=== design 1 ===
Fig. 1: design 1, signal wires on met1
Bar = 50 µm. Cells faint in the background.
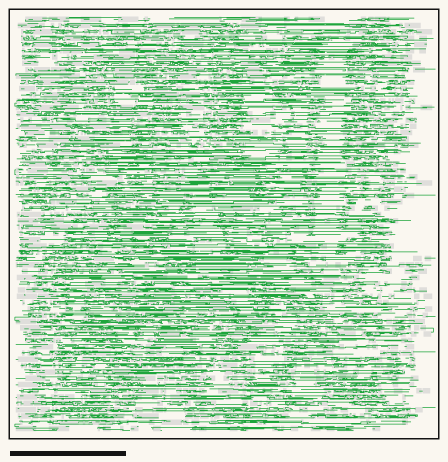
Fig. 2: design 1, M2 wires
Bar = 50 µm. Cells faint in the background.
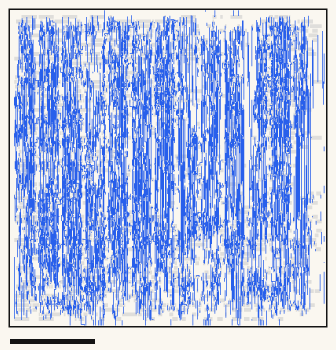
Fig. 3: design 1, the metal 3 layer
Bar = 50 µm. Cells faint in the background.
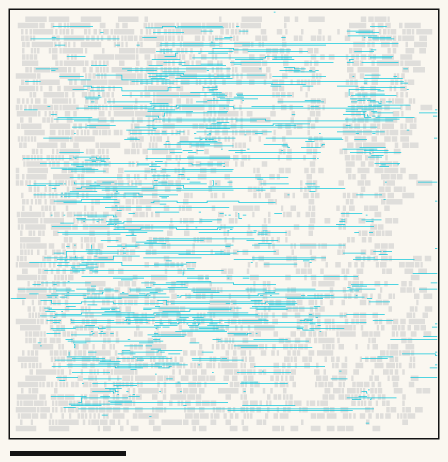
File: config.mk
export PLATFORM = sky130hd
export DESIGN_NAME = scoreboard_multi_fu
export DESIGN_NICKNAME = d
export VERILOG_FILES = /design/src/rtl/scoreboard_multi_fu_pkg.sv /design/src/rtl/scoreboard_multi_fu_credit_counter.sv /design/src/rtl/scoreboard_multi_fu.sv
export SDC_FILE = /design/constraint.sdc
export NUM_CORES = 1
export LEC_CHECK = 0
export ABC_AREA = 1
export CAP_MARGIN = 20
export CORE_MARGIN = 2
export CORE_UTILIZATION = 35
export DETAILED_ROUTE_END_ITERATION = 7
export SLEW_MARGIN = 15
export SYNTH_ARGS = -nofsm -noshare
export SYNTH_HDL_FRONTEND = slang
export SYNTH_SLANG_ARGS = --single-unit
File: constraint.sdc
create_clock -name clk -period 3.5 [get_ports clk]
set_input_delay 0.7 -clock clk [delete_from_list [all_inputs] [get_ports clk]]
set_output_delay 0.7 -clock clk [all_outputs]
set_load 0.01 [all_outputs]
File: src/rtl/scoreboard_multi_fu_pkg.sv
// Shared constants and width helpers for the multi-unit register scoreboard.
package scoreboard_multi_fu_pkg;

    localparam int FU_ALU   = 0;
    localparam int FU_MUL   = 1;
    localparam int FU_LSU   = 2;
    localparam int REG_ZERO = 0;

    // Index width that never collapses to zero bits for a single-entry range.
    function automatic int idx_w(input int n);
        return (n <= 2) ? 1 : $clog2(n);
    endfunction

endpackage

File: src/rtl/scoreboard_multi_fu_credit_counter.sv
// Per-unit in-flight credit counter; saturates at zero and flags underflow.
module fu_credit_counter #(
    parameter int DEPTH = 2,
    parameter int CNT_W = 2
) (
    input  logic             clk,
    input  logic             rst_n,
    input  logic             flush,
    input  logic             inc,
    input  logic             dec,
    output logic [CNT_W-1:0] cnt,
    output logic             full,
    output logic             underflow
);

    logic [CNT_W-1:0] cnt_q, cnt_d;

    always_comb begin
        underflow = dec && (cnt_q == '0) && !flush;
        cnt_d     = cnt_q;
        if (flush)
            cnt_d = '0;
        else
            cnt_d = cnt_q + CNT_W'(inc) - CNT_W'(dec && (cnt_q != '0));
    end

    always_ff @(posedge clk or negedge rst_n) begin
        if (!rst_n) cnt_q <= '0;
        else        cnt_q <= cnt_d;
    end

    assign cnt  = cnt_q;
    assign full = (cnt_q == CNT_W'(DEPTH));

endmodule

File: src/rtl/scoreboard_multi_fu.sv
// Register scoreboard for NUM_FU out-of-order-completing units: issue/stall
// decision, operand producer tags, and pending-write tracking until writeback.
module scoreboard_multi_fu
    import scoreboard_multi_fu_pkg::*;
#(
    parameter int NUM_REGS = 32,
    parameter int NUM_FU   = 3,
    parameter int FU_DEPTH = 2,
    parameter int REG_W    = $clog2(NUM_REGS),
    parameter int FU_W     = idx_w(NUM_FU),
    parameter int CNT_W    = $clog2(FU_DEPTH + 1)
) (
    input  logic                      clk,
    input  logic                      rst_n,
    input  logic                      flush,
    input  logic                      issue_valid,
    input  logic [FU_W-1:0]           issue_fu,
    input  logic [REG_W-1:0]          issue_rd,
    input  logic                      issue_rd_we,
    input  logic [REG_W-1:0]          issue_rs1,
    input  logic [REG_W-1:0]          issue_rs2,
    output logic                      issue_ready,
    output logic                      stall,
    output logic                      rs1_pending,
    output logic [FU_W-1:0]           rs1_tag,
    output logic                      rs2_pending,
    output logic [FU_W-1:0]           rs2_tag,
    input  logic [NUM_FU-1:0]         wb_valid,
    input  logic [NUM_FU*REG_W-1:0]   wb_rd,
    output logic [NUM_FU-1:0]         fu_busy,
    output logic                      idle,
    output logic                      err_underflow
);

    // Per-unit views padded to the full FU_W index space so out-of-range
    // unit indices read as "no writeback, not full" instead of X.
    localparam int FU_N = 1 << FU_W;

    logic [NUM_REGS-1:0]                busy_q, busy_d;
    logic [NUM_REGS-1:0][FU_W-1:0]      owner_q, owner_d;
    logic                               err_q, err_d;
    logic [FU_N-1:0]                    wbv_pad, full_pad;
    logic [FU_N-1:0][REG_W-1:0]         wbrd_pad;
    logic [NUM_FU-1:0]                  full, uf;
    logic [NUM_FU-1:0][CNT_W-1:0]       cnt;
    logic                               fu_ok, rd_pend, accept;

    always_comb begin
        wbv_pad  = '0;
        full_pad = '0;
        wbrd_pad = '0;
        for (int i = 0; i < NUM_FU; i++) begin
            wbv_pad[i]  = wb_valid[i];
            full_pad[i] = full[i];
            wbrd_pad[i] = wb_rd[i*REG_W +: REG_W];
        end
    end

    // Busy and not being released by its owner's writeback this cycle.
    function automatic logic reg_pending(input logic [REG_W-1:0] r);
        return (r != REG_W'(REG_ZERO)) && busy_q[r] &&
               !(wbv_pad[owner_q[r]] && (wbrd_pad[owner_q[r]] == r));
    endfunction

    always_comb begin
        rs1_pending = reg_pending(issue_rs1);
        rs2_pending = reg_pending(issue_rs2);
        rs1_tag     = owner_q[issue_rs1];
        rs2_tag     = owner_q[issue_rs2];
        rd_pend     = reg_pending(issue_rd);
        fu_ok       = 32'(issue_fu) < NUM_FU;
        issue_ready = issue_valid && !flush && fu_ok &&
                      (!full_pad[issue_fu] || wbv_pad[issue_fu]) &&
                      !(issue_rd_we && rd_pend);
        accept      = issue_ready;
        stall       = issue_valid && !issue_ready;
    end

    // Writeback clears land first so a same-cycle issue to the freed register wins.
    always_comb begin
        busy_d  = busy_q;
        owner_d = owner_q;
        err_d   = err_q || (|uf);
        if (!flush) begin
            for (int i = 0; i < NUM_FU; i++) begin
                if (wb_valid[i]) begin
                    if (busy_q[wbrd_pad[i]] && owner_q[wbrd_pad[i]] == FU_W'(i))
                        busy_d[wbrd_pad[i]] = 1'b0;
                    else
                        err_d = 1'b1;
                end
            end
            if (accept && issue_rd_we && issue_rd != REG_W'(REG_ZERO)) begin
                busy_d[issue_rd]  = 1'b1;
                owner_d[issue_rd] = issue_fu;
            end
        end else begin
            busy_d  = '0;
            owner_d = '0;
        end
        busy_d[REG_ZERO] = 1'b0;
    end

    always_ff @(posedge clk or negedge rst_n) begin
        if (!rst_n) begin
            busy_q  <= '0;
            owner_q <= '0;
            err_q   <= 1'b0;
        end else begin
            busy_q  <= busy_d;
            owner_q <= owner_d;
            err_q   <= err_d;
        end
    end

    for (genvar g = 0; g < NUM_FU; g++) begin : g_cnt
        fu_credit_counter #(
            .DEPTH (FU_DEPTH),
            .CNT_W (CNT_W)
        ) u_cnt (
            .clk       (clk),
            .rst_n     (rst_n),
            .flush     (flush),
            .inc       (accept && (issue_fu == FU_W'(g))),
            .dec       (wb_valid[g]),
            .cnt       (cnt[g]),
            .full      (full[g]),
            .underflow (uf[g])
        );
    end

    assign fu_busy       = full;
    assign idle          = !(|busy_q) && !(|cnt);
    assign err_underflow = err_q;

endmodule

==> flow_metrics.tcl <==
# implementation run metrics
set metrics [dict create \
    pg_comb_w 0.00201 \
    max_freq_mhz 275 \
    critical_path.top_delay_family "simple AND/OR/NAND/NOR gates" \
    drt-met1-wl_um 29900 \
    grt_overflow 0 \
    pre_cts_ws_ps -1120 \
    worstReg2RegStart "owner_q[38]" \
    grt_use_met3_pct 10.7 \
    final_util_pct 52.1 \
    combGateArea_um2 8010 \
    status "complete, but fails checks" \
    largest_register "owner_q" \
    wl_met3_um 8710 \
    inverters 185 \
    violations "negative setup slack" \
    grt_pass1_vias 16400 \
    cp.required_ps 2800 \
    crit_end "issue_ready" \
    netlist_instances 1997 \
    p_leak_nw 8.12 \
    power_w 0.00436 \
    clk_latency_ps 380 \
    drtIter0Drc 2327 \
    final_common_cell "nand2_1" \
    synthTopCellsByCount "nand2_1 (576), nand3_1 (247), o21ai_0 (177), nor2_1 (173), inv_1 (167)" \
    setup_viol 8 \
    die-area_um2 34200 \
    wirelength_um 77100 \
    setup_ws_ps -140 \
    layout_min_cycle_time_ps 3640 \
]
Notes on Fig. 1 above:
share of all routed wire: 39%
wire length on this layer: 29.9 mm
main direction: horizontal

Notes on Fig. 2 above:
nets with wire on the layer: 1,955
share of all routed wire: 42%
wire length on this layer: 32.0 mm
main direction: vertical

Notes on Fig. 3 above:
main direction: horizontal
nets with wire on the layer: 397


=== design 2 ===
Fig. 4: design 2, signal wires on met4
Bar = 50 µm.
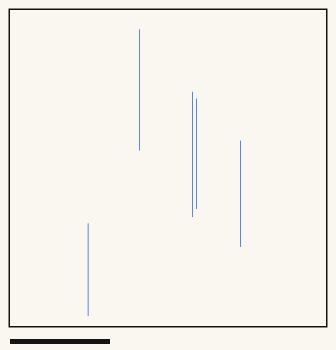
### config.mk
export PLATFORM = sky130hd
export DESIGN_NAME = eth_frame_tx_flat
export DESIGN_NICKNAME = d
export VERILOG_FILES = /design/src/rtl/eth_frame_tx_if.sv /design/src/rtl/eth_frame_tx.sv /design/src/flat_wrapper.sv
export SDC_FILE = /design/constraint.sdc
export NUM_CORES = 1
export LEC_CHECK = 0
export ABC_AREA = 1
export CAP_MARGIN = 20
export CORE_UTILIZATION = 35
export CTS_CLUSTER_DIAMETER = 200
export DETAILED_ROUTE_END_ITERATION = 6
export PLACE_DENSITY = 0.55
export SYNTH_ARGS = -nofsm -noshare
export SYNTH_HDL_FRONTEND = slang
export SYNTH_SLANG_ARGS = --single-unit
### constraint.sdc
create_clock -name clk -period 12.6 [get_ports clk]
set_input_delay 2.52 -clock clk [delete_from_list [all_inputs] [get_ports clk]]
set_output_delay 2.52 -clock clk [all_outputs]
set_load 0.005 [all_outputs]
### src/rtl/eth_frame_tx_if.sv
// Payload-FIFO read side and TX-FIFO write side of the Ethernet framer, bundled as one port.
interface eth_frame_tx_if;
    logic       pl_rd_en_out;
    logic [7:0] pl_d_in;
    logic       pl_empty_in;
    logic       wr_en_out;
    logic [8:0] wr_d_out;
    logic       wr_chk_out;
    logic       wr_clr_out;
    logic       wr_full_in;

    modport master (
        output pl_rd_en_out, wr_en_out, wr_d_out, wr_chk_out, wr_clr_out,
        input  pl_d_in, pl_empty_in, wr_full_in
    );

    modport slave (
        input  pl_rd_en_out, wr_en_out, wr_d_out, wr_chk_out, wr_clr_out,
        output pl_d_in, pl_empty_in, wr_full_in
    );
endinterface

### src/rtl/eth_frame_tx.sv
// Ethernet II framer: header, FWFT payload, zero pad to minimum, then commit or discard. First write
// one cycle after the accepted start; wr_full_in or an empty payload FIFO stalls writes in place.
module eth_frame_tx #(
    parameter int unsigned MIN_PAYLOAD   = 46,
    parameter int unsigned MAX_PAYLOAD   = 1500,
    parameter int unsigned STALL_TIMEOUT = 1024
) (
    input  logic        clk,
    input  logic        rst,
    input  logic        start_in,
    input  logic [47:0] mac_dst_in,
    input  logic [47:0] mac_src_in,
    input  logic [15:0] type_in,
    input  logic [10:0] len_in,
    output logic        busy_out,
    output logic        done_out,
    output logic        err_out,
    eth_frame_tx_if.master bus
);

    localparam int unsigned SW = $clog2(STALL_TIMEOUT + 1);
    localparam logic [10:0]   MIN_LEN   = 11'(MIN_PAYLOAD);
    localparam logic [10:0]   MAX_LEN   = 11'(MAX_PAYLOAD);
    localparam logic [SW-1:0] STALL_MAX = SW'(STALL_TIMEOUT);

    typedef struct packed {
        logic [47:0] dst;
        logic [47:0] src;
        logic [15:0] etype;
        logic [10:0] len;
    } hdr_t;

    typedef enum logic [2:0] {
        S_IDLE,
        S_HDR,
        S_PAYLOAD,
        S_PAD,
        S_COMMIT,
        S_ABORT
    } state_t;

    state_t        state_q, state_d;
    hdr_t          hdr_q, hdr_d;
    logic [10:0]   cnt_q, cnt_d;
    logic [SW-1:0] stall_q, stall_d;
    logic          busy_q, busy_d;
    logic          done_q, done_d;
    logic          err_q, err_d;
    logic          wr_en_q, wr_en_d;
    logic [8:0]    wr_d_q, wr_d_d;
    logic          chk_q, chk_d;
    logic          clr_q, clr_d;

    logic [111:0]  hdr_bits;
    logic [111:0]  hdr_shift;
    logic [10:0]   cnt_inc;
    logic [SW-1:0] stall_inc;
    logic          len_ge_min;
    logic          pl_rd_en;

    // Header byte cnt_q is brought to the top of the shifted vector (dst MSB goes first).
    assign hdr_bits   = {hdr_q.dst, hdr_q.src, hdr_q.etype};
    assign hdr_shift  = hdr_bits << {cnt_q[3:0], 3'b000};
    assign cnt_inc    = cnt_q + 11'd1;
    assign stall_inc  = stall_q + 1'b1;
    assign len_ge_min = (hdr_q.len >= MIN_LEN);
    assign pl_rd_en   = (state_q == S_PAYLOAD) && !bus.pl_empty_in && !bus.wr_full_in
                        && (cnt_q < hdr_q.len);

    assign bus.pl_rd_en_out = pl_rd_en;
    assign bus.wr_en_out    = wr_en_q;
    assign bus.wr_d_out     = wr_d_q;
    assign bus.wr_chk_out   = chk_q;
    assign bus.wr_clr_out   = clr_q;
    assign busy_out         = busy_q;
    assign done_out         = done_q;
    assign err_out          = err_q;

    always_comb begin
        state_d = state_q;
        hdr_d   = hdr_q;
        cnt_d   = cnt_q;
        stall_d = stall_q;
        busy_d  = busy_q;
        done_d  = 1'b0;
        err_d   = 1'b0;
        wr_en_d = 1'b0;
        wr_d_d  = wr_d_q;
        chk_d   = 1'b0;
        clr_d   = 1'b0;
        case (state_q)
            S_IDLE: begin
                if (start_in) begin
                    if (len_in <= MAX_LEN) begin
                        hdr_d   = '{dst: mac_dst_in, src: mac_src_in, etype: type_in, len: len_in};
                        busy_d  = 1'b1;
                        cnt_d   = '0;
                        stall_d = '0;
                        state_d = S_HDR;
                    end else begin
                        err_d = 1'b1;
                    end
                end
            end
            S_HDR: begin
                if (!bus.wr_full_in) begin
                    wr_en_d = 1'b1;
                    wr_d_d  = {1'b0, hdr_shift[111:104]};
                    if (cnt_q == 11'd13) begin
                        cnt_d   = '0;
                        state_d = (hdr_q.len == 11'd0) ? S_PAD : S_PAYLOAD;
                    end else begin
                        cnt_d = cnt_inc;
                    end
                end
            end
            S_PAYLOAD: begin
                if (pl_rd_en) begin
                    wr_en_d = 1'b1;
                    wr_d_d  = {(cnt_inc == hdr_q.len) && len_ge_min, bus.pl_d_in};
                    cnt_d   = cnt_inc;
                    stall_d = '0;
                    if (cnt_inc == hdr_q.len) begin
                        state_d = len_ge_min ? S_COMMIT : S_PAD;
                    end
                end else if (bus.pl_empty_in && !bus.wr_full_in) begin
                    // Only starvation counts toward the abort; TX backpressure freezes the count.
                    stall_d = stall_inc;
                    if (stall_inc == STALL_MAX) begin
                        state_d = S_ABORT;
                    end
                end
            end
            S_PAD: begin
                if (!bus.wr_full_in) begin
                    wr_en_d = 1'b1;
                    wr_d_d  = {cnt_inc == MIN_LEN, 8'h00};
                    cnt_d   = cnt_inc;
                    if (cnt_inc == MIN_LEN) begin
                        state_d = S_COMMIT;
                    end
                end
            end
            S_COMMIT: begin
                chk_d   = 1'b1;
                done_d  = 1'b1;
                busy_d  = 1'b0;
                state_d = S_IDLE;
            end
            S_ABORT: begin
                clr_d   = 1'b1;
                err_d   = 1'b1;
                busy_d  = 1'b0;
                state_d = S_IDLE;
            end
            default: begin
                busy_d  = 1'b0;
                state_d = S_IDLE;
            end
        endcase
    end

    always_ff @(posedge clk or posedge rst) begin
        if (rst) begin
            state_q <= S_IDLE;
            hdr_q   <= '0;
            cnt_q   <= '0;
            stall_q <= '0;
            busy_q  <= 1'b0;
            done_q  <= 1'b0;
            err_q   <= 1'b0;
            wr_en_q <= 1'b0;
            wr_d_q  <= '0;
            chk_q   <= 1'b0;
            clr_q   <= 1'b0;
        end else begin
            state_q <= state_d;
            hdr_q   <= hdr_d;
            cnt_q   <= cnt_d;
            stall_q <= stall_d;
            busy_q  <= busy_d;
            done_q  <= done_d;
            err_q   <= err_d;
            wr_en_q <= wr_en_d;
            wr_d_q  <= wr_d_d;
            chk_q   <= chk_d;
            clr_q   <= clr_d;
        end
    end

endmodule

### src/flat_wrapper.sv
// flat-port wrapper written by rule: the top's interface ports become plain ports
module eth_frame_tx_flat 
#(
    parameter int unsigned MIN_PAYLOAD   = 46,
    parameter int unsigned MAX_PAYLOAD   = 1500,
    parameter int unsigned STALL_TIMEOUT = 1024
)
  (clk, rst, start_in, mac_dst_in, mac_src_in, type_in, len_in, busy_out, done_out, err_out, bus_pl_rd_en_out, bus_wr_en_out, bus_wr_d_out, bus_wr_chk_out, bus_wr_clr_out, bus_pl_d_in, bus_pl_empty_in, bus_wr_full_in);
  eth_frame_tx_if bus_i ();
  input  logic clk;
  input  logic rst;
  input  logic start_in;
  input  logic [47:0] mac_dst_in;
  input  logic [47:0] mac_src_in;
  input  logic [15:0] type_in;
  input  logic [10:0] len_in;
  output logic busy_out;
  output logic done_out;
  output logic err_out;
  output wire logic [$bits(bus_i.pl_rd_en_out)-1:0] bus_pl_rd_en_out;
  output wire logic [$bits(bus_i.wr_en_out)-1:0] bus_wr_en_out;
  output wire logic [$bits(bus_i.wr_d_out)-1:0] bus_wr_d_out;
  output wire logic [$bits(bus_i.wr_chk_out)-1:0] bus_wr_chk_out;
  output wire logic [$bits(bus_i.wr_clr_out)-1:0] bus_wr_clr_out;
  input wire logic [$bits(bus_i.pl_d_in)-1:0] bus_pl_d_in;
  input wire logic [$bits(bus_i.pl_empty_in)-1:0] bus_pl_empty_in;
  input wire logic [$bits(bus_i.wr_full_in)-1:0] bus_wr_full_in;
  assign bus_pl_rd_en_out = bus_i.pl_rd_en_out;
  assign bus_wr_en_out = bus_i.wr_en_out;
  assign bus_wr_d_out = bus_i.wr_d_out;
  assign bus_wr_chk_out = bus_i.wr_chk_out;
  assign bus_wr_clr_out = bus_i.wr_clr_out;
  assign bus_i.pl_d_in = bus_pl_d_in;
  assign bus_i.pl_empty_in = bus_pl_empty_in;
  assign bus_i.wr_full_in = bus_wr_full_in;
  eth_frame_tx #(.MIN_PAYLOAD(MIN_PAYLOAD), .MAX_PAYLOAD(MAX_PAYLOAD), .STALL_TIMEOUT(STALL_TIMEOUT)) u_core (.clk(clk), .rst(rst), .start_in(start_in), .mac_dst_in(mac_dst_in), .mac_src_in(mac_src_in), .type_in(type_in), .len_in(len_in), .busy_out(busy_out), .done_out(done_out), .err_out(err_out), .bus(bus_i));
endmodule
==> flow_metrics.tcl <==
# implementation run metrics
set metrics [dict create \
    status "finished clean" \
    synth-main-ff-cell "dfrtp_1" \
    worstMarginPinSlew_ps 1070 \
    crit_chain "clkdlybuf4s50_1 -> nor3_2 -> nand4_2 -> inv_1 -> clkdlybuf4s50_1" \
    clk_latency_ps 430 \
    rsz0062_at_grt "no" \
    grt_overflow 0 \
    cts_setup_buffers 0 \
    cap_violations 0 \
    slew_headroom_pct 28.5 \
    grt_pass1_vias 7446 \
    setup_ws_ps 6010 \
    pre_cts_ws_ps 6030 \
    buf_share_pct 14.7 \
    reg2reg_depth 9 \
    stdcell_count 1616 \
    dp.cells 1583 \
    grt_antenna_before_repair 0 \
    crit_top_cell "clkdlybuf4s50_1" \
    ys_sh_xor_pct 0.102 \
    worst-setup-path-type "in -> out" \
    ys_warn_count 0 \
    p_switching_w 0.000913 \
    cp_num_cells 5 \
    cts_resized 0 \
    seq_share_pct 37.5 \
    comb_share_pct 36.3 \
]
Notes on Fig. 4 above:
nets with wire on the layer: 5
main direction: vertical


=== design 3 ===
File: config.mk
export PLATFORM = sky130hd
export DESIGN_NAME = mux_nx1_reg
export DESIGN_NICKNAME = d
export VERILOG_FILES = /design/src/rtl/mux_nx1_reg.sv
export SDC_FILE = /design/constraint.sdc
export NUM_CORES = 1
export LEC_CHECK = 0
export ABC_AREA = 1
export CAP_MARGIN = 20
export CORE_AREA = 2 2 130 132
export CTS_CLUSTER_SIZE = 24
export DETAILED_ROUTE_END_ITERATION = 10
export DIE_AREA = 0 0 132 134
export PLACE_DENSITY_LB_ADDON = 0.12
export SYNTH_ARGS = -nofsm -noshare
export SYNTH_HDL_FRONTEND = slang
export SYNTH_SLANG_ARGS = --single-unit
export TNS_END_PERCENT = 50
File: constraint.sdc
create_clock -name clk -period 1.2 [get_ports clk]
set_input_delay 0.18 -clock clk [delete_from_list [all_inputs] [get_ports clk]]
set_output_delay 0.18 -clock clk [all_outputs]
set_load 0.01 [all_outputs]
File: src/rtl/mux_nx1_reg.sv
// Registered N:1 channel multiplexer with a valid/ready handshake on both sides.
// Illegal selects are consumed, raise a sticky flag and bump a saturating error counter.
module mux_nx1_reg #(
  parameter int WIDTH = 64,
  parameter int N     = 4,
  parameter int SELW  = $clog2(N)
) (
  input  logic               clk,
  input  logic               reset,
  input  logic [N*WIDTH-1:0] in_bus,
  input  logic [SELW-1:0]    sel,
  input  logic               in_valid,
  output logic               in_ready,
  output logic [WIDTH-1:0]   out_data,
  output logic               out_valid,
  input  logic               out_ready,
  input  logic               flush,
  input  logic               err_clr,
  output logic               sel_err,
  output logic [7:0]         err_count
);

  // One extra bit so the channel count itself is representable when N is a power of two.
  localparam logic [SELW:0] N_LIM = (SELW+1)'(N);

  logic             sel_legal;
  logic             accept;
  logic [WIDTH-1:0] sel_data;
  logic             sel_err_next;
  logic [7:0]       err_count_next;

  assign sel_legal = ({1'b0, sel} < N_LIM);
  assign in_ready  = (!out_valid || out_ready) && !flush && !reset;
  assign accept    = in_valid && in_ready;

  // NOTE: every always_comb output gets a default before any conditional update,
  // otherwise an unassigned path infers a latch.
  always_comb begin
    sel_data = '0;
    for (int i = 0; i < N; i++) begin
      if (sel == SELW'(i)) sel_data |= in_bus[i*WIDTH +: WIDTH];
    end
  end

  // Clear first, then let a same-cycle illegal accept count on top of the cleared value.
  always_comb begin
    sel_err_next   = sel_err;
    err_count_next = err_count;
    if (err_clr) begin
      sel_err_next   = 1'b0;
      err_count_next = 8'd0;
    end
    if (accept && !sel_legal) begin
      sel_err_next = 1'b1;
      if (err_count_next != 8'hFF) err_count_next = err_count_next + 8'd1;
    end
  end

  // NOTE: state is updated with non-blocking assignments so every register samples
  // pre-edge values regardless of statement order.
  // NOTE: out_data is a single register, not a memory, so it is cleared on reset
  // to give a defined value downstream.
  always_ff @(posedge clk) begin
    if (reset) begin
      out_data  <= '0;
      out_valid <= 1'b0;
      sel_err   <= 1'b0;
      err_count <= 8'd0;
    end else begin
      sel_err   <= sel_err_next;
      err_count <= err_count_next;
      if (accept) begin
        if (sel_legal) begin
          out_data  <= sel_data;
          out_valid <= 1'b1;
        end else begin
          out_valid <= 1'b0;
        end
      end else if (flush || out_ready) begin
        out_valid <= 1'b0;
      end
    end
  end

endmodule

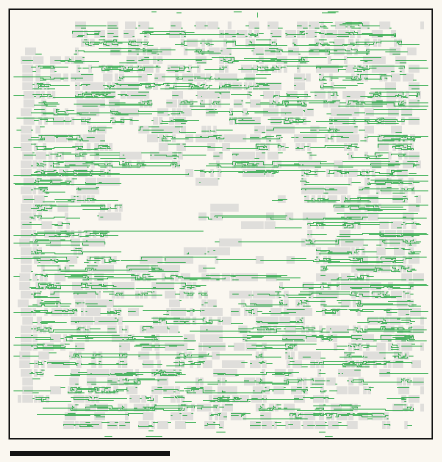
Fig. 5. Signal wires on met1 (design 3).
Bar = 50 µm. Cells faint in the background.
share of all routed wire: 41%
longest straight run: 40.5 µm
nets with wire on the layer: 1,225

==> flow_metrics.tcl <==
# implementation run metrics
set metrics [dict create \
    simple_gate_share_pct 50.5 \
    area_growth_pct 75.6 \
    largest_class "buffers" \
    setup_viol 1 \
    path_clk_slew_ps 60 \
    cap_violations 0 \
    setup_ws_ps -0.345 \
    period_used_pct 100 \
    ys_cells 860 \
    seq_share_pct 15.3 \
    largest_area_cell "dfxtp_1" \
    initCoreUtil_pct 29.7 \
    buffers 355 \
    power_density_nw_per_um2 840 \
    ys_warn_count 0 \
    clk_path_buf_depth 2 \
    clkPwrFrac_pct 36.2 \
    slew_headroom_pct 61.7 \
    cts_buffers 9 \
    finalSetupTns_ps -0.345 \
    grt_use_met3_pct 7.52 \
    grt_util_met2_pct 37.9 \
    status "complete, but fails checks" \
    violations "negative setup slack" \
    viasPerCell 4.51 \
    synth_seq_share_pct 26.9 \
    ys_sh_xor_pct 0 \
    worstSetupStartpoint "out_ready" \
    placeableCoreArea_um2 16300 \
]
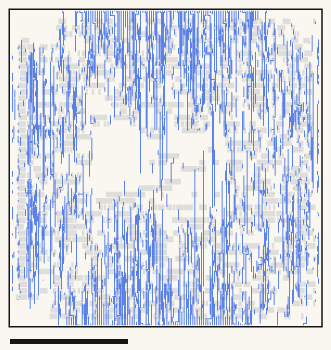
Fig. 6. M2 wires (design 3).
Bar = 50 µm. Cells faint in the background.
wire length on this layer: 9,610 µm
main direction: vertical
longest straight run: 57.5 µm
nets with wire on the layer: 996


=== design 4 ===
Fig. 7: design 4, signal wires on met1
Bar = 20 µm. Cells faint in the background.
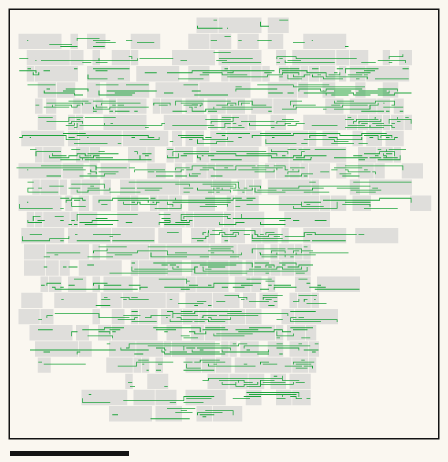
Fig. 8: design 4, M2 wires
Bar = 20 µm. Cells faint in the background.
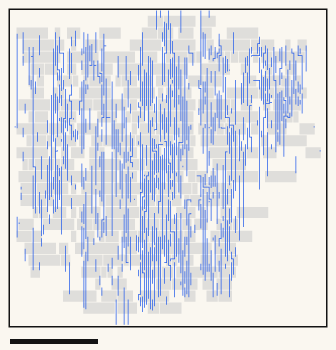
## src/rtl/key_pkg.sv

```systemverilog
// Shared types and constants for the keypad front end: FSM states, key-code
// table, frame-result encoding and the enter code.
package key_pkg;

    typedef enum logic [1:0] {
        ST_IDLE     = 2'd0,
        ST_DEBOUNCE = 2'd1,
        ST_HELD     = 2'd2,
        ST_RELEASE  = 2'd3
    } key_state_e;

    localparam logic [1:0] FRAME_NONE   = 2'd0;
    localparam logic [1:0] FRAME_SINGLE = 2'd1;
    localparam logic [1:0] FRAME_MULTI  = 2'd2;

    localparam logic [3:0] KEY_ENTER = 4'hF;

    // Nibble {row,col} holds the code; r0c0 sits in the least significant nibble.
    localparam logic [63:0] KEY_TABLE = 64'hDF0E_C987_B654_A321;

    function automatic logic [3:0] key_code(input logic [1:0] row, input logic [1:0] col);
        int idx;
        idx = int'({row, col});
        return KEY_TABLE[idx*4 +: 4];
    endfunction

endpackage

```

## src/rtl/key_col_sync.sv

```systemverilog
// Two-flop synchroniser for the asynchronous keypad column lines; resets to
// all-released (4'hF).
module key_col_sync (
    input  logic       clk,
    input  logic       reset,
    input  logic [3:0] col_async,
    output logic [3:0] col_sync
);

    logic [3:0] meta_q, meta_d;
    logic [3:0] sync_q, sync_d;

    always_comb begin
        meta_d = col_async;
        sync_d = meta_q;
    end

    always_ff @(posedge clk) begin
        if (reset) begin
            meta_q <= 4'hF;
            sync_q <= 4'hF;
        end else begin
            meta_q <= meta_d;
            sync_q <= sync_d;
        end
    end

    assign col_sync = sync_q;

endmodule

```

## src/rtl/key_scan.sv

```systemverilog
// 4x4 active-low keypad scanner with frame-based debounce and one-cycle accept
// strobe. Auto-repeat of a held key is built only when KEY_REPEAT_EN is defined.
module key_scan
    import key_pkg::*;
#(
    parameter int SCAN_DIV            = 5000,
    parameter int DEBOUNCE_FRAMES     = 50,
    parameter int REPEAT_DELAY_FRAMES = 1250,
    parameter int REPEAT_RATE_FRAMES  = 250
) (
    input  logic       IN_clk,
    input  logic       IN_reset,
    input  logic [3:0] IN_col,
    output logic [3:0] OUT_row,
    output logic [3:0] OUT_value,
    output logic       OUT_key,
    output key_state_e OUT_state
);

    localparam int SLOT_W = $clog2(SCAN_DIV);
    localparam int CNT_W  = $clog2(DEBOUNCE_FRAMES + 1);
    localparam logic [SLOT_W-1:0] SLOT_LAST  = SLOT_W'(SCAN_DIV - 1);
    localparam logic [CNT_W-1:0]  CNT_ONE    = CNT_W'(1);
    localparam logic [CNT_W-1:0]  CNT_MAX    = '1;
    localparam logic [CNT_W-1:0]  DEB_TARGET = CNT_W'(DEBOUNCE_FRAMES);

    logic [SLOT_W-1:0] slot_q, slot_d;
    logic [1:0]        row_q, row_d;
    logic              acc_hit_q, acc_hit_d;
    logic              acc_multi_q, acc_multi_d;
    logic [3:0]        acc_code_q, acc_code_d;
    key_state_e        state_q, state_d;
    logic [3:0]        cand_q, cand_d;
    logic [CNT_W-1:0]  cnt_q, cnt_d, cnt_inc;
    logic [3:0]        value_q, value_d;
    logic              key_q, key_d;

    logic [3:0] col_sync, col_low;
    logic [1:0] col_idx, frame_res;
    logic       slot_end, frame_end, row_single, row_multi;
    logic       hit_now, multi_now, accept;
    logic [3:0] code_now;

`ifdef KEY_REPEAT_EN
    localparam int REP_MAX = (REPEAT_DELAY_FRAMES > REPEAT_RATE_FRAMES) ?
                             REPEAT_DELAY_FRAMES : REPEAT_RATE_FRAMES;
    localparam int REP_W   = $clog2(REP_MAX + 1);
    localparam logic [REP_W-1:0] REP_DELAY = REP_W'(REPEAT_DELAY_FRAMES);
    localparam logic [REP_W-1:0] REP_RATE  = REP_W'(REPEAT_RATE_FRAMES);
    logic [REP_W-1:0] rep_cnt_q, rep_cnt_d, rep_inc;
    logic             rep_started_q, rep_started_d;
`endif

    key_col_sync u_col_sync (
        .clk       (IN_clk),
        .reset     (IN_reset),
        .col_async (IN_col),
        .col_sync  (col_sync)
    );

    // Row scan plus per-frame accumulation of the sampled columns.
    always_comb begin
        slot_end  = (slot_q == SLOT_LAST);
        frame_end = slot_end && (row_q == 2'd3);
        slot_d    = slot_end ? '0 : slot_q + SLOT_W'(1);
        row_d     = slot_end ? row_q + 2'd1 : row_q;

        col_low    = ~col_sync;
        row_single = (col_low != 4'd0) && ((col_low & (col_low - 4'd1)) == 4'd0);
        row_multi  = (col_low != 4'd0) && !row_single;
        col_idx    = 2'd0;
        for (int c = 3; c >= 0; c--) begin
            if (col_low[c]) col_idx = 2'(c);
        end

        hit_now   = acc_hit_q || row_single;
        multi_now = acc_multi_q || row_multi || (acc_hit_q && row_single);
        code_now  = row_single ? key_code(row_q, col_idx) : acc_code_q;

        if (multi_now)    frame_res = FRAME_MULTI;
        else if (hit_now) frame_res = FRAME_SINGLE;
        else              frame_res = FRAME_NONE;

        acc_hit_d   = acc_hit_q;
        acc_multi_d = acc_multi_q;
        acc_code_d  = acc_code_q;
        if (frame_end) begin
            acc_hit_d   = 1'b0;
            acc_multi_d = 1'b0;
            acc_code_d  = 4'd0;
        end else if (slot_end) begin
            acc_hit_d   = hit_now;
            acc_multi_d = multi_now;
            acc_code_d  = code_now;
        end
    end

    always_comb begin
        state_d = state_q;
        cand_d  = cand_q;
        cnt_d   = cnt_q;
        value_d = value_q;
        key_d   = 1'b0;
        accept  = 1'b0;
        cnt_inc = (cnt_q == CNT_MAX) ? cnt_q : cnt_q + CNT_W'(1);
`ifdef KEY_REPEAT_EN
        rep_cnt_d     = rep_cnt_q;
        rep_started_d = rep_started_q;
        rep_inc       = (rep_cnt_q == '1) ? rep_cnt_q : rep_cnt_q + REP_W'(1);
`endif

        if (frame_end) begin
            case (state_q)
                ST_IDLE: begin
                    if (frame_res == FRAME_SINGLE) begin
                        cand_d  = code_now;
                        cnt_d   = CNT_ONE;
                        state_d = ST_DEBOUNCE;
                        accept  = (CNT_ONE >= DEB_TARGET);
                    end
                end
                ST_DEBOUNCE: begin
                    if (frame_res != FRAME_SINGLE) begin
                        state_d = ST_IDLE;
                    end else if (code_now == cand_q) begin
                        cnt_d  = cnt_inc;
                        accept = (cnt_inc >= DEB_TARGET);
                    end else begin
                        cand_d = code_now;
                        cnt_d  = CNT_ONE;
                        accept = (CNT_ONE >= DEB_TARGET);
                    end
                end
                ST_HELD: begin
                    if (frame_res == FRAME_NONE) begin
                        cnt_d   = CNT_ONE;
                        state_d = (CNT_ONE >= DEB_TARGET) ? ST_IDLE : ST_RELEASE;
                    end
`ifdef KEY_REPEAT_EN
                    else if (frame_res == FRAME_SINGLE && code_now == value_q &&
                             value_q != KEY_ENTER) begin
                        if (rep_inc >= (rep_started_q ? REP_RATE : REP_DELAY)) begin
                            key_d         = 1'b1;
                            rep_cnt_d     = '0;
                            rep_started_d = 1'b1;
                        end else begin
                            rep_cnt_d = rep_inc;
                        end
                    end
`endif
                end
                ST_RELEASE: begin
                    if (frame_res == FRAME_NONE) begin
                        cnt_d = cnt_inc;
                        if (cnt_inc >= DEB_TARGET) state_d = ST_IDLE;
                    end else begin
                        state_d = ST_HELD;
                    end
                end
                default: state_d = ST_IDLE;
            endcase
        end

        if (accept) begin
            value_d = cand_d;
            key_d   = 1'b1;
            state_d = ST_HELD;
        end

`ifdef KEY_REPEAT_EN
        // Repeat timing restarts whenever HELD is entered or left.
        if (!(state_q == ST_HELD && state_d == ST_HELD)) begin
            rep_cnt_d     = '0;
            rep_started_d = 1'b0;
        end
`endif
    end

    always_ff @(posedge IN_clk) begin
        if (IN_reset) begin
            slot_q      <= '0;
            row_q       <= 2'd0;
            acc_hit_q   <= 1'b0;
            acc_multi_q <= 1'b0;
            acc_code_q  <= 4'd0;
            state_q     <= ST_IDLE;
            cand_q      <= 4'd0;
            cnt_q       <= '0;
            value_q     <= 4'd0;
            key_q       <= 1'b0;
        end else begin
            slot_q      <= slot_d;
            row_q       <= row_d;
            acc_hit_q   <= acc_hit_d;
            acc_multi_q <= acc_multi_d;
            acc_code_q  <= acc_code_d;
            state_q     <= state_d;
            cand_q      <= cand_d;
            cnt_q       <= cnt_d;
            value_q     <= value_d;
            key_q       <= key_d;
        end
    end

`ifdef KEY_REPEAT_EN
    always_ff @(posedge IN_clk) begin
        if (IN_reset) begin
            rep_cnt_q     <= '0;
            rep_started_q <= 1'b0;
        end else begin
            rep_cnt_q     <= rep_cnt_d;
            rep_started_q <= rep_started_d;
        end
    end
`endif

    assign OUT_row   = ~(4'b0001 << row_q);
    assign OUT_value = value_q;
    assign OUT_key   = key_q;
    assign OUT_state = state_q;

endmodule

```

## config.mk

```make
export PLATFORM = sky130hd
export DESIGN_NAME = key_scan
export DESIGN_NICKNAME = d
export VERILOG_FILES = /design/src/rtl/key_pkg.sv /design/src/rtl/key_col_sync.sv /design/src/rtl/key_scan.sv
export SDC_FILE = /design/constraint.sdc
export NUM_CORES = 1
export LEC_CHECK = 0
export CORE_UTILIZATION = 53
export DETAILED_ROUTE_END_ITERATION = 12
export PLACE_DENSITY = 0.87
export SYNTH_ARGS = -nofsm -noshare
export SYNTH_HDL_FRONTEND = slang
export SYNTH_SLANG_ARGS = --single-unit
```

## constraint.sdc

```tcl
create_clock -name IN_clk -period 3 [get_ports IN_clk]
set_input_delay 0.6 -clock IN_clk [delete_from_list [all_inputs] [get_ports IN_clk]]
set_output_delay 0.6 -clock IN_clk [all_outputs]
set_load 0.03 [all_outputs]
```

==> flow_metrics.tcl <==
# implementation run metrics
set metrics [dict create \
    status "finished clean" \
    top_regs "slot_q: 13 flops, cnt_q: 6 flops" \
    final_cell_mix "dfxtp_1 (43), nor2_1 (35), nand2_1 (18), clkdlybuf4s50_1 (16), inv_1 (15)" \
    worst_ep_arrival_time_ps 3200 \
    viasPerCell 5.67 \
    power_w 0.00112 \
    setup_ws_ps 54.6 \
    grt_util_met2_pct 39.0 \
    worstReg2RegStart "u_col_sync.col_sync[3]" \
    worstMarginPinSlew_ps 581 \
    setup_viol 0 \
    regArea_um2 925 \
    drive_gt1_share_pct 20.4 \
    powerClk_w 0.000378 \
    pre_cts_ws_ps 26.0 \
    cts_resized 1 \
    grt_overflow 0 \
    critPathMaxFanout 5 \
    highest_layer "met4" \
    power_density_nw_per_um2 371 \
    hold_viol_final 0 \
    via_count 2159 \
    nFillCells 390 \
    hp-class "reg -> reg" \
    final_max_slew_viol_count 0 \
]
Notes on Fig. 7 above:
nets with wire on the layer: 298
share of all routed wire: 44%
main direction: horizontal

Notes on Fig. 8 above:
wire length on this layer: 2,770 µm
nets with wire on the layer: 285
share of all routed wire: 50%
main direction: vertical


=== design 5 ===
Fig. 9: design 5, signal wires on met1
Bar = 20 µm. Cells faint in the background.
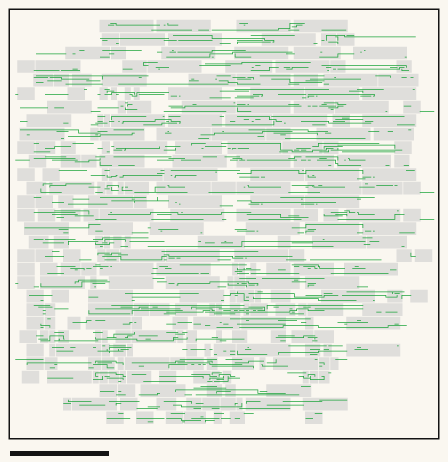
Fig. 10: design 5, M2 wires
Bar = 20 µm. Cells faint in the background.
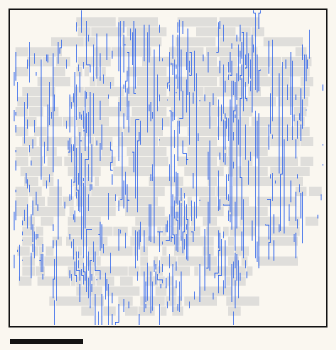
Fig. 11: design 5, the metal 3 layer
Bar = 20 µm. Cells faint in the background.
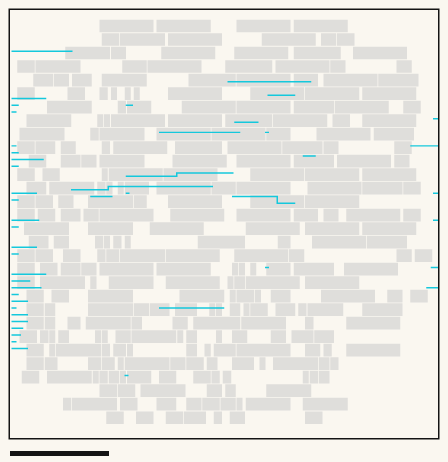
### config.mk
export PLATFORM = sky130hd
export DESIGN_NAME = vernam_decipher
export DESIGN_NICKNAME = d
export VERILOG_FILES = /design/src/rtl/vernam_decipher.sv
export SDC_FILE = /design/constraint.sdc
export NUM_CORES = 1
export LEC_CHECK = 0
export CORE_UTILIZATION = 55
export CTS_CLUSTER_DIAMETER = 100
export CTS_CLUSTER_SIZE = 30
export DETAILED_ROUTE_END_ITERATION = 8
export GPL_TIMING_DRIVEN = 0
export PLACE_DENSITY = 0.79
export SETUP_SLACK_MARGIN = 0.05
export SLEW_MARGIN = 20
export SYNTH_ARGS = -nofsm -noshare
export SYNTH_HDL_FRONTEND = slang
export SYNTH_SLANG_ARGS = --single-unit
### constraint.sdc
create_clock -name clk -period 5.5 [get_ports clk]
set_input_delay 0.55 -clock clk [delete_from_list [all_inputs] [get_ports clk]]
set_output_delay 0.55 -clock clk [all_outputs]
set_load 0.1 [all_outputs]
### src/rtl/vernam_decipher.sv
// Vernam receiver: captures ciphertext from a PicoBlaze port write, XORs it with one key byte and queues the plaintext.
// Latency: capture to pt_valid is 3 edges when key_ack is held high.
// Backpressure: a full FIFO stalls the FSM in IDLE; captures into an occupied cbuf are dropped and flagged.

module vernam_fifo #(
    parameter int W     = 8,
    parameter int DEPTH = 8,
    parameter int PTR_W = 3
) (
    input  logic             clk,
    input  logic             rst_n,
    input  logic             push,
    input  logic [W-1:0]     push_dat,
    input  logic             pop,
    output logic [W-1:0]     head_dat,
    output logic             head_vld,
    output logic [PTR_W:0]   count
);
    logic [W-1:0]     mem [DEPTH];
    logic [PTR_W-1:0] wr_ptr;
    logic [PTR_W-1:0] rd_ptr;
    logic             empty;
    logic             full;
    logic             push_ok;
    logic             pop_ok;

    // DEPTH is a power of two, so the count MSB alone marks full.
    assign empty   = (count == '0);
    assign full    = count[PTR_W];
    assign push_ok = push && !full;
    assign pop_ok  = pop && !empty;

    always_ff @(posedge clk or negedge rst_n) begin
        if (!rst_n) begin
            wr_ptr <= '0;
            rd_ptr <= '0;
            count  <= '0;
        end else begin
            if (push_ok) wr_ptr <= wr_ptr + PTR_W'(1);
            if (pop_ok)  rd_ptr <= rd_ptr + PTR_W'(1);
            case ({push_ok, pop_ok})
                2'b10:   count <= count + (PTR_W+1)'(1);
                2'b01:   count <= count - (PTR_W+1)'(1);
                default: count <= count;
            endcase
        end
    end

    always_ff @(posedge clk) begin
        if (push_ok) mem[wr_ptr] <= push_dat;
    end

    assign head_vld = !empty;
    assign head_dat = empty ? '0 : mem[rd_ptr];
endmodule

module vernam_decipher #(
    parameter logic [7:0] CIPHER_PORT = 8'h80,
    parameter int         FIFO_DEPTH  = 8,
    parameter int         PTR_W       = 3
) (
    input  logic             clk,
    input  logic             reset_n,
    input  logic [7:0]       port_id,
    input  logic [7:0]       out_port,
    input  logic             write_strobe,
    output logic             key_req,
    input  logic             key_ack,
    input  logic [7:0]       key_data,
    output logic [7:0]       pt_data,
    output logic             pt_valid,
    input  logic             pt_read,
    output logic [PTR_W:0]   fifo_count,
    output logic             overflow,
    output logic             busy
);
    localparam logic [1:0] IDLE    = 2'd0;
    localparam logic [1:0] KEY_REQ = 2'd1;
    localparam logic [1:0] WRITE   = 2'd2;

    logic [1:0] state;
    logic [7:0] cbuf;
    logic       cbuf_full;
    logic [7:0] pt_reg;
    logic       capture;
    logic       clear;
    logic       accept;
    logic       fifo_full;

    assign capture   = write_strobe && (port_id == CIPHER_PORT);
    assign clear     = (state == WRITE);
    // A byte arriving on the clearing edge takes the slot being vacated.
    assign accept    = capture && (!cbuf_full || clear);
    assign fifo_full = fifo_count[PTR_W];

    always_ff @(posedge clk or negedge reset_n) begin
        if (!reset_n) begin
            cbuf      <= 8'h00;
            cbuf_full <= 1'b0;
            overflow  <= 1'b0;
        end else begin
            if (accept) begin
                cbuf      <= out_port;
                cbuf_full <= 1'b1;
            end else if (clear) begin
                cbuf_full <= 1'b0;
            end
            if (capture && cbuf_full && !clear) overflow <= 1'b1;
        end
    end

    always_ff @(posedge clk or negedge reset_n) begin
        if (!reset_n) begin
            state   <= IDLE;
            key_req <= 1'b0;
            pt_reg  <= 8'h00;
        end else begin
            case (state)
                IDLE: begin
                    if (cbuf_full && !fifo_full) begin
                        state   <= KEY_REQ;
                        key_req <= 1'b1;
                    end
                end
                KEY_REQ: begin
                    if (key_ack) begin
                        pt_reg  <= cbuf ^ key_data;
                        key_req <= 1'b0;
                        state   <= WRITE;
                    end
                end
                WRITE: begin
                    state <= IDLE;
                end
                default: begin
                    state   <= IDLE;
                    key_req <= 1'b0;
                end
            endcase
        end
    end

    vernam_fifo #(
        .W     (8),
        .DEPTH (FIFO_DEPTH),
        .PTR_W (PTR_W)
    ) u_fifo (
        .clk      (clk),
        .rst_n    (reset_n),
        .push     (clear),
        .push_dat (pt_reg),
        .pop      (pt_read),
        .head_dat (pt_data),
        .head_vld (pt_valid),
        .count    (fifo_count)
    );

    assign busy = (state != IDLE) || cbuf_full;
endmodule
==> flow_metrics.tcl <==
# implementation run metrics
set metrics [dict create \
    finalSetupTns_ps 0 \
    wirelength_um 6400 \
    status "finished clean" \
    crit_chain "nor3_2 -> nand2b_1 -> nor2b_1 -> buf_2 -> a22o_1 -> clkdlybuf4s50_1" \
    final_util_pct 67.9 \
    ys_sh_xor_pct 3.82 \
    cts_buffers 9 \
    grt_max_degree 32 \
    cts_setup_buffers 0 \
    finClkSkew_ps 16.4 \
    grt_util_met2_pct 32.0 \
    first_pass_iters 4 \
    rr_endpoint "u_fifo.count[2]" \
    seq_cell_count 95 \
    nets 318 \
    synth-adder-area-share_pct 1.61 \
    postSynth.asyncResetShare_pct 32.6 \
    path_clk_slew_ps 100 \
    slew_headroom_pct 34.1 \
    drt-met1-wl_um 2910 \
    regArea_um2 2700 \
    synth_seq_share_pct 69.2 \
]
About Fig. 9:
main direction: horizontal
longest straight run: 26.7 µm
nets with wire on the layer: 280
share of all routed wire: 45%
wire length on this layer: 2,910 µm

About Fig. 10:
share of all routed wire: 49%
longest straight run: 52.7 µm

About Fig. 11:
share of all routed wire: 3.5%
longest straight run: 20.9 µm
main direction: horizontal
wire length on this layer: 221 µm
nets with wire on the layer: 39


=== design 6 ===
## config.mk

```make
export PLATFORM = sky130hd
export DESIGN_NAME = mainfsm
export DESIGN_NICKNAME = d
export VERILOG_FILES = /design/src/rtl/mainfsm.sv
export SDC_FILE = /design/constraint.sdc
export NUM_CORES = 1
export LEC_CHECK = 0
export ABC_CLOCK_PERIOD_IN_PS = 1700
export CAP_MARGIN = 10
export CORE_AREA = 10 10 47 49
export CTS_CLUSTER_DIAMETER = 120
export CTS_CLUSTER_SIZE = 25
export DETAILED_ROUTE_END_ITERATION = 10
export DIE_AREA = 0 0 57 59
export GPL_ROUTABILITY_DRIVEN = 1
export PLACE_DENSITY = 0.66
export SLEW_MARGIN = 20
export SYNTH_ARGS = -nofsm -noshare
export SYNTH_HDL_FRONTEND = slang
export SYNTH_SLANG_ARGS = --single-unit
export TNS_END_PERCENT = 1
```

## constraint.sdc

```tcl
create_clock -name clk -period 1.7 [get_ports clk]
set_input_delay 0.255 -clock clk [delete_from_list [all_inputs] [get_ports clk]]
set_output_delay 0.255 -clock clk [all_outputs]
set_load 0.02 [all_outputs]
```

## src/rtl/mainfsm.sv

```systemverilog
// Multicycle controller FSM for the ARM-subset processor.
// Moore machine sequencing fetch/decode/execute/memory/writeback steps.
module mainfsm (
    input  logic       clk,
    input  logic       reset,
    input  logic [1:0] Op,
    input  logic [5:0] Funct,
    output logic       IRWrite,
    output logic       AdrSrc,
    output logic [1:0] ALUSrcA,
    output logic [1:0] ALUSrcB,
    output logic [1:0] ResultSrc,
    output logic       NextPC,
    output logic       RegW,
    output logic       MemW,
    output logic       Branch,
    output logic       ALUOp,
    output logic [3:0] State
);

    typedef enum logic [3:0] {
        FETCH    = 4'd0,
        DECODE   = 4'd1,
        MEMADR   = 4'd2,
        MEMRD    = 4'd3,
        MEMWB    = 4'd4,
        MEMWR    = 4'd5,
        EXECUTER = 4'd6,
        EXECUTEI = 4'd7,
        ALUWB    = 4'd8,
        BRANCH   = 4'd9,
        UNKNOWN  = 4'd10
    } state_t;

    state_t state;
    state_t state_next;

    // State register; reset aborts any instruction back to FETCH at once.
    always_ff @(posedge clk or negedge reset) begin
        if (!reset) begin
            state <= FETCH;
        end else begin
            state <= state_next;
        end
    end

    // Next-state logic; Op/Funct only matter when leaving DECODE or MEMADR.
    always_comb begin
        state_next = FETCH;
        case (state)
            FETCH: state_next = DECODE;
            DECODE: begin
                case (Op)
                    2'b00:   state_next = Funct[5] ? EXECUTEI : EXECUTER;
                    2'b01:   state_next = MEMADR;
                    2'b10:   state_next = BRANCH;
                    default: state_next = UNKNOWN;
                endcase
            end
            MEMADR:   state_next = Funct[0] ? MEMRD : MEMWR;
            MEMRD:    state_next = MEMWB;
            EXECUTER: state_next = ALUWB;
            EXECUTEI: state_next = ALUWB;
            default:  state_next = FETCH;
        endcase
    end

    // Output decode; every control signal is a function of state alone.
    always_comb begin
        IRWrite   = 1'b0;
        AdrSrc    = 1'b0;
        ALUSrcA   = 2'b00;
        ALUSrcB   = 2'b00;
        ResultSrc = 2'b00;
        NextPC    = 1'b0;
        RegW      = 1'b0;
        MemW      = 1'b0;
        Branch    = 1'b0;
        ALUOp     = 1'b0;
        case (state)
            FETCH: begin
                IRWrite   = 1'b1;
                NextPC    = 1'b1;
                ALUSrcA   = 2'b01;
                ALUSrcB   = 2'b10;
                ResultSrc = 2'b10;
            end
            DECODE: begin
                ALUSrcA   = 2'b01;
                ALUSrcB   = 2'b10;
                ResultSrc = 2'b10;
            end
            MEMADR: begin
                ALUSrcB = 2'b01;
            end
            MEMRD: begin
                AdrSrc = 1'b1;
            end
            MEMWB: begin
                ResultSrc = 2'b01;
                RegW      = 1'b1;
            end
            MEMWR: begin
                AdrSrc = 1'b1;
                MemW   = 1'b1;
            end
            EXECUTER: begin
                ALUOp = 1'b1;
            end
            EXECUTEI: begin
                ALUSrcB = 2'b01;
                ALUOp   = 1'b1;
            end
            ALUWB: begin
                RegW = 1'b1;
            end
            BRANCH: begin
                ALUSrcB   = 2'b01;
                ResultSrc = 2'b10;
                Branch    = 1'b1;
            end
            default: begin
            end
        endcase
    end

    assign State = state;

endmodule

```

==> flow_metrics.tcl <==
# implementation run metrics
set metrics [dict create \
    layout_min_cycle_time_ps 1720 \
    power_density_nw_per_um2 2180 \
    worst-setup-path-type "reg -> out" \
    cap_violations 0 \
    status "complete, but fails checks" \
    grt_overflow 0 \
    critPathMaxStageDelay_ps 360 \
    violations "negative setup slack" \
    die-area_um2 3360 \
    setup_viol 2 \
    io_pins 27 \
    start_kind "flip-flop" \
    crit_end "IRWrite" \
    top_power_group "combinational logic" \
    regToRegSetupSlack_ps 660 \
    setup_ws_ps -20.0 \
    pre_cts_ws_ps -243 \
    synthTopCellsByArea "dfrtp_1 (31%), nand3b_1 (6.9%), a21oi_1 (6.1%)" \
    grt_use_met3_pct 3.86 \
    yosysUniqueCellTypes 19 \
    root_buffer "clkbuf_4" \
    ys_ff 4 \
]
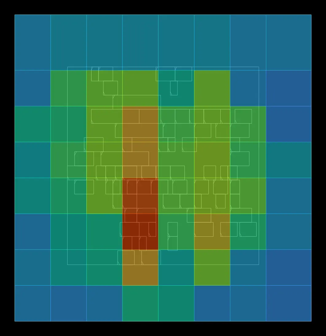
Fig. 12. Congestion heat map (design 6).
gr usage total: 6.34%
met2 usage: 9.61%


=== design 7 ===
Fig. 13: design 7, signal wires on met1
Bar = 20 µm. Cells faint in the background.
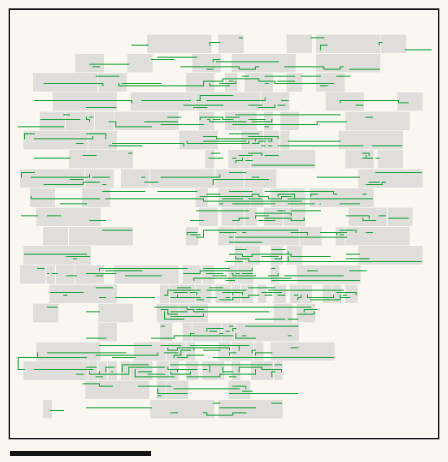
Fig. 14: design 7, M2 wires
Bar = 20 µm. Cells faint in the background.
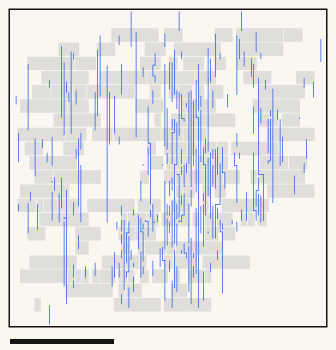
$ cat src/rtl/uart_rx.sv
// uart_rx: oversampling asynchronous serial receiver (8N1, LSB first, idle high).
// Define UART_RX_PARITY_EN to expect an even-parity bit between the data and stop bits.
module uart_rx #(
  parameter int ticks_per_bit = 104
) (
  input  logic       clk,
  input  logic       rst,
  input  logic       rx_in,
  output logic [7:0] data_out,
  output logic       rx_done,
  output logic       frame_err,
  output logic       parity_err
);

  localparam logic [7:0] LastTick = 8'(ticks_per_bit - 1);
  localparam logic [7:0] HalfTick = 8'(ticks_per_bit / 2 - 1);

`ifdef UART_RX_PARITY_EN
  typedef enum logic [2:0] {IDLE, START, DATA, PARITY, STOP, WAIT_HIGH} state_t;
`else
  typedef enum logic [2:0] {IDLE, START, DATA, STOP, WAIT_HIGH} state_t;
`endif

  state_t     state_q, state_d;
  logic       syncA_q, rxS_q;
  logic [7:0] counter_q, counter_d;
  logic [2:0] bitIdx_q, bitIdx_d;
  logic [7:0] shift_q, shift_d;
  logic [7:0] dataOut_q, dataOut_d;
  logic       rxDone_q, rxDone_d;
  logic       frameErr_q, frameErr_d;
`ifdef UART_RX_PARITY_EN
  logic       parityBad_q, parityBad_d;
  logic       parityErr_q, parityErr_d;
`endif

  // Synchronizer flops reset high so a reset never looks like a start bit.
  always_ff @(posedge clk or posedge rst) begin
    if (rst) begin
      syncA_q    <= 1'b1;
      rxS_q      <= 1'b1;
      state_q    <= IDLE;
      counter_q  <= '0;
      bitIdx_q   <= '0;
      shift_q    <= '0;
      dataOut_q  <= '0;
      rxDone_q   <= 1'b0;
      frameErr_q <= 1'b0;
`ifdef UART_RX_PARITY_EN
      parityBad_q <= 1'b0;
      parityErr_q <= 1'b0;
`endif
    end else begin
      syncA_q    <= rx_in;
      rxS_q      <= syncA_q;
      state_q    <= state_d;
      counter_q  <= counter_d;
      bitIdx_q   <= bitIdx_d;
      shift_q    <= shift_d;
      dataOut_q  <= dataOut_d;
      rxDone_q   <= rxDone_d;
      frameErr_q <= frameErr_d;
`ifdef UART_RX_PARITY_EN
      parityBad_q <= parityBad_d;
      parityErr_q <= parityErr_d;
`endif
    end
  end

  always_comb begin
    state_d    = state_q;
    counter_d  = counter_q;
    bitIdx_d   = bitIdx_q;
    shift_d    = shift_q;
    dataOut_d  = dataOut_q;
    rxDone_d   = 1'b0;
    frameErr_d = 1'b0;
`ifdef UART_RX_PARITY_EN
    parityBad_d = parityBad_q;
    parityErr_d = 1'b0;
`endif
    case (state_q)
      IDLE: begin
        counter_d = '0;
`ifdef UART_RX_PARITY_EN
        parityBad_d = 1'b0;
`endif
        if (!rxS_q) state_d = START;
      end
      // Re-check the line half a bit in, so short glitches are dropped silently.
      START: begin
        if (counter_q == HalfTick) begin
          counter_d = '0;
          bitIdx_d  = '0;
          state_d   = rxS_q ? IDLE : DATA;
        end else begin
          counter_d = counter_q + 8'd1;
        end
      end
      DATA: begin
        if (counter_q == LastTick) begin
          shift_d[bitIdx_q] = rxS_q;
          counter_d = '0;
          if (bitIdx_q == 3'd7) begin
`ifdef UART_RX_PARITY_EN
            state_d = PARITY;
`else
            state_d = STOP;
`endif
          end else begin
            bitIdx_d = bitIdx_q + 3'd1;
          end
        end else begin
          counter_d = counter_q + 8'd1;
        end
      end
`ifdef UART_RX_PARITY_EN
      PARITY: begin
        if (counter_q == LastTick) begin
          counter_d   = '0;
          parityBad_d = (rxS_q != ^shift_q);
          state_d     = STOP;
        end else begin
          counter_d = counter_q + 8'd1;
        end
      end
`endif
      // The byte is published even on a bad stop bit; the strobe says which.
      STOP: begin
        if (counter_q == LastTick) begin
          counter_d = '0;
          dataOut_d = shift_q;
`ifdef UART_RX_PARITY_EN
          parityErr_d = parityBad_q;
`endif
          if (rxS_q) begin
            rxDone_d = 1'b1;
            state_d  = IDLE;
          end else begin
            frameErr_d = 1'b1;
            state_d    = WAIT_HIGH;
          end
        end else begin
          counter_d = counter_q + 8'd1;
        end
      end
      WAIT_HIGH: begin
        counter_d = '0;
        if (rxS_q) state_d = IDLE;
      end
      default: begin
        counter_d = '0;
        state_d   = IDLE;
      end
    endcase
  end

  assign data_out  = dataOut_q;
  assign rx_done   = rxDone_q;
  assign frame_err = frameErr_q;
`ifdef UART_RX_PARITY_EN
  assign parity_err = parityErr_q;
`else
  assign parity_err = 1'b0;
`endif

endmodule
$ cat config.mk
export PLATFORM = sky130hd
export DESIGN_NAME = uart_rx
export DESIGN_NICKNAME = d
export VERILOG_FILES = /design/src/rtl/uart_rx.sv
export SDC_FILE = /design/constraint.sdc
export NUM_CORES = 1
export LEC_CHECK = 0
export CAP_MARGIN = 20
export CORE_UTILIZATION = 45
export DETAILED_ROUTE_END_ITERATION = 16
export PLACE_DENSITY = 0.62
export SYNTH_ARGS = -nofsm -noshare
export SYNTH_HDL_FRONTEND = slang
export SYNTH_SLANG_ARGS = --single-unit
export TNS_END_PERCENT = 5
$ cat constraint.sdc
create_clock -name clk -period 2.4 [get_ports clk]
set_input_delay 0.48 -clock clk [delete_from_list [all_inputs] [get_ports clk]]
set_output_delay 0.48 -clock clk [all_outputs]
set_load 0.02 [all_outputs]
==> flow_metrics.tcl <==
# implementation run metrics
set metrics [dict create \
    status "finished clean" \
    combPwrFrac_pct 1.9 \
    tapCellCount 44 \
    met2WireLength_um 1190 \
    worst_ep_arrival_time_ps 2440 \
    simple_gate_share_pct 18.8 \
    warnings 26 \
    power_density_nw_per_um2 523 \
    die_x_um 60.6 \
    synth-adder-area-share_pct 2.43 \
    largest_class "sequential cells" \
    finalSetupTns_ps 0 \
    buf_share_pct 7.65 \
    min_from "syncA_q" \
    worstSetupStartpoint "counter_q[0]" \
    io_pins 14 \
    top_power_group "sequential cells" \
    die-area_um2 3670 \
    start_kind "flip-flop" \
]
Notes on Fig. 13 above:
longest straight run: 24.4 µm
main direction: horizontal
nets with wire on the layer: 136
wire length on this layer: 1,290 µm

Notes on Fig. 14 above:
share of all routed wire: 45%
wire length on this layer: 1,190 µm
longest straight run: 36.4 µm
nets with wire on the layer: 127


=== design 8 ===
===== src/rtl/ps2_pkg.sv =====
// Shared PS/2 scan-code constants and the prefix-sequence FSM encoding.
package ps2_pkg;

  localparam logic [7:0] PS2_BRK      = 8'hF0;
  localparam logic [7:0] PS2_EXT      = 8'hE0;
  localparam logic [7:0] PS2_BAT_OK   = 8'hAA;
  localparam logic [7:0] PS2_BAT_FAIL = 8'hFC;

  // Prefix-sequence state. It is kept as a named 2-bit type so that
  // downstream logic can observe where a multi-byte code currently stands.
  typedef enum logic [1:0] {
    IDLE    = 2'd0,
    BRK     = 2'd1,
    EXT     = 2'd2,
    EXT_BRK = 2'd3
  } ps2_state_t;

endpackage


===== src/rtl/ps2_seq_timer.sv =====
// Saturating timeout counter for prefix sequences; expired_o flags the last
// allowed idle count so the controller can abort on the following edge.
module ps2_seq_timer #(
  parameter int TIMEOUT_CYCLES = 5_000_000
) (
  input  logic clk,
  input  logic reset,
  input  logic clr_i,
  input  logic load_i,
  input  logic [((TIMEOUT_CYCLES > 1) ? $clog2(TIMEOUT_CYCLES) : 1)-1:0] load_val_i,
  input  logic inc_i,
  output logic expired_o
);

  localparam int W = (TIMEOUT_CYCLES > 1) ? $clog2(TIMEOUT_CYCLES) : 1;
  localparam logic [W-1:0] LAST = W'(TIMEOUT_CYCLES - 1);

  logic [W-1:0] cnt_q;

  // Clear wins over load, load wins over counting; counting holds at LAST.
  always_ff @(posedge clk) begin
    if (reset) begin
      cnt_q <= '0;
    end else if (clr_i) begin
      cnt_q <= '0;
    end else if (load_i) begin
      cnt_q <= load_val_i;
    end else if (inc_i && (cnt_q != LAST)) begin
      cnt_q <= cnt_q + 1'b1;
    end
  end

  assign expired_o = (cnt_q == LAST);

endmodule


===== src/rtl/ps2_key_flag_ctrl.sv =====
// Scan-code sequencer: follows F0/E0 prefixes, turns four keys into held
// flags, reports plain make codes and flags truncated sequences / BAT failure.
module ps2_key_flag_ctrl
  import ps2_pkg::*;
#(
  parameter int         TIMEOUT_CYCLES = 5_000_000,
  parameter logic [7:0] CODE_T0        = 8'h16,
  parameter logic [7:0] CODE_T1        = 8'h1E,
  parameter logic [7:0] CODE_H1        = 8'h26,
  parameter logic [7:0] CODE_E         = 8'h25
) (
  input  logic       clk,
  input  logic       reset,
  input  logic       rx_done_tick,
  input  logic [7:0] rx_data,
  input  logic       pause,
  output logic       rx_en,
  output logic       T0,
  output logic       T1,
  output logic       H1,
  output logic       E,
  output logic [7:0] key_code,
  output logic       key_valid,
  output logic       seq_err
);

  localparam int TW = (TIMEOUT_CYCLES > 1) ? $clog2(TIMEOUT_CYCLES) : 1;

  // Flag bit order: {E, H1, T1, T0}.
  localparam logic [3:0][7:0] CODES = {CODE_E, CODE_H1, CODE_T1, CODE_T0};

  ps2_state_t state_q;
  logic [3:0] flags_q;
  logic [7:0] key_code_q;
  logic       key_valid_q;
  logic       seq_err_q;
  logic       rx_en_q;

  logic [3:0] hit;
  logic       tmr_expired;
  logic       timeout;

  // One-hot-ish match of the incoming byte against each assigned key.
  for (genvar gi = 0; gi < 4; gi++) begin : g_hit
    assign hit[gi] = (rx_data == CODES[gi]);
  end

  // A prefix is abandoned only if no byte shows up on the expiring cycle.
  assign timeout = (state_q != IDLE) && tmr_expired && !rx_done_tick;

  ps2_seq_timer #(
    .TIMEOUT_CYCLES(TIMEOUT_CYCLES)
  ) u_timer (
    .clk       (clk),
    .reset     (reset),
    .clr_i     ((state_q == IDLE) || rx_done_tick || timeout),
    .load_i    (1'b0),
    .load_val_i({TW{1'b0}}),
    .inc_i     (state_q != IDLE),
    .expired_o (tmr_expired)
  );

  // Sequencer FSM with all outputs registered on the byte-sampling edge.
  always_ff @(posedge clk) begin
    if (reset) begin
      state_q     <= IDLE;
      flags_q     <= 4'b0000;
      key_code_q  <= 8'h00;
      key_valid_q <= 1'b0;
      seq_err_q   <= 1'b0;
      rx_en_q     <= 1'b0;
    end else begin
      rx_en_q     <= ~pause;
      key_valid_q <= 1'b0;
      if (rx_done_tick) begin
        case (state_q)
          IDLE: begin
            case (rx_data)
              PS2_BRK:      state_q   <= BRK;
              PS2_EXT:      state_q   <= EXT;
              PS2_BAT_OK:   flags_q   <= 4'b0000;
              PS2_BAT_FAIL: seq_err_q <= 1'b1;
              default: begin
                key_code_q  <= rx_data;
                key_valid_q <= 1'b1;
                flags_q     <= flags_q | hit;
              end
            endcase
          end
          BRK: begin
            flags_q <= flags_q & ~hit;
            state_q <= IDLE;
          end
          EXT: begin
            state_q <= (rx_data == PS2_BRK) ? EXT_BRK : IDLE;
          end
          default: begin
            state_q <= IDLE;
          end
        endcase
      end else if (timeout) begin
        state_q   <= IDLE;
        seq_err_q <= 1'b1;
      end
    end
  end

  assign rx_en     = rx_en_q;
  assign T0        = flags_q[0];
  assign T1        = flags_q[1];
  assign H1        = flags_q[2];
  assign E         = flags_q[3];
  assign key_code  = key_code_q;
  assign key_valid = key_valid_q;
  assign seq_err   = seq_err_q;

endmodule


===== config.mk =====
export PLATFORM = sky130hd
export DESIGN_NAME = ps2_key_flag_ctrl
export DESIGN_NICKNAME = d
export VERILOG_FILES = /design/src/rtl/ps2_pkg.sv /design/src/rtl/ps2_seq_timer.sv /design/src/rtl/ps2_key_flag_ctrl.sv
export SDC_FILE = /design/constraint.sdc
export NUM_CORES = 1
export LEC_CHECK = 0
export CORE_MARGIN = 8
export CORE_UTILIZATION = 60
export CTS_CLUSTER_SIZE = 30
export DETAILED_ROUTE_END_ITERATION = 7
export PLACE_DENSITY_LB_ADDON = 0.05
export SYNTH_ARGS = -nofsm -noshare
export SYNTH_HDL_FRONTEND = slang
export SYNTH_HIERARCHICAL = 1
export SYNTH_SLANG_ARGS = --single-unit

===== constraint.sdc =====
create_clock -name clk -period 5.5 [get_ports clk]
set_input_delay 0.55 -clock clk [delete_from_list [all_inputs] [get_ports clk]]
set_output_delay 0.55 -clock clk [all_outputs]
set_load 0.01 [all_outputs]

==> flow_metrics.tcl <==
# implementation run metrics
set metrics [dict create \
    status "finished clean" \
    rsz0062_at_grt "no" \
    placeableCoreArea_um2 3690 \
    comb_cells 245 \
    top_power_group "sequential cells" \
    swShare_pct 24.5 \
    hold_viol_final 0 \
    io_pins 27 \
    ys_warn_count 6 \
    wl_met3_um 242 \
    p_switching_w 0.000137 \
    top_usage_layer "met2" \
    via_count 2094 \
    synth.most_common_cell "dfxtp_1" \
    p_leak_nw 0.920 \
    grt_antenna_before_repair 0 \
    logic_family "simple AND/OR/NAND/NOR gates" \
    pg_comb_w 0.0000545 \
    root_buffer "clkbuf_8" \
    yosysUniqueCellTypes 51 \
    yosys_area_um2 2310 \
    netlist_instances 276 \
    powerClk_w 0.000208 \
    synth_seq_share_pct 34.7 \
    min_from "key_code[0]" \
    initCoreUtil_pct 62.6 \
    setup_viol 0 \
    largest_reg_flops 23 \
    rr_endpoint "u_timer/cnt_q[14]" \
]
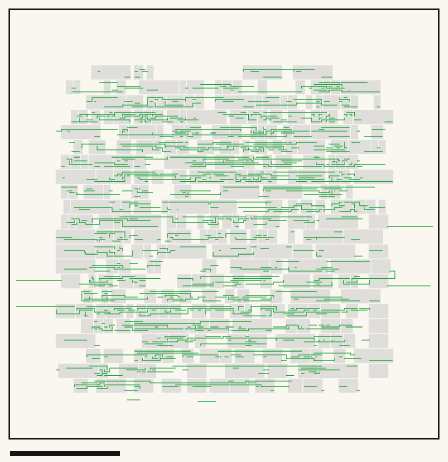
Fig. 15. Signal wires on met1 (design 8).
Bar = 20 µm. Cells faint in the background.
wire length on this layer: 2,440 µm
share of all routed wire: 48%
main direction: horizontal
longest straight run: 27.1 µm
nets with wire on the layer: 313

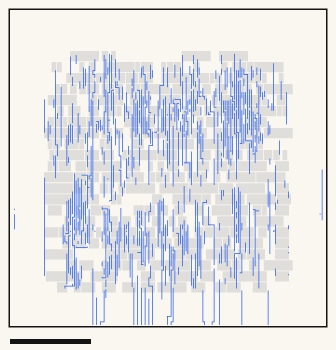
Fig. 16. M2 wires (design 8).
Bar = 20 µm. Cells faint in the background.
main direction: vertical
longest straight run: 24.5 µm
share of all routed wire: 46%
wire length on this layer: 2,320 µm
nets with wire on the layer: 258

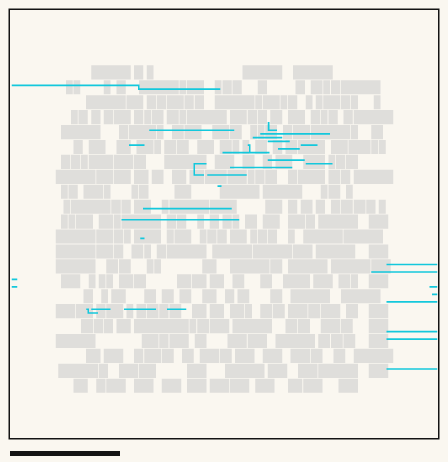
Fig. 17. The metal 3 layer (design 8).
Bar = 20 µm. Cells faint in the background.
main direction: horizontal
wire length on this layer: 243 µm
nets with wire on the layer: 28
share of all routed wire: 4.8%


=== design 9 ===
Fig. 18: design 9, signal wires on met1
Bar = 20 µm. Cells faint in the background.
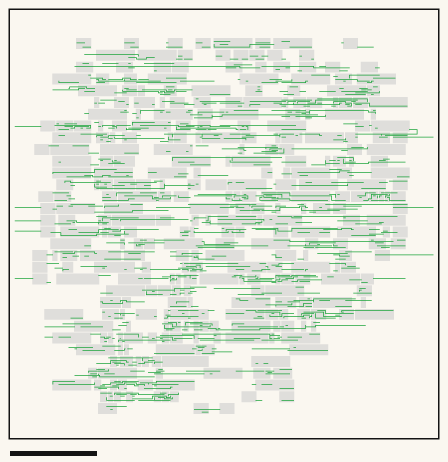
Fig. 19: design 9, M2 wires
Bar = 20 µm. Cells faint in the background.
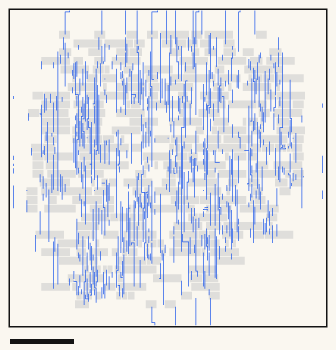
$ cat config.mk
export PLATFORM = sky130hd
export DESIGN_NAME = amp_ver_spi_tx_flat
export DESIGN_NICKNAME = d
export VERILOG_FILES = /design/src/rtl/amp_spi_pkg.sv /design/src/rtl/amp_ver_spi_tx_if.sv /design/src/rtl/amp_ver_spi_tx_sync.sv /design/src/rtl/amp_ver_spi_tx.sv /design/src/flat_wrapper.sv
export SDC_FILE = /design/constraint.sdc
export NUM_CORES = 1
export LEC_CHECK = 0
export CAP_MARGIN = 20
export CORE_MARGIN = 5
export CORE_UTILIZATION = 46
export CTS_BUF_LIST = sky130_fd_sc_hd__clkbuf_4 sky130_fd_sc_hd__clkbuf_8
export CTS_CLUSTER_SIZE = 24
export DETAILED_ROUTE_END_ITERATION = 12
export PLACE_DENSITY = 0.66
export SYNTH_ARGS = -nofsm -noshare
export SYNTH_HDL_FRONTEND = slang
export SYNTH_SLANG_ARGS = --single-unit
$ cat constraint.sdc
create_clock -name clk -period 6.55 [get_ports clk]
set_input_delay 1.31 -clock clk [delete_from_list [all_inputs] [get_ports clk]]
set_output_delay 1.31 -clock clk [all_outputs]
set_load 0.005 [all_outputs]
$ cat src/rtl/amp_spi_pkg.sv
// Shared constants, state encoding and frame builder for the amplitude
// readback SPI transmitter.
package amp_spi_pkg;

    localparam int FRAME_W   = 32;
    localparam int RANGE_MAX = 7;

    // Status field positions inside the 32-bit frame
    localparam int ST_FRESH  = 31;
    localparam int ST_OOR    = 30;
    localparam int ST_SEQ_HI = 27;
    localparam int ST_SEQ_LO = 24;

    typedef enum logic [1:0] {
        IDLE  = 2'd0,
        LOAD  = 2'd1,
        SHIFT = 2'd2,
        DONE  = 2'd3
    } tx_state_e;

    // Assemble {fresh, oor, 2'b00, seq, amp_dat, a_ver}
    function automatic logic [FRAME_W-1:0] build_frame(
        input logic        fresh,
        input logic        oor,
        input logic [3:0]  seq,
        input logic [23:0] data
    );
        logic [FRAME_W-1:0] f;
        f                       = '0;
        f[ST_FRESH]             = fresh;
        f[ST_OOR]               = oor;
        f[ST_SEQ_HI:ST_SEQ_LO]  = seq;
        f[23:0]                 = data;
        return f;
    endfunction

endpackage

$ cat src/rtl/amp_ver_spi_tx_if.sv
// Bus bundle between the STM32-facing pins / amplitude path and the
// readback transmitter.
interface amp_ver_spi_tx_if;
    logic [15:0] amp_dat;
    logic [7:0]  a_ver;
    logic        dat_valid;
    logic        spi_cs_n;
    logic        spi_sclk;
    logic        spi_miso;
    logic        miso_oe;
    logic        tx_busy;
    logic        tx_done;
    logic        tx_abort;

    // Driver side: data source plus SPI master pins
    modport master (
        output amp_dat, a_ver, dat_valid, spi_cs_n, spi_sclk,
        input  spi_miso, miso_oe, tx_busy, tx_done, tx_abort
    );

    // Transmitter side
    modport slave (
        input  amp_dat, a_ver, dat_valid, spi_cs_n, spi_sclk,
        output spi_miso, miso_oe, tx_busy, tx_done, tx_abort
    );
endinterface

$ cat src/rtl/amp_ver_spi_tx_sync.sv
// Multi-flop synchroniser for an asynchronous SPI pin with rise/fall
// pulse generation in the clk domain. SYNC_STAGES must be at least 2.
module spi_in_sync #(
    parameter int   SYNC_STAGES = 2,
    parameter logic RST_VAL     = 1'b0
) (
    input  logic clk,
    input  logic rst,
    input  logic din,
    output logic rise,
    output logic fall
);

    logic [SYNC_STAGES-1:0] sync_pipe;
    logic                   last_q;

    // Shift the pin through the synchroniser and keep one cycle of history
    always_ff @(posedge clk or posedge rst) begin
        if (rst) begin
            sync_pipe <= {SYNC_STAGES{RST_VAL}};
            last_q    <= RST_VAL;
        end else begin
            sync_pipe <= {sync_pipe[SYNC_STAGES-2:0], din};
            last_q    <= sync_pipe[SYNC_STAGES-1];
        end
    end

    assign rise =  sync_pipe[SYNC_STAGES-1] & ~last_q;
    assign fall = ~sync_pipe[SYNC_STAGES-1] &  last_q;

endmodule

$ cat src/rtl/amp_ver_spi_tx.sv
// SPI-slave readback transmitter: returns a 32-bit status/amplitude
// snapshot to the STM32 in SPI mode 0, MSB first.
module amp_ver_spi_tx #(
    parameter int SYNC_STAGES = 2,
    parameter int FRAME_W     = amp_spi_pkg::FRAME_W,
    parameter int RANGE_MAX   = amp_spi_pkg::RANGE_MAX
) (
    input logic            clk,
    input logic            rst,
    amp_ver_spi_tx_if.slave bus
);
    import amp_spi_pkg::*;

    localparam int CNT_W = $clog2(FRAME_W + 1);

    logic sclk_rise, sclk_fall, cs_rise, cs_fall;

    spi_in_sync #(.SYNC_STAGES(SYNC_STAGES), .RST_VAL(1'b0)) u_sclk_sync (
        .clk  (clk),
        .rst  (rst),
        .din  (bus.spi_sclk),
        .rise (sclk_rise),
        .fall (sclk_fall)
    );

    spi_in_sync #(.SYNC_STAGES(SYNC_STAGES), .RST_VAL(1'b1)) u_cs_sync (
        .clk  (clk),
        .rst  (rst),
        .din  (bus.spi_cs_n),
        .rise (cs_rise),
        .fall (cs_fall)
    );

    tx_state_e          state_q, state_d;
    logic [FRAME_W-1:0] shreg_q;
    logic [CNT_W-1:0]   bit_cnt_q;
    logic [23:0]        shadow_q;
    logic               fresh_q, oor_q, upd_pend_q;
    logic [3:0]         seq_q;
    logic               miso_oe_q, tx_busy_q, tx_done_q, tx_abort_q;
    logic               start_evt, done_evt, abort_evt;

    // State register
    always_ff @(posedge clk or posedge rst) begin
        if (rst) state_q <= IDLE;
        else     state_q <= state_d;
    end

    // Next state and single-cycle event strobes; abort beats everything
    always_comb begin
        state_d   = state_q;
        start_evt = 1'b0;
        done_evt  = 1'b0;
        abort_evt = 1'b0;
        case (state_q)
            IDLE: begin
                if (cs_fall) begin
                    state_d   = LOAD;
                    start_evt = 1'b1;
                end
            end
            LOAD: begin
                if (cs_rise) begin
                    state_d   = IDLE;
                    abort_evt = 1'b1;
                end else begin
                    state_d   = SHIFT;
                end
            end
            SHIFT: begin
                if (cs_rise) begin
                    state_d   = IDLE;
                    abort_evt = 1'b1;
                end else if (bit_cnt_q == CNT_W'(FRAME_W)) begin
                    state_d  = DONE;
                    done_evt = 1'b1;
                end
            end
            DONE: begin
                if (cs_rise) state_d = IDLE;
            end
            default: state_d = IDLE;
        endcase
    end

    // Frame shifter and pad control; zeros shift in so overclocked bits read 0
    always_ff @(posedge clk or posedge rst) begin
        if (rst) begin
            shreg_q    <= '0;
            bit_cnt_q  <= '0;
            miso_oe_q  <= 1'b0;
            tx_busy_q  <= 1'b0;
            tx_done_q  <= 1'b0;
            tx_abort_q <= 1'b0;
        end else begin
            tx_done_q  <= done_evt;
            tx_abort_q <= abort_evt;
            if (abort_evt) begin
                shreg_q   <= '0;
                miso_oe_q <= 1'b0;
                tx_busy_q <= 1'b0;
            end else begin
                case (state_q)
                    IDLE: begin
                        shreg_q   <= '0;
                        miso_oe_q <= 1'b0;
                        tx_busy_q <= 1'b0;
                    end
                    LOAD: begin
                        shreg_q   <= FRAME_W'(build_frame(fresh_q, oor_q, seq_q, shadow_q));
                        bit_cnt_q <= '0;
                        miso_oe_q <= 1'b1;
                        tx_busy_q <= 1'b1;
                    end
                    SHIFT: begin
                        if (sclk_rise) bit_cnt_q <= bit_cnt_q + CNT_W'(1);
                        if (sclk_fall) shreg_q   <= {shreg_q[FRAME_W-2:0], 1'b0};
                    end
                    DONE: begin
                        if (cs_rise) begin
                            shreg_q   <= '0;
                            miso_oe_q <= 1'b0;
                            tx_busy_q <= 1'b0;
                        end else if (sclk_fall) begin
                            shreg_q <= {shreg_q[FRAME_W-2:0], 1'b0};
                        end
                    end
                    default: shreg_q <= '0;
                endcase
            end
        end
    end

    // Shadow snapshot and status; fresh survives a completed frame when
    // newer data arrived after that frame was loaded
    always_ff @(posedge clk or posedge rst) begin
        if (rst) begin
            shadow_q   <= '0;
            fresh_q    <= 1'b0;
            oor_q      <= 1'b0;
            seq_q      <= '0;
            upd_pend_q <= 1'b0;
        end else begin
            if (bus.dat_valid) begin
                shadow_q <= {bus.amp_dat, bus.a_ver};
                fresh_q  <= 1'b1;
                oor_q    <= (bus.amp_dat[15:8] > 8'(RANGE_MAX));
            end else if (done_evt) begin
                fresh_q  <= upd_pend_q;
            end
            if (done_evt) seq_q <= seq_q + 4'd1;
            if (start_evt)
                upd_pend_q <= 1'b0;
            else if (bus.dat_valid && state_q != IDLE)
                upd_pend_q <= 1'b1;
        end
    end

    assign bus.spi_miso = shreg_q[FRAME_W-1];
    assign bus.miso_oe  = miso_oe_q;
    assign bus.tx_busy  = tx_busy_q;
    assign bus.tx_done  = tx_done_q;
    assign bus.tx_abort = tx_abort_q;

endmodule

$ cat src/flat_wrapper.sv
// flat-port wrapper written by rule: the top's interface ports become plain ports
module amp_ver_spi_tx_flat import amp_spi_pkg::*;
#(
    parameter int SYNC_STAGES = 2,
    parameter int FRAME_W     = amp_spi_pkg::FRAME_W,
    parameter int RANGE_MAX   = amp_spi_pkg::RANGE_MAX
)
  (clk, rst, bus_amp_dat, bus_a_ver, bus_dat_valid, bus_spi_cs_n, bus_spi_sclk, bus_spi_miso, bus_miso_oe, bus_tx_busy, bus_tx_done, bus_tx_abort);
  amp_ver_spi_tx_if bus_i ();
  input logic clk;
  input logic rst;
  input wire logic [$bits(bus_i.amp_dat)-1:0] bus_amp_dat;
  input wire logic [$bits(bus_i.a_ver)-1:0] bus_a_ver;
  input wire logic [$bits(bus_i.dat_valid)-1:0] bus_dat_valid;
  input wire logic [$bits(bus_i.spi_cs_n)-1:0] bus_spi_cs_n;
  input wire logic [$bits(bus_i.spi_sclk)-1:0] bus_spi_sclk;
  output wire logic [$bits(bus_i.spi_miso)-1:0] bus_spi_miso;
  output wire logic [$bits(bus_i.miso_oe)-1:0] bus_miso_oe;
  output wire logic [$bits(bus_i.tx_busy)-1:0] bus_tx_busy;
  output wire logic [$bits(bus_i.tx_done)-1:0] bus_tx_done;
  output wire logic [$bits(bus_i.tx_abort)-1:0] bus_tx_abort;
  assign bus_i.amp_dat = bus_amp_dat;
  assign bus_i.a_ver = bus_a_ver;
  assign bus_i.dat_valid = bus_dat_valid;
  assign bus_i.spi_cs_n = bus_spi_cs_n;
  assign bus_i.spi_sclk = bus_spi_sclk;
  assign bus_spi_miso = bus_i.spi_miso;
  assign bus_miso_oe = bus_i.miso_oe;
  assign bus_tx_busy = bus_i.tx_busy;
  assign bus_tx_done = bus_i.tx_done;
  assign bus_tx_abort = bus_i.tx_abort;
  amp_ver_spi_tx #(.SYNC_STAGES(SYNC_STAGES), .FRAME_W(FRAME_W), .RANGE_MAX(RANGE_MAX)) u_core (.clk(clk), .rst(rst), .bus(bus_i));
endmodule
==> flow_metrics.tcl <==
# implementation run metrics
set metrics [dict create \
    gp_congestion 0.702 \
    fin_area_um2 4290 \
    syn_area_um2 3630 \
    grt_use_met3_pct 2.97 \
    stdcell_count 437 \
    rows 32 \
    end_kind "primary output" \
    largest_class "sequential cells" \
    cts_resized 0 \
    die-area_um2 9780 \
    yosys_area_um2 3630 \
    port_buffers 33 \
    ys_ff 80 \
    worstSetupStartpoint "u_core.bus.miso_oe" \
    hold_viol_final 0 \
    cts_tree "built" \
    h-tree-depth 3 \
    first_pass_iters 4 \
    status "finished clean" \
    fin_hold_ws_ps 358 \
    tapCellCount 102 \
    powerClk_w 0.000367 \
    cts_buffers 9 \
    buf_share_pct 10.3 \
]
Notes on Fig. 18 above:
share of all routed wire: 47%
main direction: horizontal
nets with wire on the layer: 329
longest straight run: 38.2 µm
wire length on this layer: 3,010 µm

Notes on Fig. 19 above:
main direction: vertical
nets with wire on the layer: 321
wire length on this layer: 3,130 µm
longest straight run: 43.5 µm
share of all routed wire: 49%


=== design 10 ===
--- config.mk ---
export PLATFORM = sky130hd
export DESIGN_NAME = dram_port_arbiter
export DESIGN_NICKNAME = d
export VERILOG_FILES = /design/src/rtl/dram_port_arbiter.sv
export SDC_FILE = /design/constraint.sdc
export NUM_CORES = 1
export LEC_CHECK = 0
export CORE_AREA = 2 2 307 309
export CTS_CLUSTER_DIAMETER = 100
export DETAILED_ROUTE_END_ITERATION = 12
export DIE_AREA = 0 0 309 311
export PLACE_DENSITY_LB_ADDON = 0.15
export SYNTH_ARGS = -nofsm -noshare
export SYNTH_HDL_FRONTEND = slang
export SYNTH_SLANG_ARGS = --single-unit
--- constraint.sdc ---
create_clock -name clk -period 2.2 [get_ports clk]
set_clock_uncertainty 0.15 [all_clocks]
set_input_delay 0.55 -clock clk [delete_from_list [all_inputs] [get_ports clk]]
set_output_delay 0.55 -clock clk [all_outputs]
set_load 0.02 [all_outputs]
--- src/rtl/dram_port_arbiter.sv ---
// Round-robin arbiter sharing one single-port block DRAM between icache (port1, read) and dcache (port2, r/w).
// Latency: request edge to acknowledge is 2 cycles plus one per memory wait cycle; one transaction in flight.
// Backpressure: requests are held by the requesters until their one-cycle acknowledge; memory is held via mem_req until mem_ready.
module dram_port_arbiter #(
    parameter int ADDR_W      = 32,
    parameter int WORD_W      = 32,
    parameter int BLOCK_WORDS = 4,
    parameter int CNT_W       = 16
) (
    input  logic                                  clk,
    input  logic                                  reset,
    input  logic                                  dram_port1_request,
    input  logic [ADDR_W-1:0]                     dram_port1_address,
    output logic                                  dram_port1_acknowledge,
    output logic [BLOCK_WORDS-1:0][WORD_W-1:0]    dram_port1_read_data,
    input  logic                                  dram_port2_request,
    input  logic [ADDR_W-1:0]                     dram_port2_address,
    input  logic                                  dram_port2_we,
    input  logic [BLOCK_WORDS-1:0][WORD_W-1:0]    dram_port2_write_data,
    output logic                                  dram_port2_acknowledge,
    output logic [BLOCK_WORDS-1:0][WORD_W-1:0]    dram_port2_read_data,
    output logic                                  dram_busy,
    output logic                                  mem_req,
    output logic [ADDR_W-1:0]                     mem_address,
    output logic                                  mem_we,
    output logic [BLOCK_WORDS-1:0][WORD_W-1:0]    mem_write_data,
    input  logic                                  mem_ready,
    input  logic [BLOCK_WORDS-1:0][WORD_W-1:0]    mem_read_data,
    output logic [CNT_W-1:0]                      port1_grants,
    output logic [CNT_W-1:0]                      port2_grants
);

    typedef enum logic [1:0] {IDLE, ISSUE, RESP} state_t;

    state_t state, state_nxt;
    logic   gnt2;
    logic   last2;
    logic   pick2;

    localparam logic [CNT_W-1:0] CNT_ONE = {{(CNT_W-1){1'b0}}, 1'b1};

    // On a tie, the port that did not win last time gets the grant.
    assign pick2 = dram_port2_request && (!dram_port1_request || !last2);

    always_ff @(posedge clk or negedge reset) begin
        if (!reset) begin
            state <= IDLE;
        end else begin
            state <= state_nxt;
        end
    end

    always_comb begin
        state_nxt              = state;
        mem_req                = 1'b0;
        dram_busy              = 1'b0;
        dram_port1_acknowledge = 1'b0;
        dram_port2_acknowledge = 1'b0;
        case (state)
            IDLE: begin
                if (dram_port1_request || dram_port2_request) begin
                    state_nxt = ISSUE;
                end
            end
            ISSUE: begin
                mem_req   = 1'b1;
                dram_busy = 1'b1;
                if (mem_ready) begin
                    state_nxt = RESP;
                end
            end
            RESP: begin
                dram_busy              = 1'b1;
                dram_port1_acknowledge = !gnt2;
                dram_port2_acknowledge = gnt2;
                state_nxt              = IDLE;
            end
            default: state_nxt = IDLE;
        endcase
    end

    always_ff @(posedge clk or negedge reset) begin
        if (!reset) begin
            gnt2                 <= 1'b0;
            last2                <= 1'b1;
            mem_address          <= '0;
            mem_we               <= 1'b0;
            mem_write_data       <= '0;
            dram_port1_read_data <= '0;
            dram_port2_read_data <= '0;
            port1_grants         <= '0;
            port2_grants         <= '0;
        end else begin
            case (state)
                IDLE: begin
                    if (dram_port1_request || dram_port2_request) begin
                        gnt2           <= pick2;
                        mem_address    <= pick2 ? dram_port2_address : dram_port1_address;
                        mem_we         <= pick2 && dram_port2_we;
                        mem_write_data <= pick2 ? dram_port2_write_data : '0;
                    end
                end
                ISSUE: begin
                    if (mem_ready) begin
                        if (gnt2) begin
                            dram_port2_read_data <= mem_read_data;
                        end else begin
                            dram_port1_read_data <= mem_read_data;
                        end
                    end
                end
                RESP: begin
                    last2 <= gnt2;
                    if (gnt2) begin
                        if (!(&port2_grants)) port2_grants <= port2_grants + CNT_ONE;
                    end else begin
                        if (!(&port1_grants)) port1_grants <= port1_grants + CNT_ONE;
                    end
                end
                default: ;
            endcase
        end
    end

endmodule

==> flow_metrics.tcl <==
# implementation run metrics
set metrics [dict create \
    status "complete, but fails checks" \
    placedInstanceArea_um2 27200 \
    grt_antenna_before_repair 22 \
    crit_end "dram_busy" \
    drtIter0Drc 401 \
    n_clock_buffer 83 \
    first_pass_iters 4 \
    nFillCells 9525 \
    violations "negative setup slack" \
    top_power_group "combinational logic" \
    via_count 12900 \
    setup_ws_ps -56.4 \
    seq_share_pct 39.6 \
    ant_nets 0 \
    ys_cells 1117 \
    clk_latency_ps 580 \
    die-area_um2 96100 \
    largest_class "sequential cells" \
    crit_chain "inv_2 -> buf_4 -> ha_4 -> buf_6" \
    fin_hold_ws_ps 305 \
    rows 112 \
    pre_cts_ws_ps -222 \
    synthTopCellsByArea "dfrtp_1 (66%), mux2_2 (17%), a22o_1 (6.6%)" \
    synth-main-ff-cell "dfrtp_1" \
    hold_viol_final 0 \
    area_growth_pct 67.5 \
    slew_headroom_pct 65.4 \
    setup_viol 3 \
]
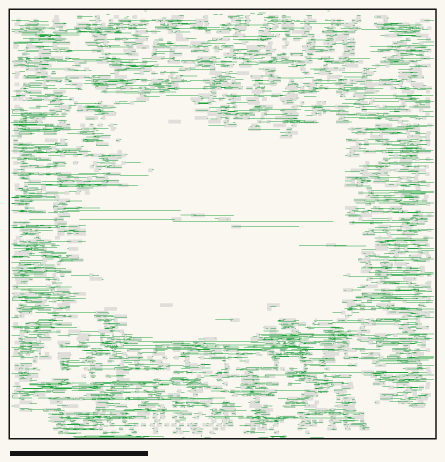
Fig. 20. Signal wires on met1 (design 10).
Bar = 100 µm. Cells faint in the background.
wire length on this layer: 23.7 mm
longest straight run: 116 µm

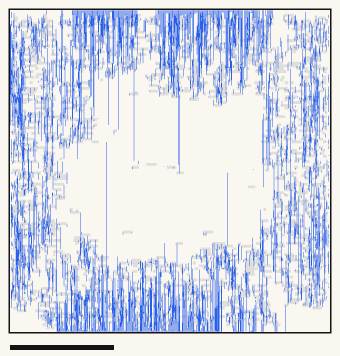
Fig. 21. M2 wires (design 10).
Bar = 100 µm. Cells faint in the background.
main direction: vertical
nets with wire on the layer: 2,139


=== design 11 ===
Fig. 22: design 11, the metal 3 layer
Bar = 100 µm. Cells faint in the background.
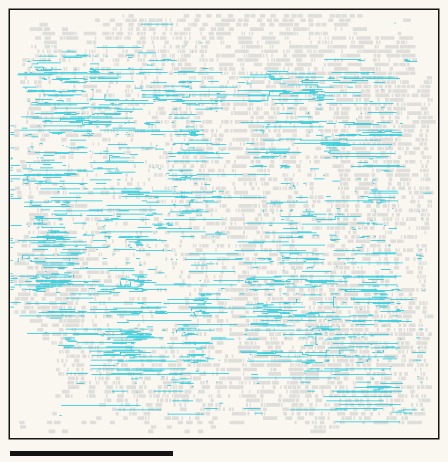
Fig. 23: design 11, M2 wires
Bar = 100 µm. Cells faint in the background.
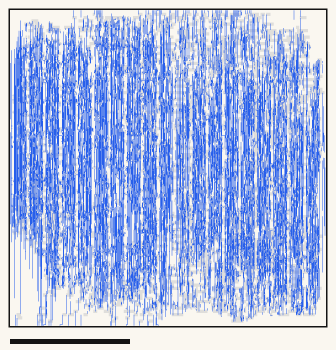
Fig. 24: design 11, congestion heat map
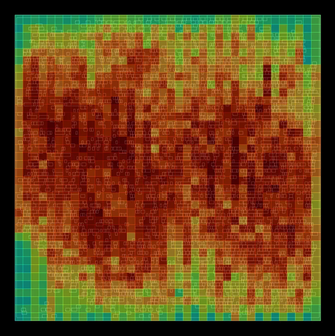
### src/rtl/alu_pkg.sv
// Shared types and constants for the sequential ALU / multiply-divide unit.
// Covers the handshake states, ALUOp and funct3 encodings, and operand signedness selection.
package alu_pkg;

    typedef enum logic [1:0] {
        IDLE = 2'b00,
        MUL  = 2'b01,
        DIV  = 2'b10,
        DONE = 2'b11
    } state_e;

    typedef enum logic [1:0] {
        MD_MUL_LO = 2'b00,
        MD_MUL_HI = 2'b01,
        MD_DIV_Q  = 2'b10,
        MD_DIV_R  = 2'b11
    } md_op_e;

    localparam logic [1:0] ALU_ADD   = 2'b00;
    localparam logic [1:0] ALU_SUB   = 2'b01;
    localparam logic [1:0] ALU_FUNCT = 2'b10;

    localparam logic [2:0] F3_ADD  = 3'b000;
    localparam logic [2:0] F3_SLL  = 3'b001;
    localparam logic [2:0] F3_SLT  = 3'b010;
    localparam logic [2:0] F3_SLTU = 3'b011;
    localparam logic [2:0] F3_XOR  = 3'b100;
    localparam logic [2:0] F3_SR   = 3'b101;
    localparam logic [2:0] F3_OR   = 3'b110;
    localparam logic [2:0] F3_AND  = 3'b111;

    localparam logic [2:0] F3_MUL    = 3'b000;
    localparam logic [2:0] F3_MULH   = 3'b001;
    localparam logic [2:0] F3_MULHSU = 3'b010;
    localparam logic [2:0] F3_MULHU  = 3'b011;
    localparam logic [2:0] F3_DIV    = 3'b100;
    localparam logic [2:0] F3_DIVU   = 3'b101;
    localparam logic [2:0] F3_REM    = 3'b110;
    localparam logic [2:0] F3_REMU   = 3'b111;

    // Bit 1: operand a is signed, bit 0: operand b is signed.
    localparam logic [1:0] SGN_UU = 2'b00;
    localparam logic [1:0] SGN_SU = 2'b10;
    localparam logic [1:0] SGN_SS = 2'b11;

    function automatic logic [1:0] m_sign_sel(input logic [2:0] f3);
        logic [1:0] sel;
        case (f3)
            F3_MUL, F3_MULH, F3_DIV, F3_REM: sel = SGN_SS;
            F3_MULHSU:                       sel = SGN_SU;
            default:                         sel = SGN_UU;
        endcase
        return sel;
    endfunction

endpackage

### src/rtl/alu_muldiv_iter.sv
// Iterative multiply/divide engine: one shift-add or restoring-divide step per cycle for WIDTH cycles.
// Works on magnitudes; the sign fix is applied to the result presented alongside done.
import alu_pkg::*;

module alu_muldiv_iter #(
    parameter int WIDTH = 32
) (
    input  logic             clk,
    input  logic             reset,
    input  logic             start,
    input  md_op_e           op,
    input  logic [WIDTH-1:0] mag_a,
    input  logic [WIDTH-1:0] mag_b,
    input  logic             neg,
    output logic             done,
    output logic [WIDTH-1:0] result
);
    localparam int SHW = $clog2(WIDTH);
    localparam logic [SHW-1:0] CNT_LAST = SHW'(WIDTH - 1);

    logic [2*WIDTH-1:0] acc_r;
    logic [WIDTH-1:0]   opb_r;
    logic [SHW-1:0]     cnt_r;
    logic               run_r;
    md_op_e             op_r;
    logic               neg_r;

    logic [WIDTH:0]     mul_sum_s;
    logic [WIDTH:0]     div_shift_s;
    logic [WIDTH:0]     div_trial_s;
    logic [2*WIDTH-1:0] acc_nx_s;
    logic [2*WIDTH-1:0] prod_fix_s;
    logic [WIDTH-1:0]   result_s;

    // One iteration step; acc holds {partial product, multiplier} or {remainder, quotient}
    always_comb begin
        mul_sum_s   = {1'b0, acc_r[2*WIDTH-1:WIDTH]}
                    + (acc_r[0] ? {1'b0, opb_r} : {(WIDTH+1){1'b0}});
        div_shift_s = {acc_r[2*WIDTH-1:WIDTH], acc_r[WIDTH-1]};
        div_trial_s = div_shift_s - {1'b0, opb_r};
        if (op_r == MD_MUL_LO || op_r == MD_MUL_HI) begin
            acc_nx_s = {mul_sum_s, acc_r[WIDTH-1:1]};
        end else if (div_trial_s[WIDTH]) begin
            acc_nx_s = {div_shift_s[WIDTH-1:0], acc_r[WIDTH-2:0], 1'b0};
        end else begin
            acc_nx_s = {div_trial_s[WIDTH-1:0], acc_r[WIDTH-2:0], 1'b1};
        end
    end

    // Sign fix and result selection from the final accumulator value
    always_comb begin
        prod_fix_s = neg_r ? ({(2*WIDTH){1'b0}} - acc_nx_s) : acc_nx_s;
        case (op_r)
            MD_MUL_LO: result_s = prod_fix_s[WIDTH-1:0];
            MD_MUL_HI: result_s = prod_fix_s[2*WIDTH-1:WIDTH];
            MD_DIV_Q:  result_s = neg_r ? ({WIDTH{1'b0}} - acc_nx_s[WIDTH-1:0])
                                        : acc_nx_s[WIDTH-1:0];
            MD_DIV_R:  result_s = neg_r ? ({WIDTH{1'b0}} - acc_nx_s[2*WIDTH-1:WIDTH])
                                        : acc_nx_s[2*WIDTH-1:WIDTH];
            default:   result_s = {WIDTH{1'b0}};
        endcase
    end

    // Iteration state: load on start, step while running
    always_ff @(posedge clk or negedge reset) begin
        if (!reset) begin
            acc_r <= {(2*WIDTH){1'b0}};
            opb_r <= {WIDTH{1'b0}};
            cnt_r <= {SHW{1'b0}};
            run_r <= 1'b0;
            op_r  <= MD_MUL_LO;
            neg_r <= 1'b0;
        end else if (start) begin
            acc_r <= {{WIDTH{1'b0}}, mag_a};
            opb_r <= mag_b;
            cnt_r <= {SHW{1'b0}};
            run_r <= 1'b1;
            op_r  <= op;
            neg_r <= neg;
        end else if (run_r) begin
            acc_r <= acc_nx_s;
            cnt_r <= cnt_r + {{(SHW-1){1'b0}}, 1'b1};
            run_r <= (cnt_r != CNT_LAST);
        end else begin
            acc_r <= acc_r;
        end
    end

    assign done   = run_r && (cnt_r == CNT_LAST);
    assign result = result_s;

endmodule

### src/rtl/alu_mdu_seq.sv
// Sequential RV32I/M execution unit with valid/ready handshakes on both sides.
// Base ops complete in one cycle; M ops iterate in alu_muldiv_iter for WIDTH cycles.
import alu_pkg::*;

module alu_mdu_seq #(
    parameter  int WIDTH = 32,
    localparam int SHW   = $clog2(WIDTH)
) (
    input  logic             clk,
    input  logic             reset,
    input  logic             in_valid,
    output logic             in_ready,
    input  logic [WIDTH-1:0] a,
    input  logic [WIDTH-1:0] b,
    input  logic [1:0]       ALUOp,
    input  logic [2:0]       funct3,
    input  logic             funct7b5,
    input  logic             funct7b0,
    input  logic             opb5,
    output logic             out_valid,
    input  logic             out_ready,
    output logic [WIDTH-1:0] alu_out,
    output logic             zero,
    output logic             busy
);
    state_e           state_r, state_nx_s;
    logic             in_ready_r, out_valid_r, busy_r, zero_r;
    logic [WIDTH-1:0] alu_out_r;

    logic [WIDTH-1:0] base_s, res_s, mag_a_s, mag_b_s, md_result_s;
    logic [1:0]       sgn_s;
    logic             is_m_s, a_neg_s, b_neg_s, md_neg_s, start_s, load_s, md_done_s;
    md_op_e           md_op_s;

    // Base RV32I result; ALUOp 00/01 bypass funct3 entirely
    always_comb begin
        base_s = a + b;
        case (ALUOp)
            ALU_ADD: base_s = a + b;
            ALU_SUB: base_s = a - b;
            ALU_FUNCT: begin
                case (funct3)
                    F3_ADD:  base_s = (funct7b5 && opb5) ? (a - b) : (a + b);
                    F3_SLL:  base_s = a << b[SHW-1:0];
                    F3_SLT:  base_s = {{(WIDTH-1){1'b0}}, ($signed(a) < $signed(b))};
                    F3_SLTU: base_s = {{(WIDTH-1){1'b0}}, (a < b)};
                    F3_XOR:  base_s = a ^ b;
                    F3_SR:   base_s = funct7b5 ? $unsigned($signed(a) >>> b[SHW-1:0])
                                               : (a >> b[SHW-1:0]);
                    F3_OR:   base_s = a | b;
                    F3_AND:  base_s = a & b;
                    default: base_s = a + b;
                endcase
            end
            default: base_s = a + b;
        endcase
    end

    // M-op decode: magnitudes, engine op and final sign of the selected result
    always_comb begin
        is_m_s  = (ALUOp == ALU_FUNCT) && opb5 && funct7b0;
        sgn_s   = m_sign_sel(funct3);
        a_neg_s = sgn_s[1] && a[WIDTH-1];
        b_neg_s = sgn_s[0] && b[WIDTH-1];
        mag_a_s = a_neg_s ? ({WIDTH{1'b0}} - a) : a;
        mag_b_s = b_neg_s ? ({WIDTH{1'b0}} - b) : b;
        if (!funct3[2]) begin
            md_op_s  = (funct3[1:0] == 2'b00) ? MD_MUL_LO : MD_MUL_HI;
            md_neg_s = a_neg_s ^ b_neg_s;
        end else if (!funct3[1]) begin
            // Division by zero keeps the all-ones quotient unsigned
            md_op_s  = MD_DIV_Q;
            md_neg_s = (a_neg_s ^ b_neg_s) && (b != {WIDTH{1'b0}});
        end else begin
            md_op_s  = MD_DIV_R;
            md_neg_s = a_neg_s;
        end
    end

    alu_muldiv_iter #(.WIDTH(WIDTH)) u_iter (
        .clk    (clk),
        .reset  (reset),
        .start  (start_s),
        .op     (md_op_s),
        .mag_a  (mag_a_s),
        .mag_b  (mag_b_s),
        .neg    (md_neg_s),
        .done   (md_done_s),
        .result (md_result_s)
    );

    // Handshake FSM next state and result load strobe
    always_comb begin
        state_nx_s = state_r;
        start_s    = 1'b0;
        load_s     = 1'b0;
        res_s      = base_s;
        case (state_r)
            IDLE: begin
                if (in_valid && is_m_s) begin
                    start_s    = 1'b1;
                    state_nx_s = funct3[2] ? DIV : MUL;
                end else if (in_valid) begin
                    load_s     = 1'b1;
                    state_nx_s = DONE;
                end else begin
                    state_nx_s = IDLE;
                end
            end
            MUL, DIV: begin
                res_s = md_result_s;
                if (md_done_s) begin
                    load_s     = 1'b1;
                    state_nx_s = DONE;
                end else begin
                    state_nx_s = state_r;
                end
            end
            DONE: begin
                if (out_ready) begin
                    state_nx_s = IDLE;
                end else begin
                    state_nx_s = DONE;
                end
            end
            default: state_nx_s = IDLE;
        endcase
    end

    // State and registered handshake/result outputs
    always_ff @(posedge clk or negedge reset) begin
        if (!reset) begin
            state_r     <= IDLE;
            in_ready_r  <= 1'b1;
            out_valid_r <= 1'b0;
            busy_r      <= 1'b0;
            alu_out_r   <= {WIDTH{1'b0}};
            zero_r      <= 1'b1;
        end else begin
            state_r     <= state_nx_s;
            in_ready_r  <= (state_nx_s == IDLE);
            out_valid_r <= (state_nx_s == DONE);
            busy_r      <= (state_nx_s == MUL) || (state_nx_s == DIV);
            if (load_s) begin
                alu_out_r <= res_s;
                zero_r    <= (res_s == {WIDTH{1'b0}});
            end else begin
                alu_out_r <= alu_out_r;
                zero_r    <= zero_r;
            end
        end
    end

    assign in_ready  = in_ready_r;
    assign out_valid = out_valid_r;
    assign busy      = busy_r;
    assign alu_out   = alu_out_r;
    assign zero      = zero_r;

endmodule

### config.mk
export PLATFORM = sky130hd
export DESIGN_NAME = alu_mdu_seq
export DESIGN_NICKNAME = d
export VERILOG_FILES = /design/src/rtl/alu_pkg.sv /design/src/rtl/alu_muldiv_iter.sv /design/src/rtl/alu_mdu_seq.sv
export SDC_FILE = /design/constraint.sdc
export NUM_CORES = 1
export LEC_CHECK = 0
export ABC_CLOCK_PERIOD_IN_PS = 4900
export CAP_MARGIN = 10
export CORE_UTILIZATION = 36
export CTS_CLUSTER_DIAMETER = 150
export DETAILED_ROUTE_END_ITERATION = 10
export GPL_TIMING_DRIVEN = 0
export PLACE_DENSITY = 0.55
export SLEW_MARGIN = 20
export SYNTH_ARGS = -nofsm -noshare
export SYNTH_HDL_FRONTEND = slang
export SYNTH_SLANG_ARGS = --single-unit
### constraint.sdc
create_clock -name clk -period 4.9 [get_ports clk]
set_input_delay 0.735 -clock clk [delete_from_list [all_inputs] [get_ports clk]]
set_output_delay 0.735 -clock clk [all_outputs]
set_load 0.02 [all_outputs]
==> flow_metrics.tcl <==
# implementation run metrics
set metrics [dict create \
    status "complete, but fails checks" \
    hold_viol_final 0 \
    fin_area_um2 30900 \
    reg2reg_depth 22 \
    cts_setup_buffers 101 \
    syn_area_um2 24600 \
    pwr-share-seq_pct 11.0 \
    crit_end "zero" \
    drt-met1-wl_um 54200 \
    intPower_w 0.00950 \
    fp_nets 3671 \
    seq_share_pct 11.7 \
    grtUsageMet1_pct 47.5 \
    grt_overflow 0 \
    viasPerCell 6.59 \
    cts_buffers 17 \
    power_density_nw_per_um2 727 \
    setup_viol 18 \
    postSynth.asyncResetShare_pct 100 \
    setup_ws_ps -750 \
    netlist_instances 3416 \
    violations "negative setup slack" \
    cts_resized 435 \
]
About Fig. 22:
main direction: horizontal
wire length on this layer: 11,800 µm
share of all routed wire: 7.9%

About Fig. 23:
longest straight run: 207 µm
share of all routed wire: 46%
wire length on this layer: 68.6 mm
main direction: vertical

About Fig. 24:
Top Usage Layer GRT: met2
met2 usage: 68.4%
routed len/inst: 32.7 µm
M3 GR Usage: 6.66%


=== design 12 ===
Fig. 25: design 12, signal wires on met1
Bar = 50 µm. Cells faint in the background.
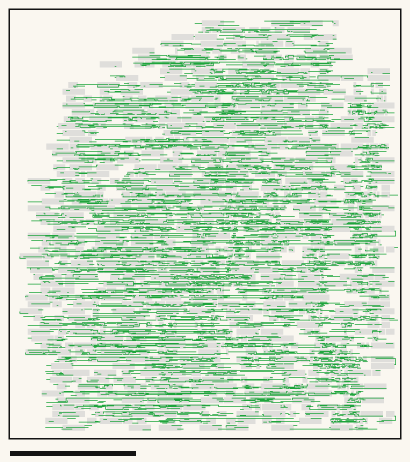
--- config.mk ---
export PLATFORM = sky130hd
export DESIGN_NAME = ledcontroller_multi_flat
export DESIGN_NICKNAME = d
export VERILOG_FILES = /design/src/rtl/ledcontroller_multi_if.sv /design/src/rtl/ledcontroller_multi.sv /design/src/flat_wrapper.sv
export SDC_FILE = /design/constraint.sdc
export NUM_CORES = 1
export LEC_CHECK = 0
export CORE_ASPECT_RATIO = 1.1
export CORE_MARGIN = 2
export CORE_UTILIZATION = 55
export CTS_CLUSTER_SIZE = 40
export DETAILED_ROUTE_END_ITERATION = 6
export GPL_ROUTABILITY_DRIVEN = 0
export PLACE_DENSITY = 0.71
export REMOVE_ABC_BUFFERS = 1
export SETUP_SLACK_MARGIN = 0.2
export SLEW_MARGIN = 40
export SYNTH_ARGS = -nofsm -noshare
export SYNTH_HDL_FRONTEND = slang
export SYNTH_SLANG_ARGS = --single-unit
--- constraint.sdc ---
create_clock -name clk -period 3.6 [get_ports clk]
set_clock_uncertainty 0.15 [all_clocks]
set_input_delay 0.54 -clock clk [delete_from_list [all_inputs] [get_ports clk]]
set_output_delay 0.54 -clock clk [all_outputs]
set_load 0.01 [all_outputs]
--- src/rtl/ledcontroller_multi_if.sv ---
// Pin bundle between the board I2C open-drain halves, the strip data pins and the busy flag.
// No latency of its own; pure wiring.
// No flow control; SCL stretching is carried on scl_o.
interface ledcontroller_multi_if #(
  parameter int CHANNELS = 3
);
  logic                scl_i;
  logic                scl_o;
  logic                sda_i;
  logic                sda_o;
  logic [CHANNELS-1:0] led_o;
  logic                busy_o;

  // Board / bus-master side: drives the pin levels, observes the drives
  modport master (
    output scl_i, sda_i,
    input  scl_o, sda_o, led_o, busy_o
  );

  // Controller side
  modport slave (
    input  scl_i, sda_i,
    output scl_o, sda_o, led_o, busy_o
  );
endinterface

--- src/rtl/ledcontroller_multi.sv ---
// I2C-slave-programmed multi-strip WS2812 driver with per-transaction channel select and broadcast refresh.
// Latency: serializer enters TX one clk after STOP/repeated-START commit; I2C inputs pass 2-FF sync + edge detect.
// Backpressure: SCL is stretched after a header/data ACK slot while a frame is being transmitted.
module ledcontroller_multi #(
  parameter logic [6:0] ADDRESS     = 7'h4A,
  parameter int         CHANNELS    = 3,
  parameter int         LED_CNT     = 3,
  parameter int         COLOR_BYTES = 3,
  parameter int         T0H         = 10,
  parameter int         T1H         = 20,
  parameter int         TBIT        = 31,
  parameter int         TRESET      = 1300
) (
  input logic                  clk,
  input logic                  reset,
  ledcontroller_multi_if.slave bus
);

  localparam int NBYTES = LED_CNT * COLOR_BYTES;
  localparam int PW     = $clog2(NBYTES + 1);
  localparam int CW     = (CHANNELS > 1) ? $clog2(CHANNELS) : 1;

  localparam logic [PW-1:0] NB_L       = PW'(NBYTES);
  localparam logic [PW-1:0] LAST_L     = PW'(NBYTES - 1);
  localparam logic [6:0]    CH_L       = 7'(CHANNELS);
  localparam logic [15:0]   T0H_L      = 16'(T0H);
  localparam logic [15:0]   T1H_L      = 16'(T1H);
  localparam logic [15:0]   TBIT_END   = 16'(TBIT - 1);
  localparam logic [15:0]   TRESET_END = 16'(TRESET - 1);

  typedef enum logic [1:0] {I_IDLE, I_ADDR, I_HDR, I_DATA} i2c_state_t;
  typedef enum logic [1:0] {S_IDLE, S_TX, S_LATCH} ser_state_t;

  // ---------------- input conditioning ----------------
  logic [1:0] scl_sync, sda_sync;
  logic       scl_q, sda_q;

  // Two-stage synchronisers plus one delayed copy for edge detection; idle bus level is high
  always_ff @(posedge clk or negedge reset) begin
    if (!reset) begin
      scl_sync <= 2'b11;
      sda_sync <= 2'b11;
      scl_q    <= 1'b1;
      sda_q    <= 1'b1;
    end else begin
      scl_sync <= {scl_sync[0], bus.scl_i};
      sda_sync <= {sda_sync[0], bus.sda_i};
      scl_q    <= scl_sync[1];
      sda_q    <= sda_sync[1];
    end
  end

  logic scl_s, sda_s, scl_rise, scl_fall, start_det, stop_det;
  assign scl_s     = scl_sync[1];
  assign sda_s     = sda_sync[1];
  assign scl_rise  = scl_s & ~scl_q;
  assign scl_fall  = ~scl_s & scl_q;
  assign start_det = scl_s & scl_q & sda_q & ~sda_s;
  assign stop_det  = scl_s & scl_q & ~sda_q & sda_s;

  // ---------------- I2C slave ----------------
  i2c_state_t     i_state;
  logic [7:0]     shreg;
  logic [3:0]     bit_cnt;
  logic           in_ack;
  logic           sda_o_q, scl_o_q;
  logic           all_q, wrote_q;
  logic [CW-1:0]  ch_q;
  logic [PW-1:0]  ptr_q;
  logic [7:0]     frame_q [CHANNELS][NBYTES];
  logic           busy_q;

  // A bus STOP/START ends the transaction; it refreshes only if data actually landed
  logic                commit;
  logic [CHANNELS-1:0] commit_mask;
  assign commit      = (start_det | stop_det) & wrote_q;
  assign commit_mask = all_q ? {CHANNELS{1'b1}} : (CHANNELS'(1) << ch_q);

  // Byte receiver, ACK/NACK driver, frame buffer writes and SCL stretch
  always_ff @(posedge clk or negedge reset) begin
    if (!reset) begin
      i_state <= I_IDLE;
      shreg   <= '0;
      bit_cnt <= '0;
      in_ack  <= 1'b0;
      sda_o_q <= 1'b1;
      scl_o_q <= 1'b1;
      all_q   <= 1'b0;
      wrote_q <= 1'b0;
      ch_q    <= '0;
      ptr_q   <= '0;
      for (int c = 0; c < CHANNELS; c++)
        for (int b = 0; b < NBYTES; b++)
          frame_q[c][b] <= '0;
    end else begin
      // Stretch ends as soon as the serializer is back to idle
      if (!scl_o_q && !busy_q)
        scl_o_q <= 1'b1;

      if (start_det) begin
        i_state <= I_ADDR;
        bit_cnt <= '0;
        in_ack  <= 1'b0;
        sda_o_q <= 1'b1;
        wrote_q <= 1'b0;
      end else if (stop_det) begin
        i_state <= I_IDLE;
        in_ack  <= 1'b0;
        sda_o_q <= 1'b1;
        wrote_q <= 1'b0;
      end else if (i_state != I_IDLE) begin
        if (scl_rise && !in_ack && bit_cnt != 4'd8) begin
          shreg   <= {shreg[6:0], sda_s};
          bit_cnt <= bit_cnt + 4'd1;
        end else if (scl_fall && in_ack) begin
          // End of ACK slot; hold SCL low if the buffer is being streamed out
          in_ack  <= 1'b0;
          sda_o_q <= 1'b1;
          bit_cnt <= '0;
          if (i_state == I_DATA && busy_q)
            scl_o_q <= 1'b0;
        end else if (scl_fall && bit_cnt == 4'd8) begin
          case (i_state)
            I_ADDR: begin
              // Reads and foreign addresses are ignored until the next START
              if (shreg == {ADDRESS, 1'b0}) begin
                in_ack  <= 1'b1;
                sda_o_q <= 1'b0;
                i_state <= I_HDR;
              end else begin
                i_state <= I_IDLE;
              end
            end
            I_HDR: begin
              if (shreg[6:0] < CH_L) begin
                in_ack  <= 1'b1;
                sda_o_q <= 1'b0;
                i_state <= I_DATA;
                all_q   <= shreg[7];
                ch_q    <= CW'(shreg[6:0]);
                ptr_q   <= '0;
              end else begin
                i_state <= I_IDLE;
              end
            end
            I_DATA: begin
              // Past the end of the strip: NACK and drop, pointer parks at the end
              in_ack <= 1'b1;
              if (ptr_q != NB_L) begin
                sda_o_q              <= 1'b0;
                frame_q[ch_q][ptr_q] <= shreg;
                ptr_q                <= ptr_q + 1'b1;
                wrote_q              <= 1'b1;
              end
            end
            default: i_state <= I_IDLE;
          endcase
        end
      end
    end
  end

  // ---------------- WS2812 serializer ----------------
  ser_state_t          s_state;
  logic [CHANNELS-1:0] mask_q;
  logic [PW-1:0]       byte_idx;
  logic [2:0]          bit_idx;
  logic [15:0]         cnt;
  logic [CHANNELS-1:0] led_q, led_next;

  // Pulse shape for the current bit of every masked channel; unmasked strips stay low
  always_comb begin
    led_next = '0;
    for (int c = 0; c < CHANNELS; c++)
      led_next[c] = (s_state == S_TX) && mask_q[c] &&
                    (cnt < (frame_q[c][byte_idx][bit_idx] ? T1H_L : T0H_L));
  end

  // Shared bit/byte sequencing for all strips, then the latch gap; commits outside IDLE cannot occur (SCL is stretched)
  always_ff @(posedge clk or negedge reset) begin
    if (!reset) begin
      s_state  <= S_IDLE;
      mask_q   <= '0;
      byte_idx <= '0;
      bit_idx  <= 3'd7;
      cnt      <= '0;
      busy_q   <= 1'b0;
      led_q    <= '0;
    end else begin
      led_q <= led_next;
      case (s_state)
        S_IDLE: begin
          if (commit) begin
            s_state  <= S_TX;
            busy_q   <= 1'b1;
            mask_q   <= commit_mask;
            byte_idx <= '0;
            bit_idx  <= 3'd7;
            cnt      <= '0;
          end
        end
        S_TX: begin
          if (cnt == TBIT_END) begin
            cnt <= '0;
            if (bit_idx == 3'd0) begin
              bit_idx <= 3'd7;
              if (byte_idx == LAST_L)
                s_state <= S_LATCH;
              else
                byte_idx <= byte_idx + 1'b1;
            end else begin
              bit_idx <= bit_idx - 3'd1;
            end
          end else begin
            cnt <= cnt + 16'd1;
          end
        end
        S_LATCH: begin
          if (cnt == TRESET_END) begin
            s_state <= S_IDLE;
            busy_q  <= 1'b0;
            cnt     <= '0;
          end else begin
            cnt <= cnt + 16'd1;
          end
        end
        default: s_state <= S_IDLE;
      endcase
    end
  end

  assign bus.scl_o  = scl_o_q;
  assign bus.sda_o  = sda_o_q;
  assign bus.led_o  = led_q;
  assign bus.busy_o = busy_q;

endmodule

--- src/flat_wrapper.sv ---
// flat-port wrapper written by rule: the top's interface ports become plain ports
module ledcontroller_multi_flat 
#(
  parameter logic [6:0] ADDRESS     = 7'h4A,
  parameter int         CHANNELS    = 3,
  parameter int         LED_CNT     = 3,
  parameter int         COLOR_BYTES = 3,
  parameter int         T0H         = 10,
  parameter int         T1H         = 20,
  parameter int         TBIT        = 31,
  parameter int         TRESET      = 1300
)
  (clk, reset, bus_scl_i, bus_sda_i, bus_scl_o, bus_sda_o, bus_led_o, bus_busy_o);
  ledcontroller_multi_if #(.CHANNELS(CHANNELS)) bus_i ();
  input logic clk;
  input logic reset;
  input wire logic [$bits(bus_i.scl_i)-1:0] bus_scl_i;
  input wire logic [$bits(bus_i.sda_i)-1:0] bus_sda_i;
  output wire logic [$bits(bus_i.scl_o)-1:0] bus_scl_o;
  output wire logic [$bits(bus_i.sda_o)-1:0] bus_sda_o;
  output wire logic [$bits(bus_i.led_o)-1:0] bus_led_o;
  output wire logic [$bits(bus_i.busy_o)-1:0] bus_busy_o;
  assign bus_i.scl_i = bus_scl_i;
  assign bus_i.sda_i = bus_sda_i;
  assign bus_scl_o = bus_i.scl_o;
  assign bus_sda_o = bus_i.sda_o;
  assign bus_led_o = bus_i.led_o;
  assign bus_busy_o = bus_i.busy_o;
  ledcontroller_multi #(.ADDRESS(ADDRESS), .CHANNELS(CHANNELS), .LED_CNT(LED_CNT), .COLOR_BYTES(COLOR_BYTES), .T0H(T0H), .T1H(T1H), .TBIT(TBIT), .TRESET(TRESET)) u_core (.clk(clk), .reset(reset), .bus(bus_i));
endmodule
==> flow_metrics.tcl <==
# implementation run metrics
set metrics [dict create \
    grt_pass1_vias 9340 \
    ys_warn_count 0 \
    powerClk_w 0.00297 \
    io_pins 10 \
    pg_comb_w 0.000588 \
    status "finished clean" \
    edf_count 0 \
    slew_headroom_pct 52.2 \
    clk_latency_ps 550 \
    viasPerCell 6.20 \
    h-tree-depth 1 \
    cp_slowest_cell "or4_4" \
    wl_per_cell_um 22.3 \
    drt-met1-wl_um 14700 \
    grt_usage_pct 25.7 \
]
## Picture notes: Fig. 25
longest straight run: 57.0 µm
share of all routed wire: 45%
nets with wire on the layer: 1,103
wire length on this layer: 14,700 µm
main direction: horizontal


=== design 13 ===
Fig. 26: design 13, signal wires on met1
Bar = 20 µm. Cells faint in the background.
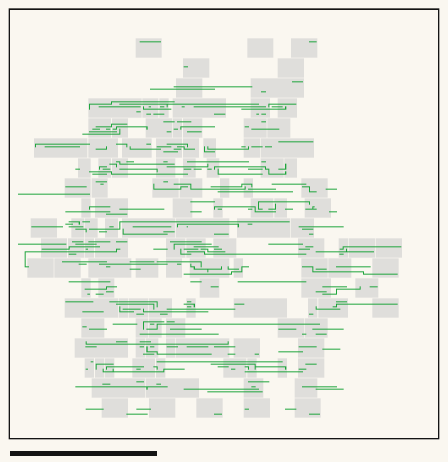
Fig. 27: design 13, M2 wires
Bar = 20 µm. Cells faint in the background.
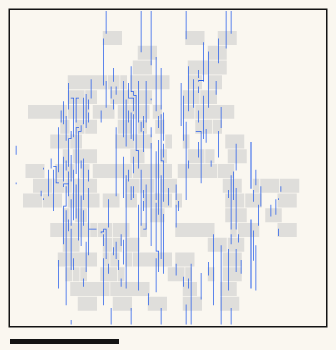
Fig. 28: design 13, the metal 3 layer
Bar = 20 µm. Cells faint in the background.
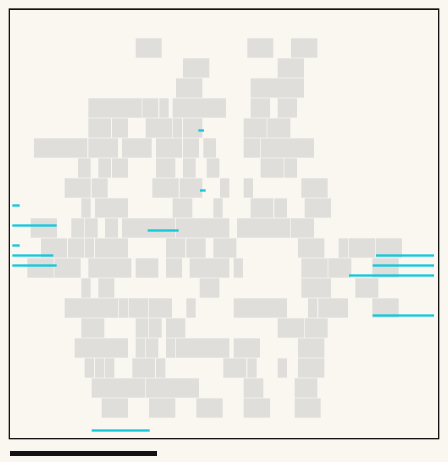
### config.mk
export PLATFORM = sky130hd
export DESIGN_NAME = gray_counter
export DESIGN_NICKNAME = d
export VERILOG_FILES = /design/src/rtl/gray_counter_pkg.sv /design/src/rtl/gray_counter_conv.sv /design/src/rtl/gray_counter.sv
export SDC_FILE = /design/constraint.sdc
export NUM_CORES = 1
export LEC_CHECK = 0
export CORE_MARGIN = 2
export CORE_UTILIZATION = 31
export CTS_CLUSTER_DIAMETER = 200
export CTS_CLUSTER_SIZE = 24
export DETAILED_ROUTE_END_ITERATION = 8
export HOLD_SLACK_MARGIN = 0.1
export SETUP_SLACK_MARGIN = 0.5
export SYNTH_ARGS = -nofsm -noshare
export SYNTH_HDL_FRONTEND = slang
export SYNTH_HIERARCHICAL = 1
export SYNTH_SLANG_ARGS = --single-unit
### constraint.sdc
create_clock -name CLK -period 4.9 [get_ports CLK]
set_input_delay 0.49 -clock CLK [delete_from_list [all_inputs] [get_ports CLK]]
set_output_delay 0.49 -clock CLK [all_outputs]
set_load 0.01 [all_outputs]
### src/rtl/gray_counter_pkg.sv
// gray_counter_pkg: shared width limits and binary/Gray conversion helpers
package gray_counter_pkg;

    localparam int WIDTH_DEF = 4;
    localparam int WIDTH_MIN = 2;
    localparam int WIDTH_MAX = 32;

    typedef enum logic {
        CONV_B2G = 1'b0,
        CONV_G2B = 1'b1
    } conv_mode_e;

    // Helpers work at the widest legal width; callers zero-extend and truncate.
    function automatic logic [WIDTH_MAX-1:0] bin2gray(input logic [WIDTH_MAX-1:0] b);
        return b ^ (b >> 1);
    endfunction

    function automatic logic [WIDTH_MAX-1:0] gray2bin(input logic [WIDTH_MAX-1:0] g);
        logic [WIDTH_MAX-1:0] b;
        b[WIDTH_MAX-1] = g[WIDTH_MAX-1];
        for (int i = WIDTH_MAX - 2; i >= 0; i--)
            b[i] = b[i+1] ^ g[i];
        return b;
    endfunction

endpackage

### src/rtl/gray_counter_conv.sv
// gray_conv: combinational binary<->Gray converter selected by MODE
module gray_conv
    import gray_counter_pkg::*;
#(
    parameter int WIDTH = WIDTH_DEF
) (
    input  logic             MODE,
    input  logic [WIDTH-1:0] D,
    output logic [WIDTH-1:0] Q
);

    // MODE high treats D as Gray and returns binary, low does the reverse
    always_comb
        Q = (MODE == CONV_G2B) ? WIDTH'(gray2bin(32'(D))) : WIDTH'(bin2gray(32'(D)));

endmodule

### src/rtl/gray_counter.sv
// gray_counter: up/down counter with loadable value, registered Gray, binary, wrap and toggle-mask outputs
module gray_counter
    import gray_counter_pkg::*;
#(
    parameter int WIDTH = WIDTH_DEF
) (
    input  logic             CLK,
    input  logic             RST,
    input  logic             EN,
    input  logic             UP,
    input  logic             LD,
    input  logic             LD_GRAY,
    input  logic [WIDTH-1:0] D,
    output logic [WIDTH-1:0] G,
    output logic [WIDTH-1:0] B,
    output logic             WRAP,
    output logic [WIDTH-1:0] CHG
);

    if (WIDTH < WIDTH_MIN || WIDTH > WIDTH_MAX) begin : g_bad_width
        $error("gray_counter: WIDTH out of range");
    end

    logic             conv_mode;
    logic [WIDTH-1:0] conv;
    logic [WIDTH-1:0] ld_bin;
    logic [WIDTH-1:0] ld_gray;
    logic [WIDTH-1:0] step_bin;
    logic [WIDTH-1:0] bin_nxt;
    logic [WIDTH-1:0] gray_nxt;
    logic             wrap_nxt;

    // One converter serves both load formats: it produces whichever form D lacks
    assign conv_mode = LD_GRAY ? CONV_G2B : CONV_B2G;

    gray_conv #(.WIDTH(WIDTH)) u_conv (
        .MODE (conv_mode),
        .D    (D),
        .Q    (conv)
    );

    // Next-state selection: load beats step; Gray is derived from the next binary value
    always_comb begin
        ld_bin   = LD_GRAY ? conv : D;
        ld_gray  = LD_GRAY ? D : conv;
        step_bin = UP ? B + 1'b1 : B - 1'b1;
        bin_nxt  = LD ? ld_bin : EN ? step_bin : B;
        gray_nxt = LD ? ld_gray : EN ? WIDTH'(bin2gray(32'(step_bin))) : G;
        wrap_nxt = !LD && EN && (UP ? &B : ~|B);
    end

    // Binary state and registered Gray/status outputs; reset overrides everything
    always_ff @(posedge CLK) begin
        if (RST) begin
            B    <= '0;
            G    <= '0;
            WRAP <= 1'b0;
            CHG  <= '0;
        end else begin
            B    <= bin_nxt;
            G    <= gray_nxt;
            WRAP <= wrap_nxt;
            CHG  <= gray_nxt ^ G;
        end
    end

endmodule

==> flow_metrics.tcl <==
# implementation run metrics
set metrics [dict create \
    finClkSkew_ps 7.94 \
    wl_per_cell_um 12.5 \
    ys_cells 105 \
    status "finished clean" \
    regArea_um2 260 \
    powerClk_w 0.0000685 \
    clk_path_buf_depth 2 \
    diodes 0 \
    worstSetupStartpoint "UP" \
    powerSeq_w 0.000130 \
    combPwrFrac_pct 40.7 \
    simple_gate_share_pct 21.4 \
    initCoreUtil_pct 32.7 \
    die_y_um 58.2 \
    pre_cts_ws_ps 2290 \
    worst-setup-path-type "in -> reg" \
    cp.required_ps 5050 \
    grt_antenna_before_repair 0 \
    ys_ff 13 \
    finalSetupTns_ps 0 \
    root_buffer "clkbuf_4" \
    buf_share_pct 18.9 \
    nets 138 \
]
About Fig. 26:
longest straight run: 23.0 µm
wire length on this layer: 923 µm
share of all routed wire: 47%
nets with wire on the layer: 119
main direction: horizontal

About Fig. 27:
share of all routed wire: 47%
wire length on this layer: 921 µm

About Fig. 28:
nets with wire on the layer: 11
wire length on this layer: 65.1 µm
share of all routed wire: 3.4%
longest straight run: 11.3 µm
main direction: horizontal



==> layout pictures side by side <==
I/O pins on the die edge.
Bar = 20 µm. Pins as bars across the die edge, other pins in gray.
panel A
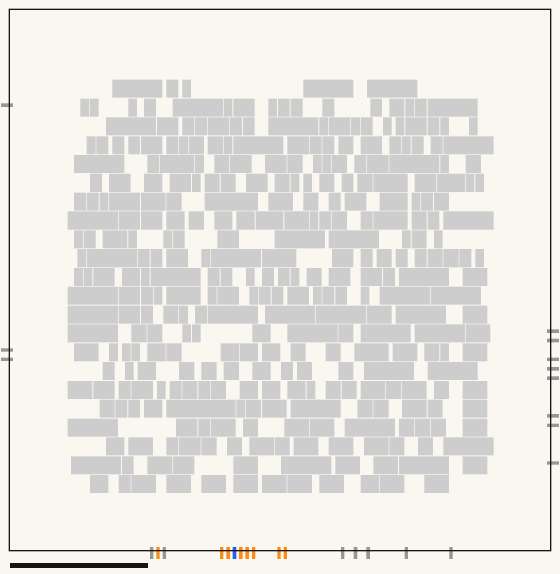
panel B
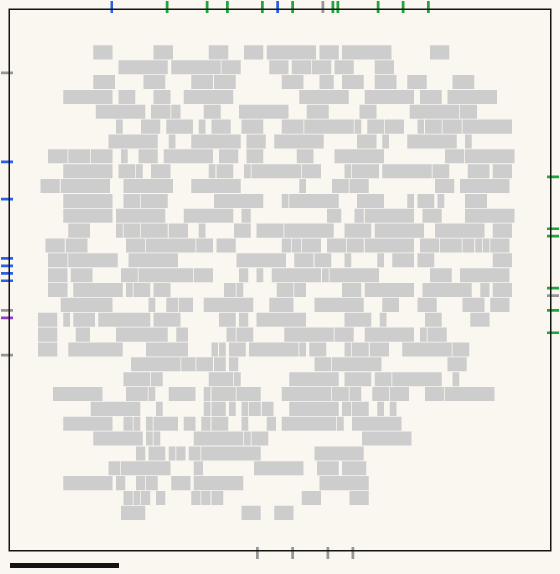
panel C
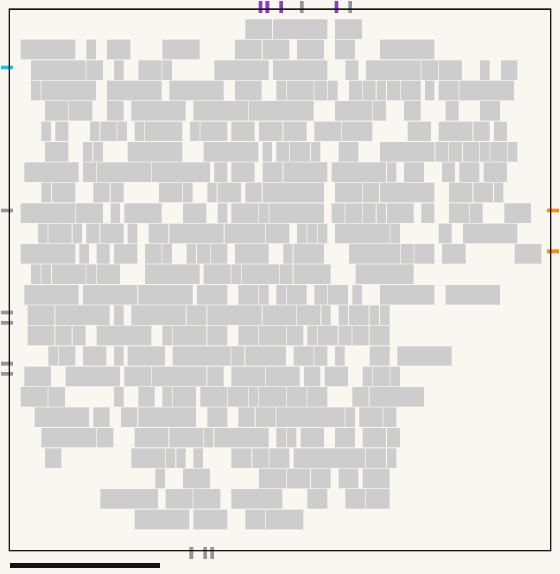
panel D
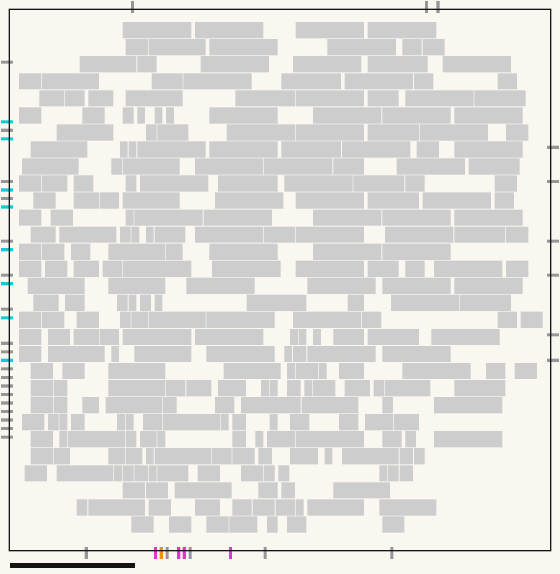
panel E
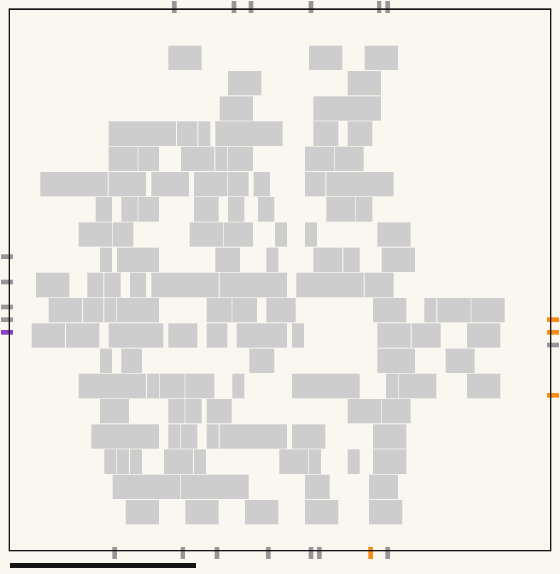
panel F
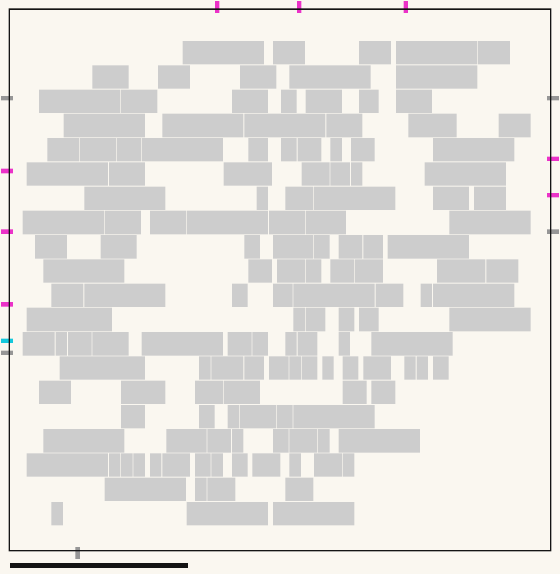
| from | picture |
|---|---|
| design 4 | panel C |
| design 13 | panel E |
| design 5 | panel D |
| design 8 | panel A |
| design 7 | panel F |
| design 9 | panel B |
Of these, most pins: panel D


## Gallery

M2 wires.
Plate I
Bar = 50 µm. Cells faint in the background.
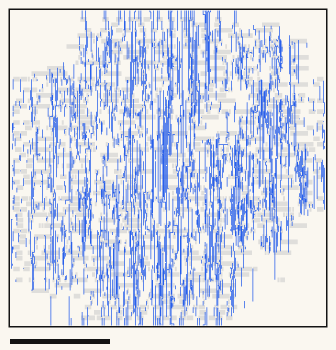
Plate II
Bar = 20 µm. Cells faint in the background.
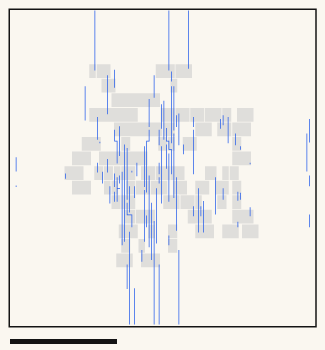
Plate III
Bar = 50 µm. Cells faint in the background.
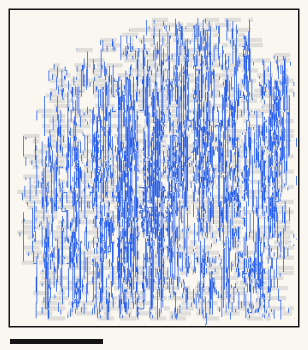
design 6: Plate II
design 2: Plate I
design 12: Plate III

Key to Plate II:
wire length on this layer: 464 µm
main direction: vertical
nets with wire on the layer: 69
longest straight run: 19.2 µm

Power figures rest on the tool's default switching activity, not on a simulated workload.
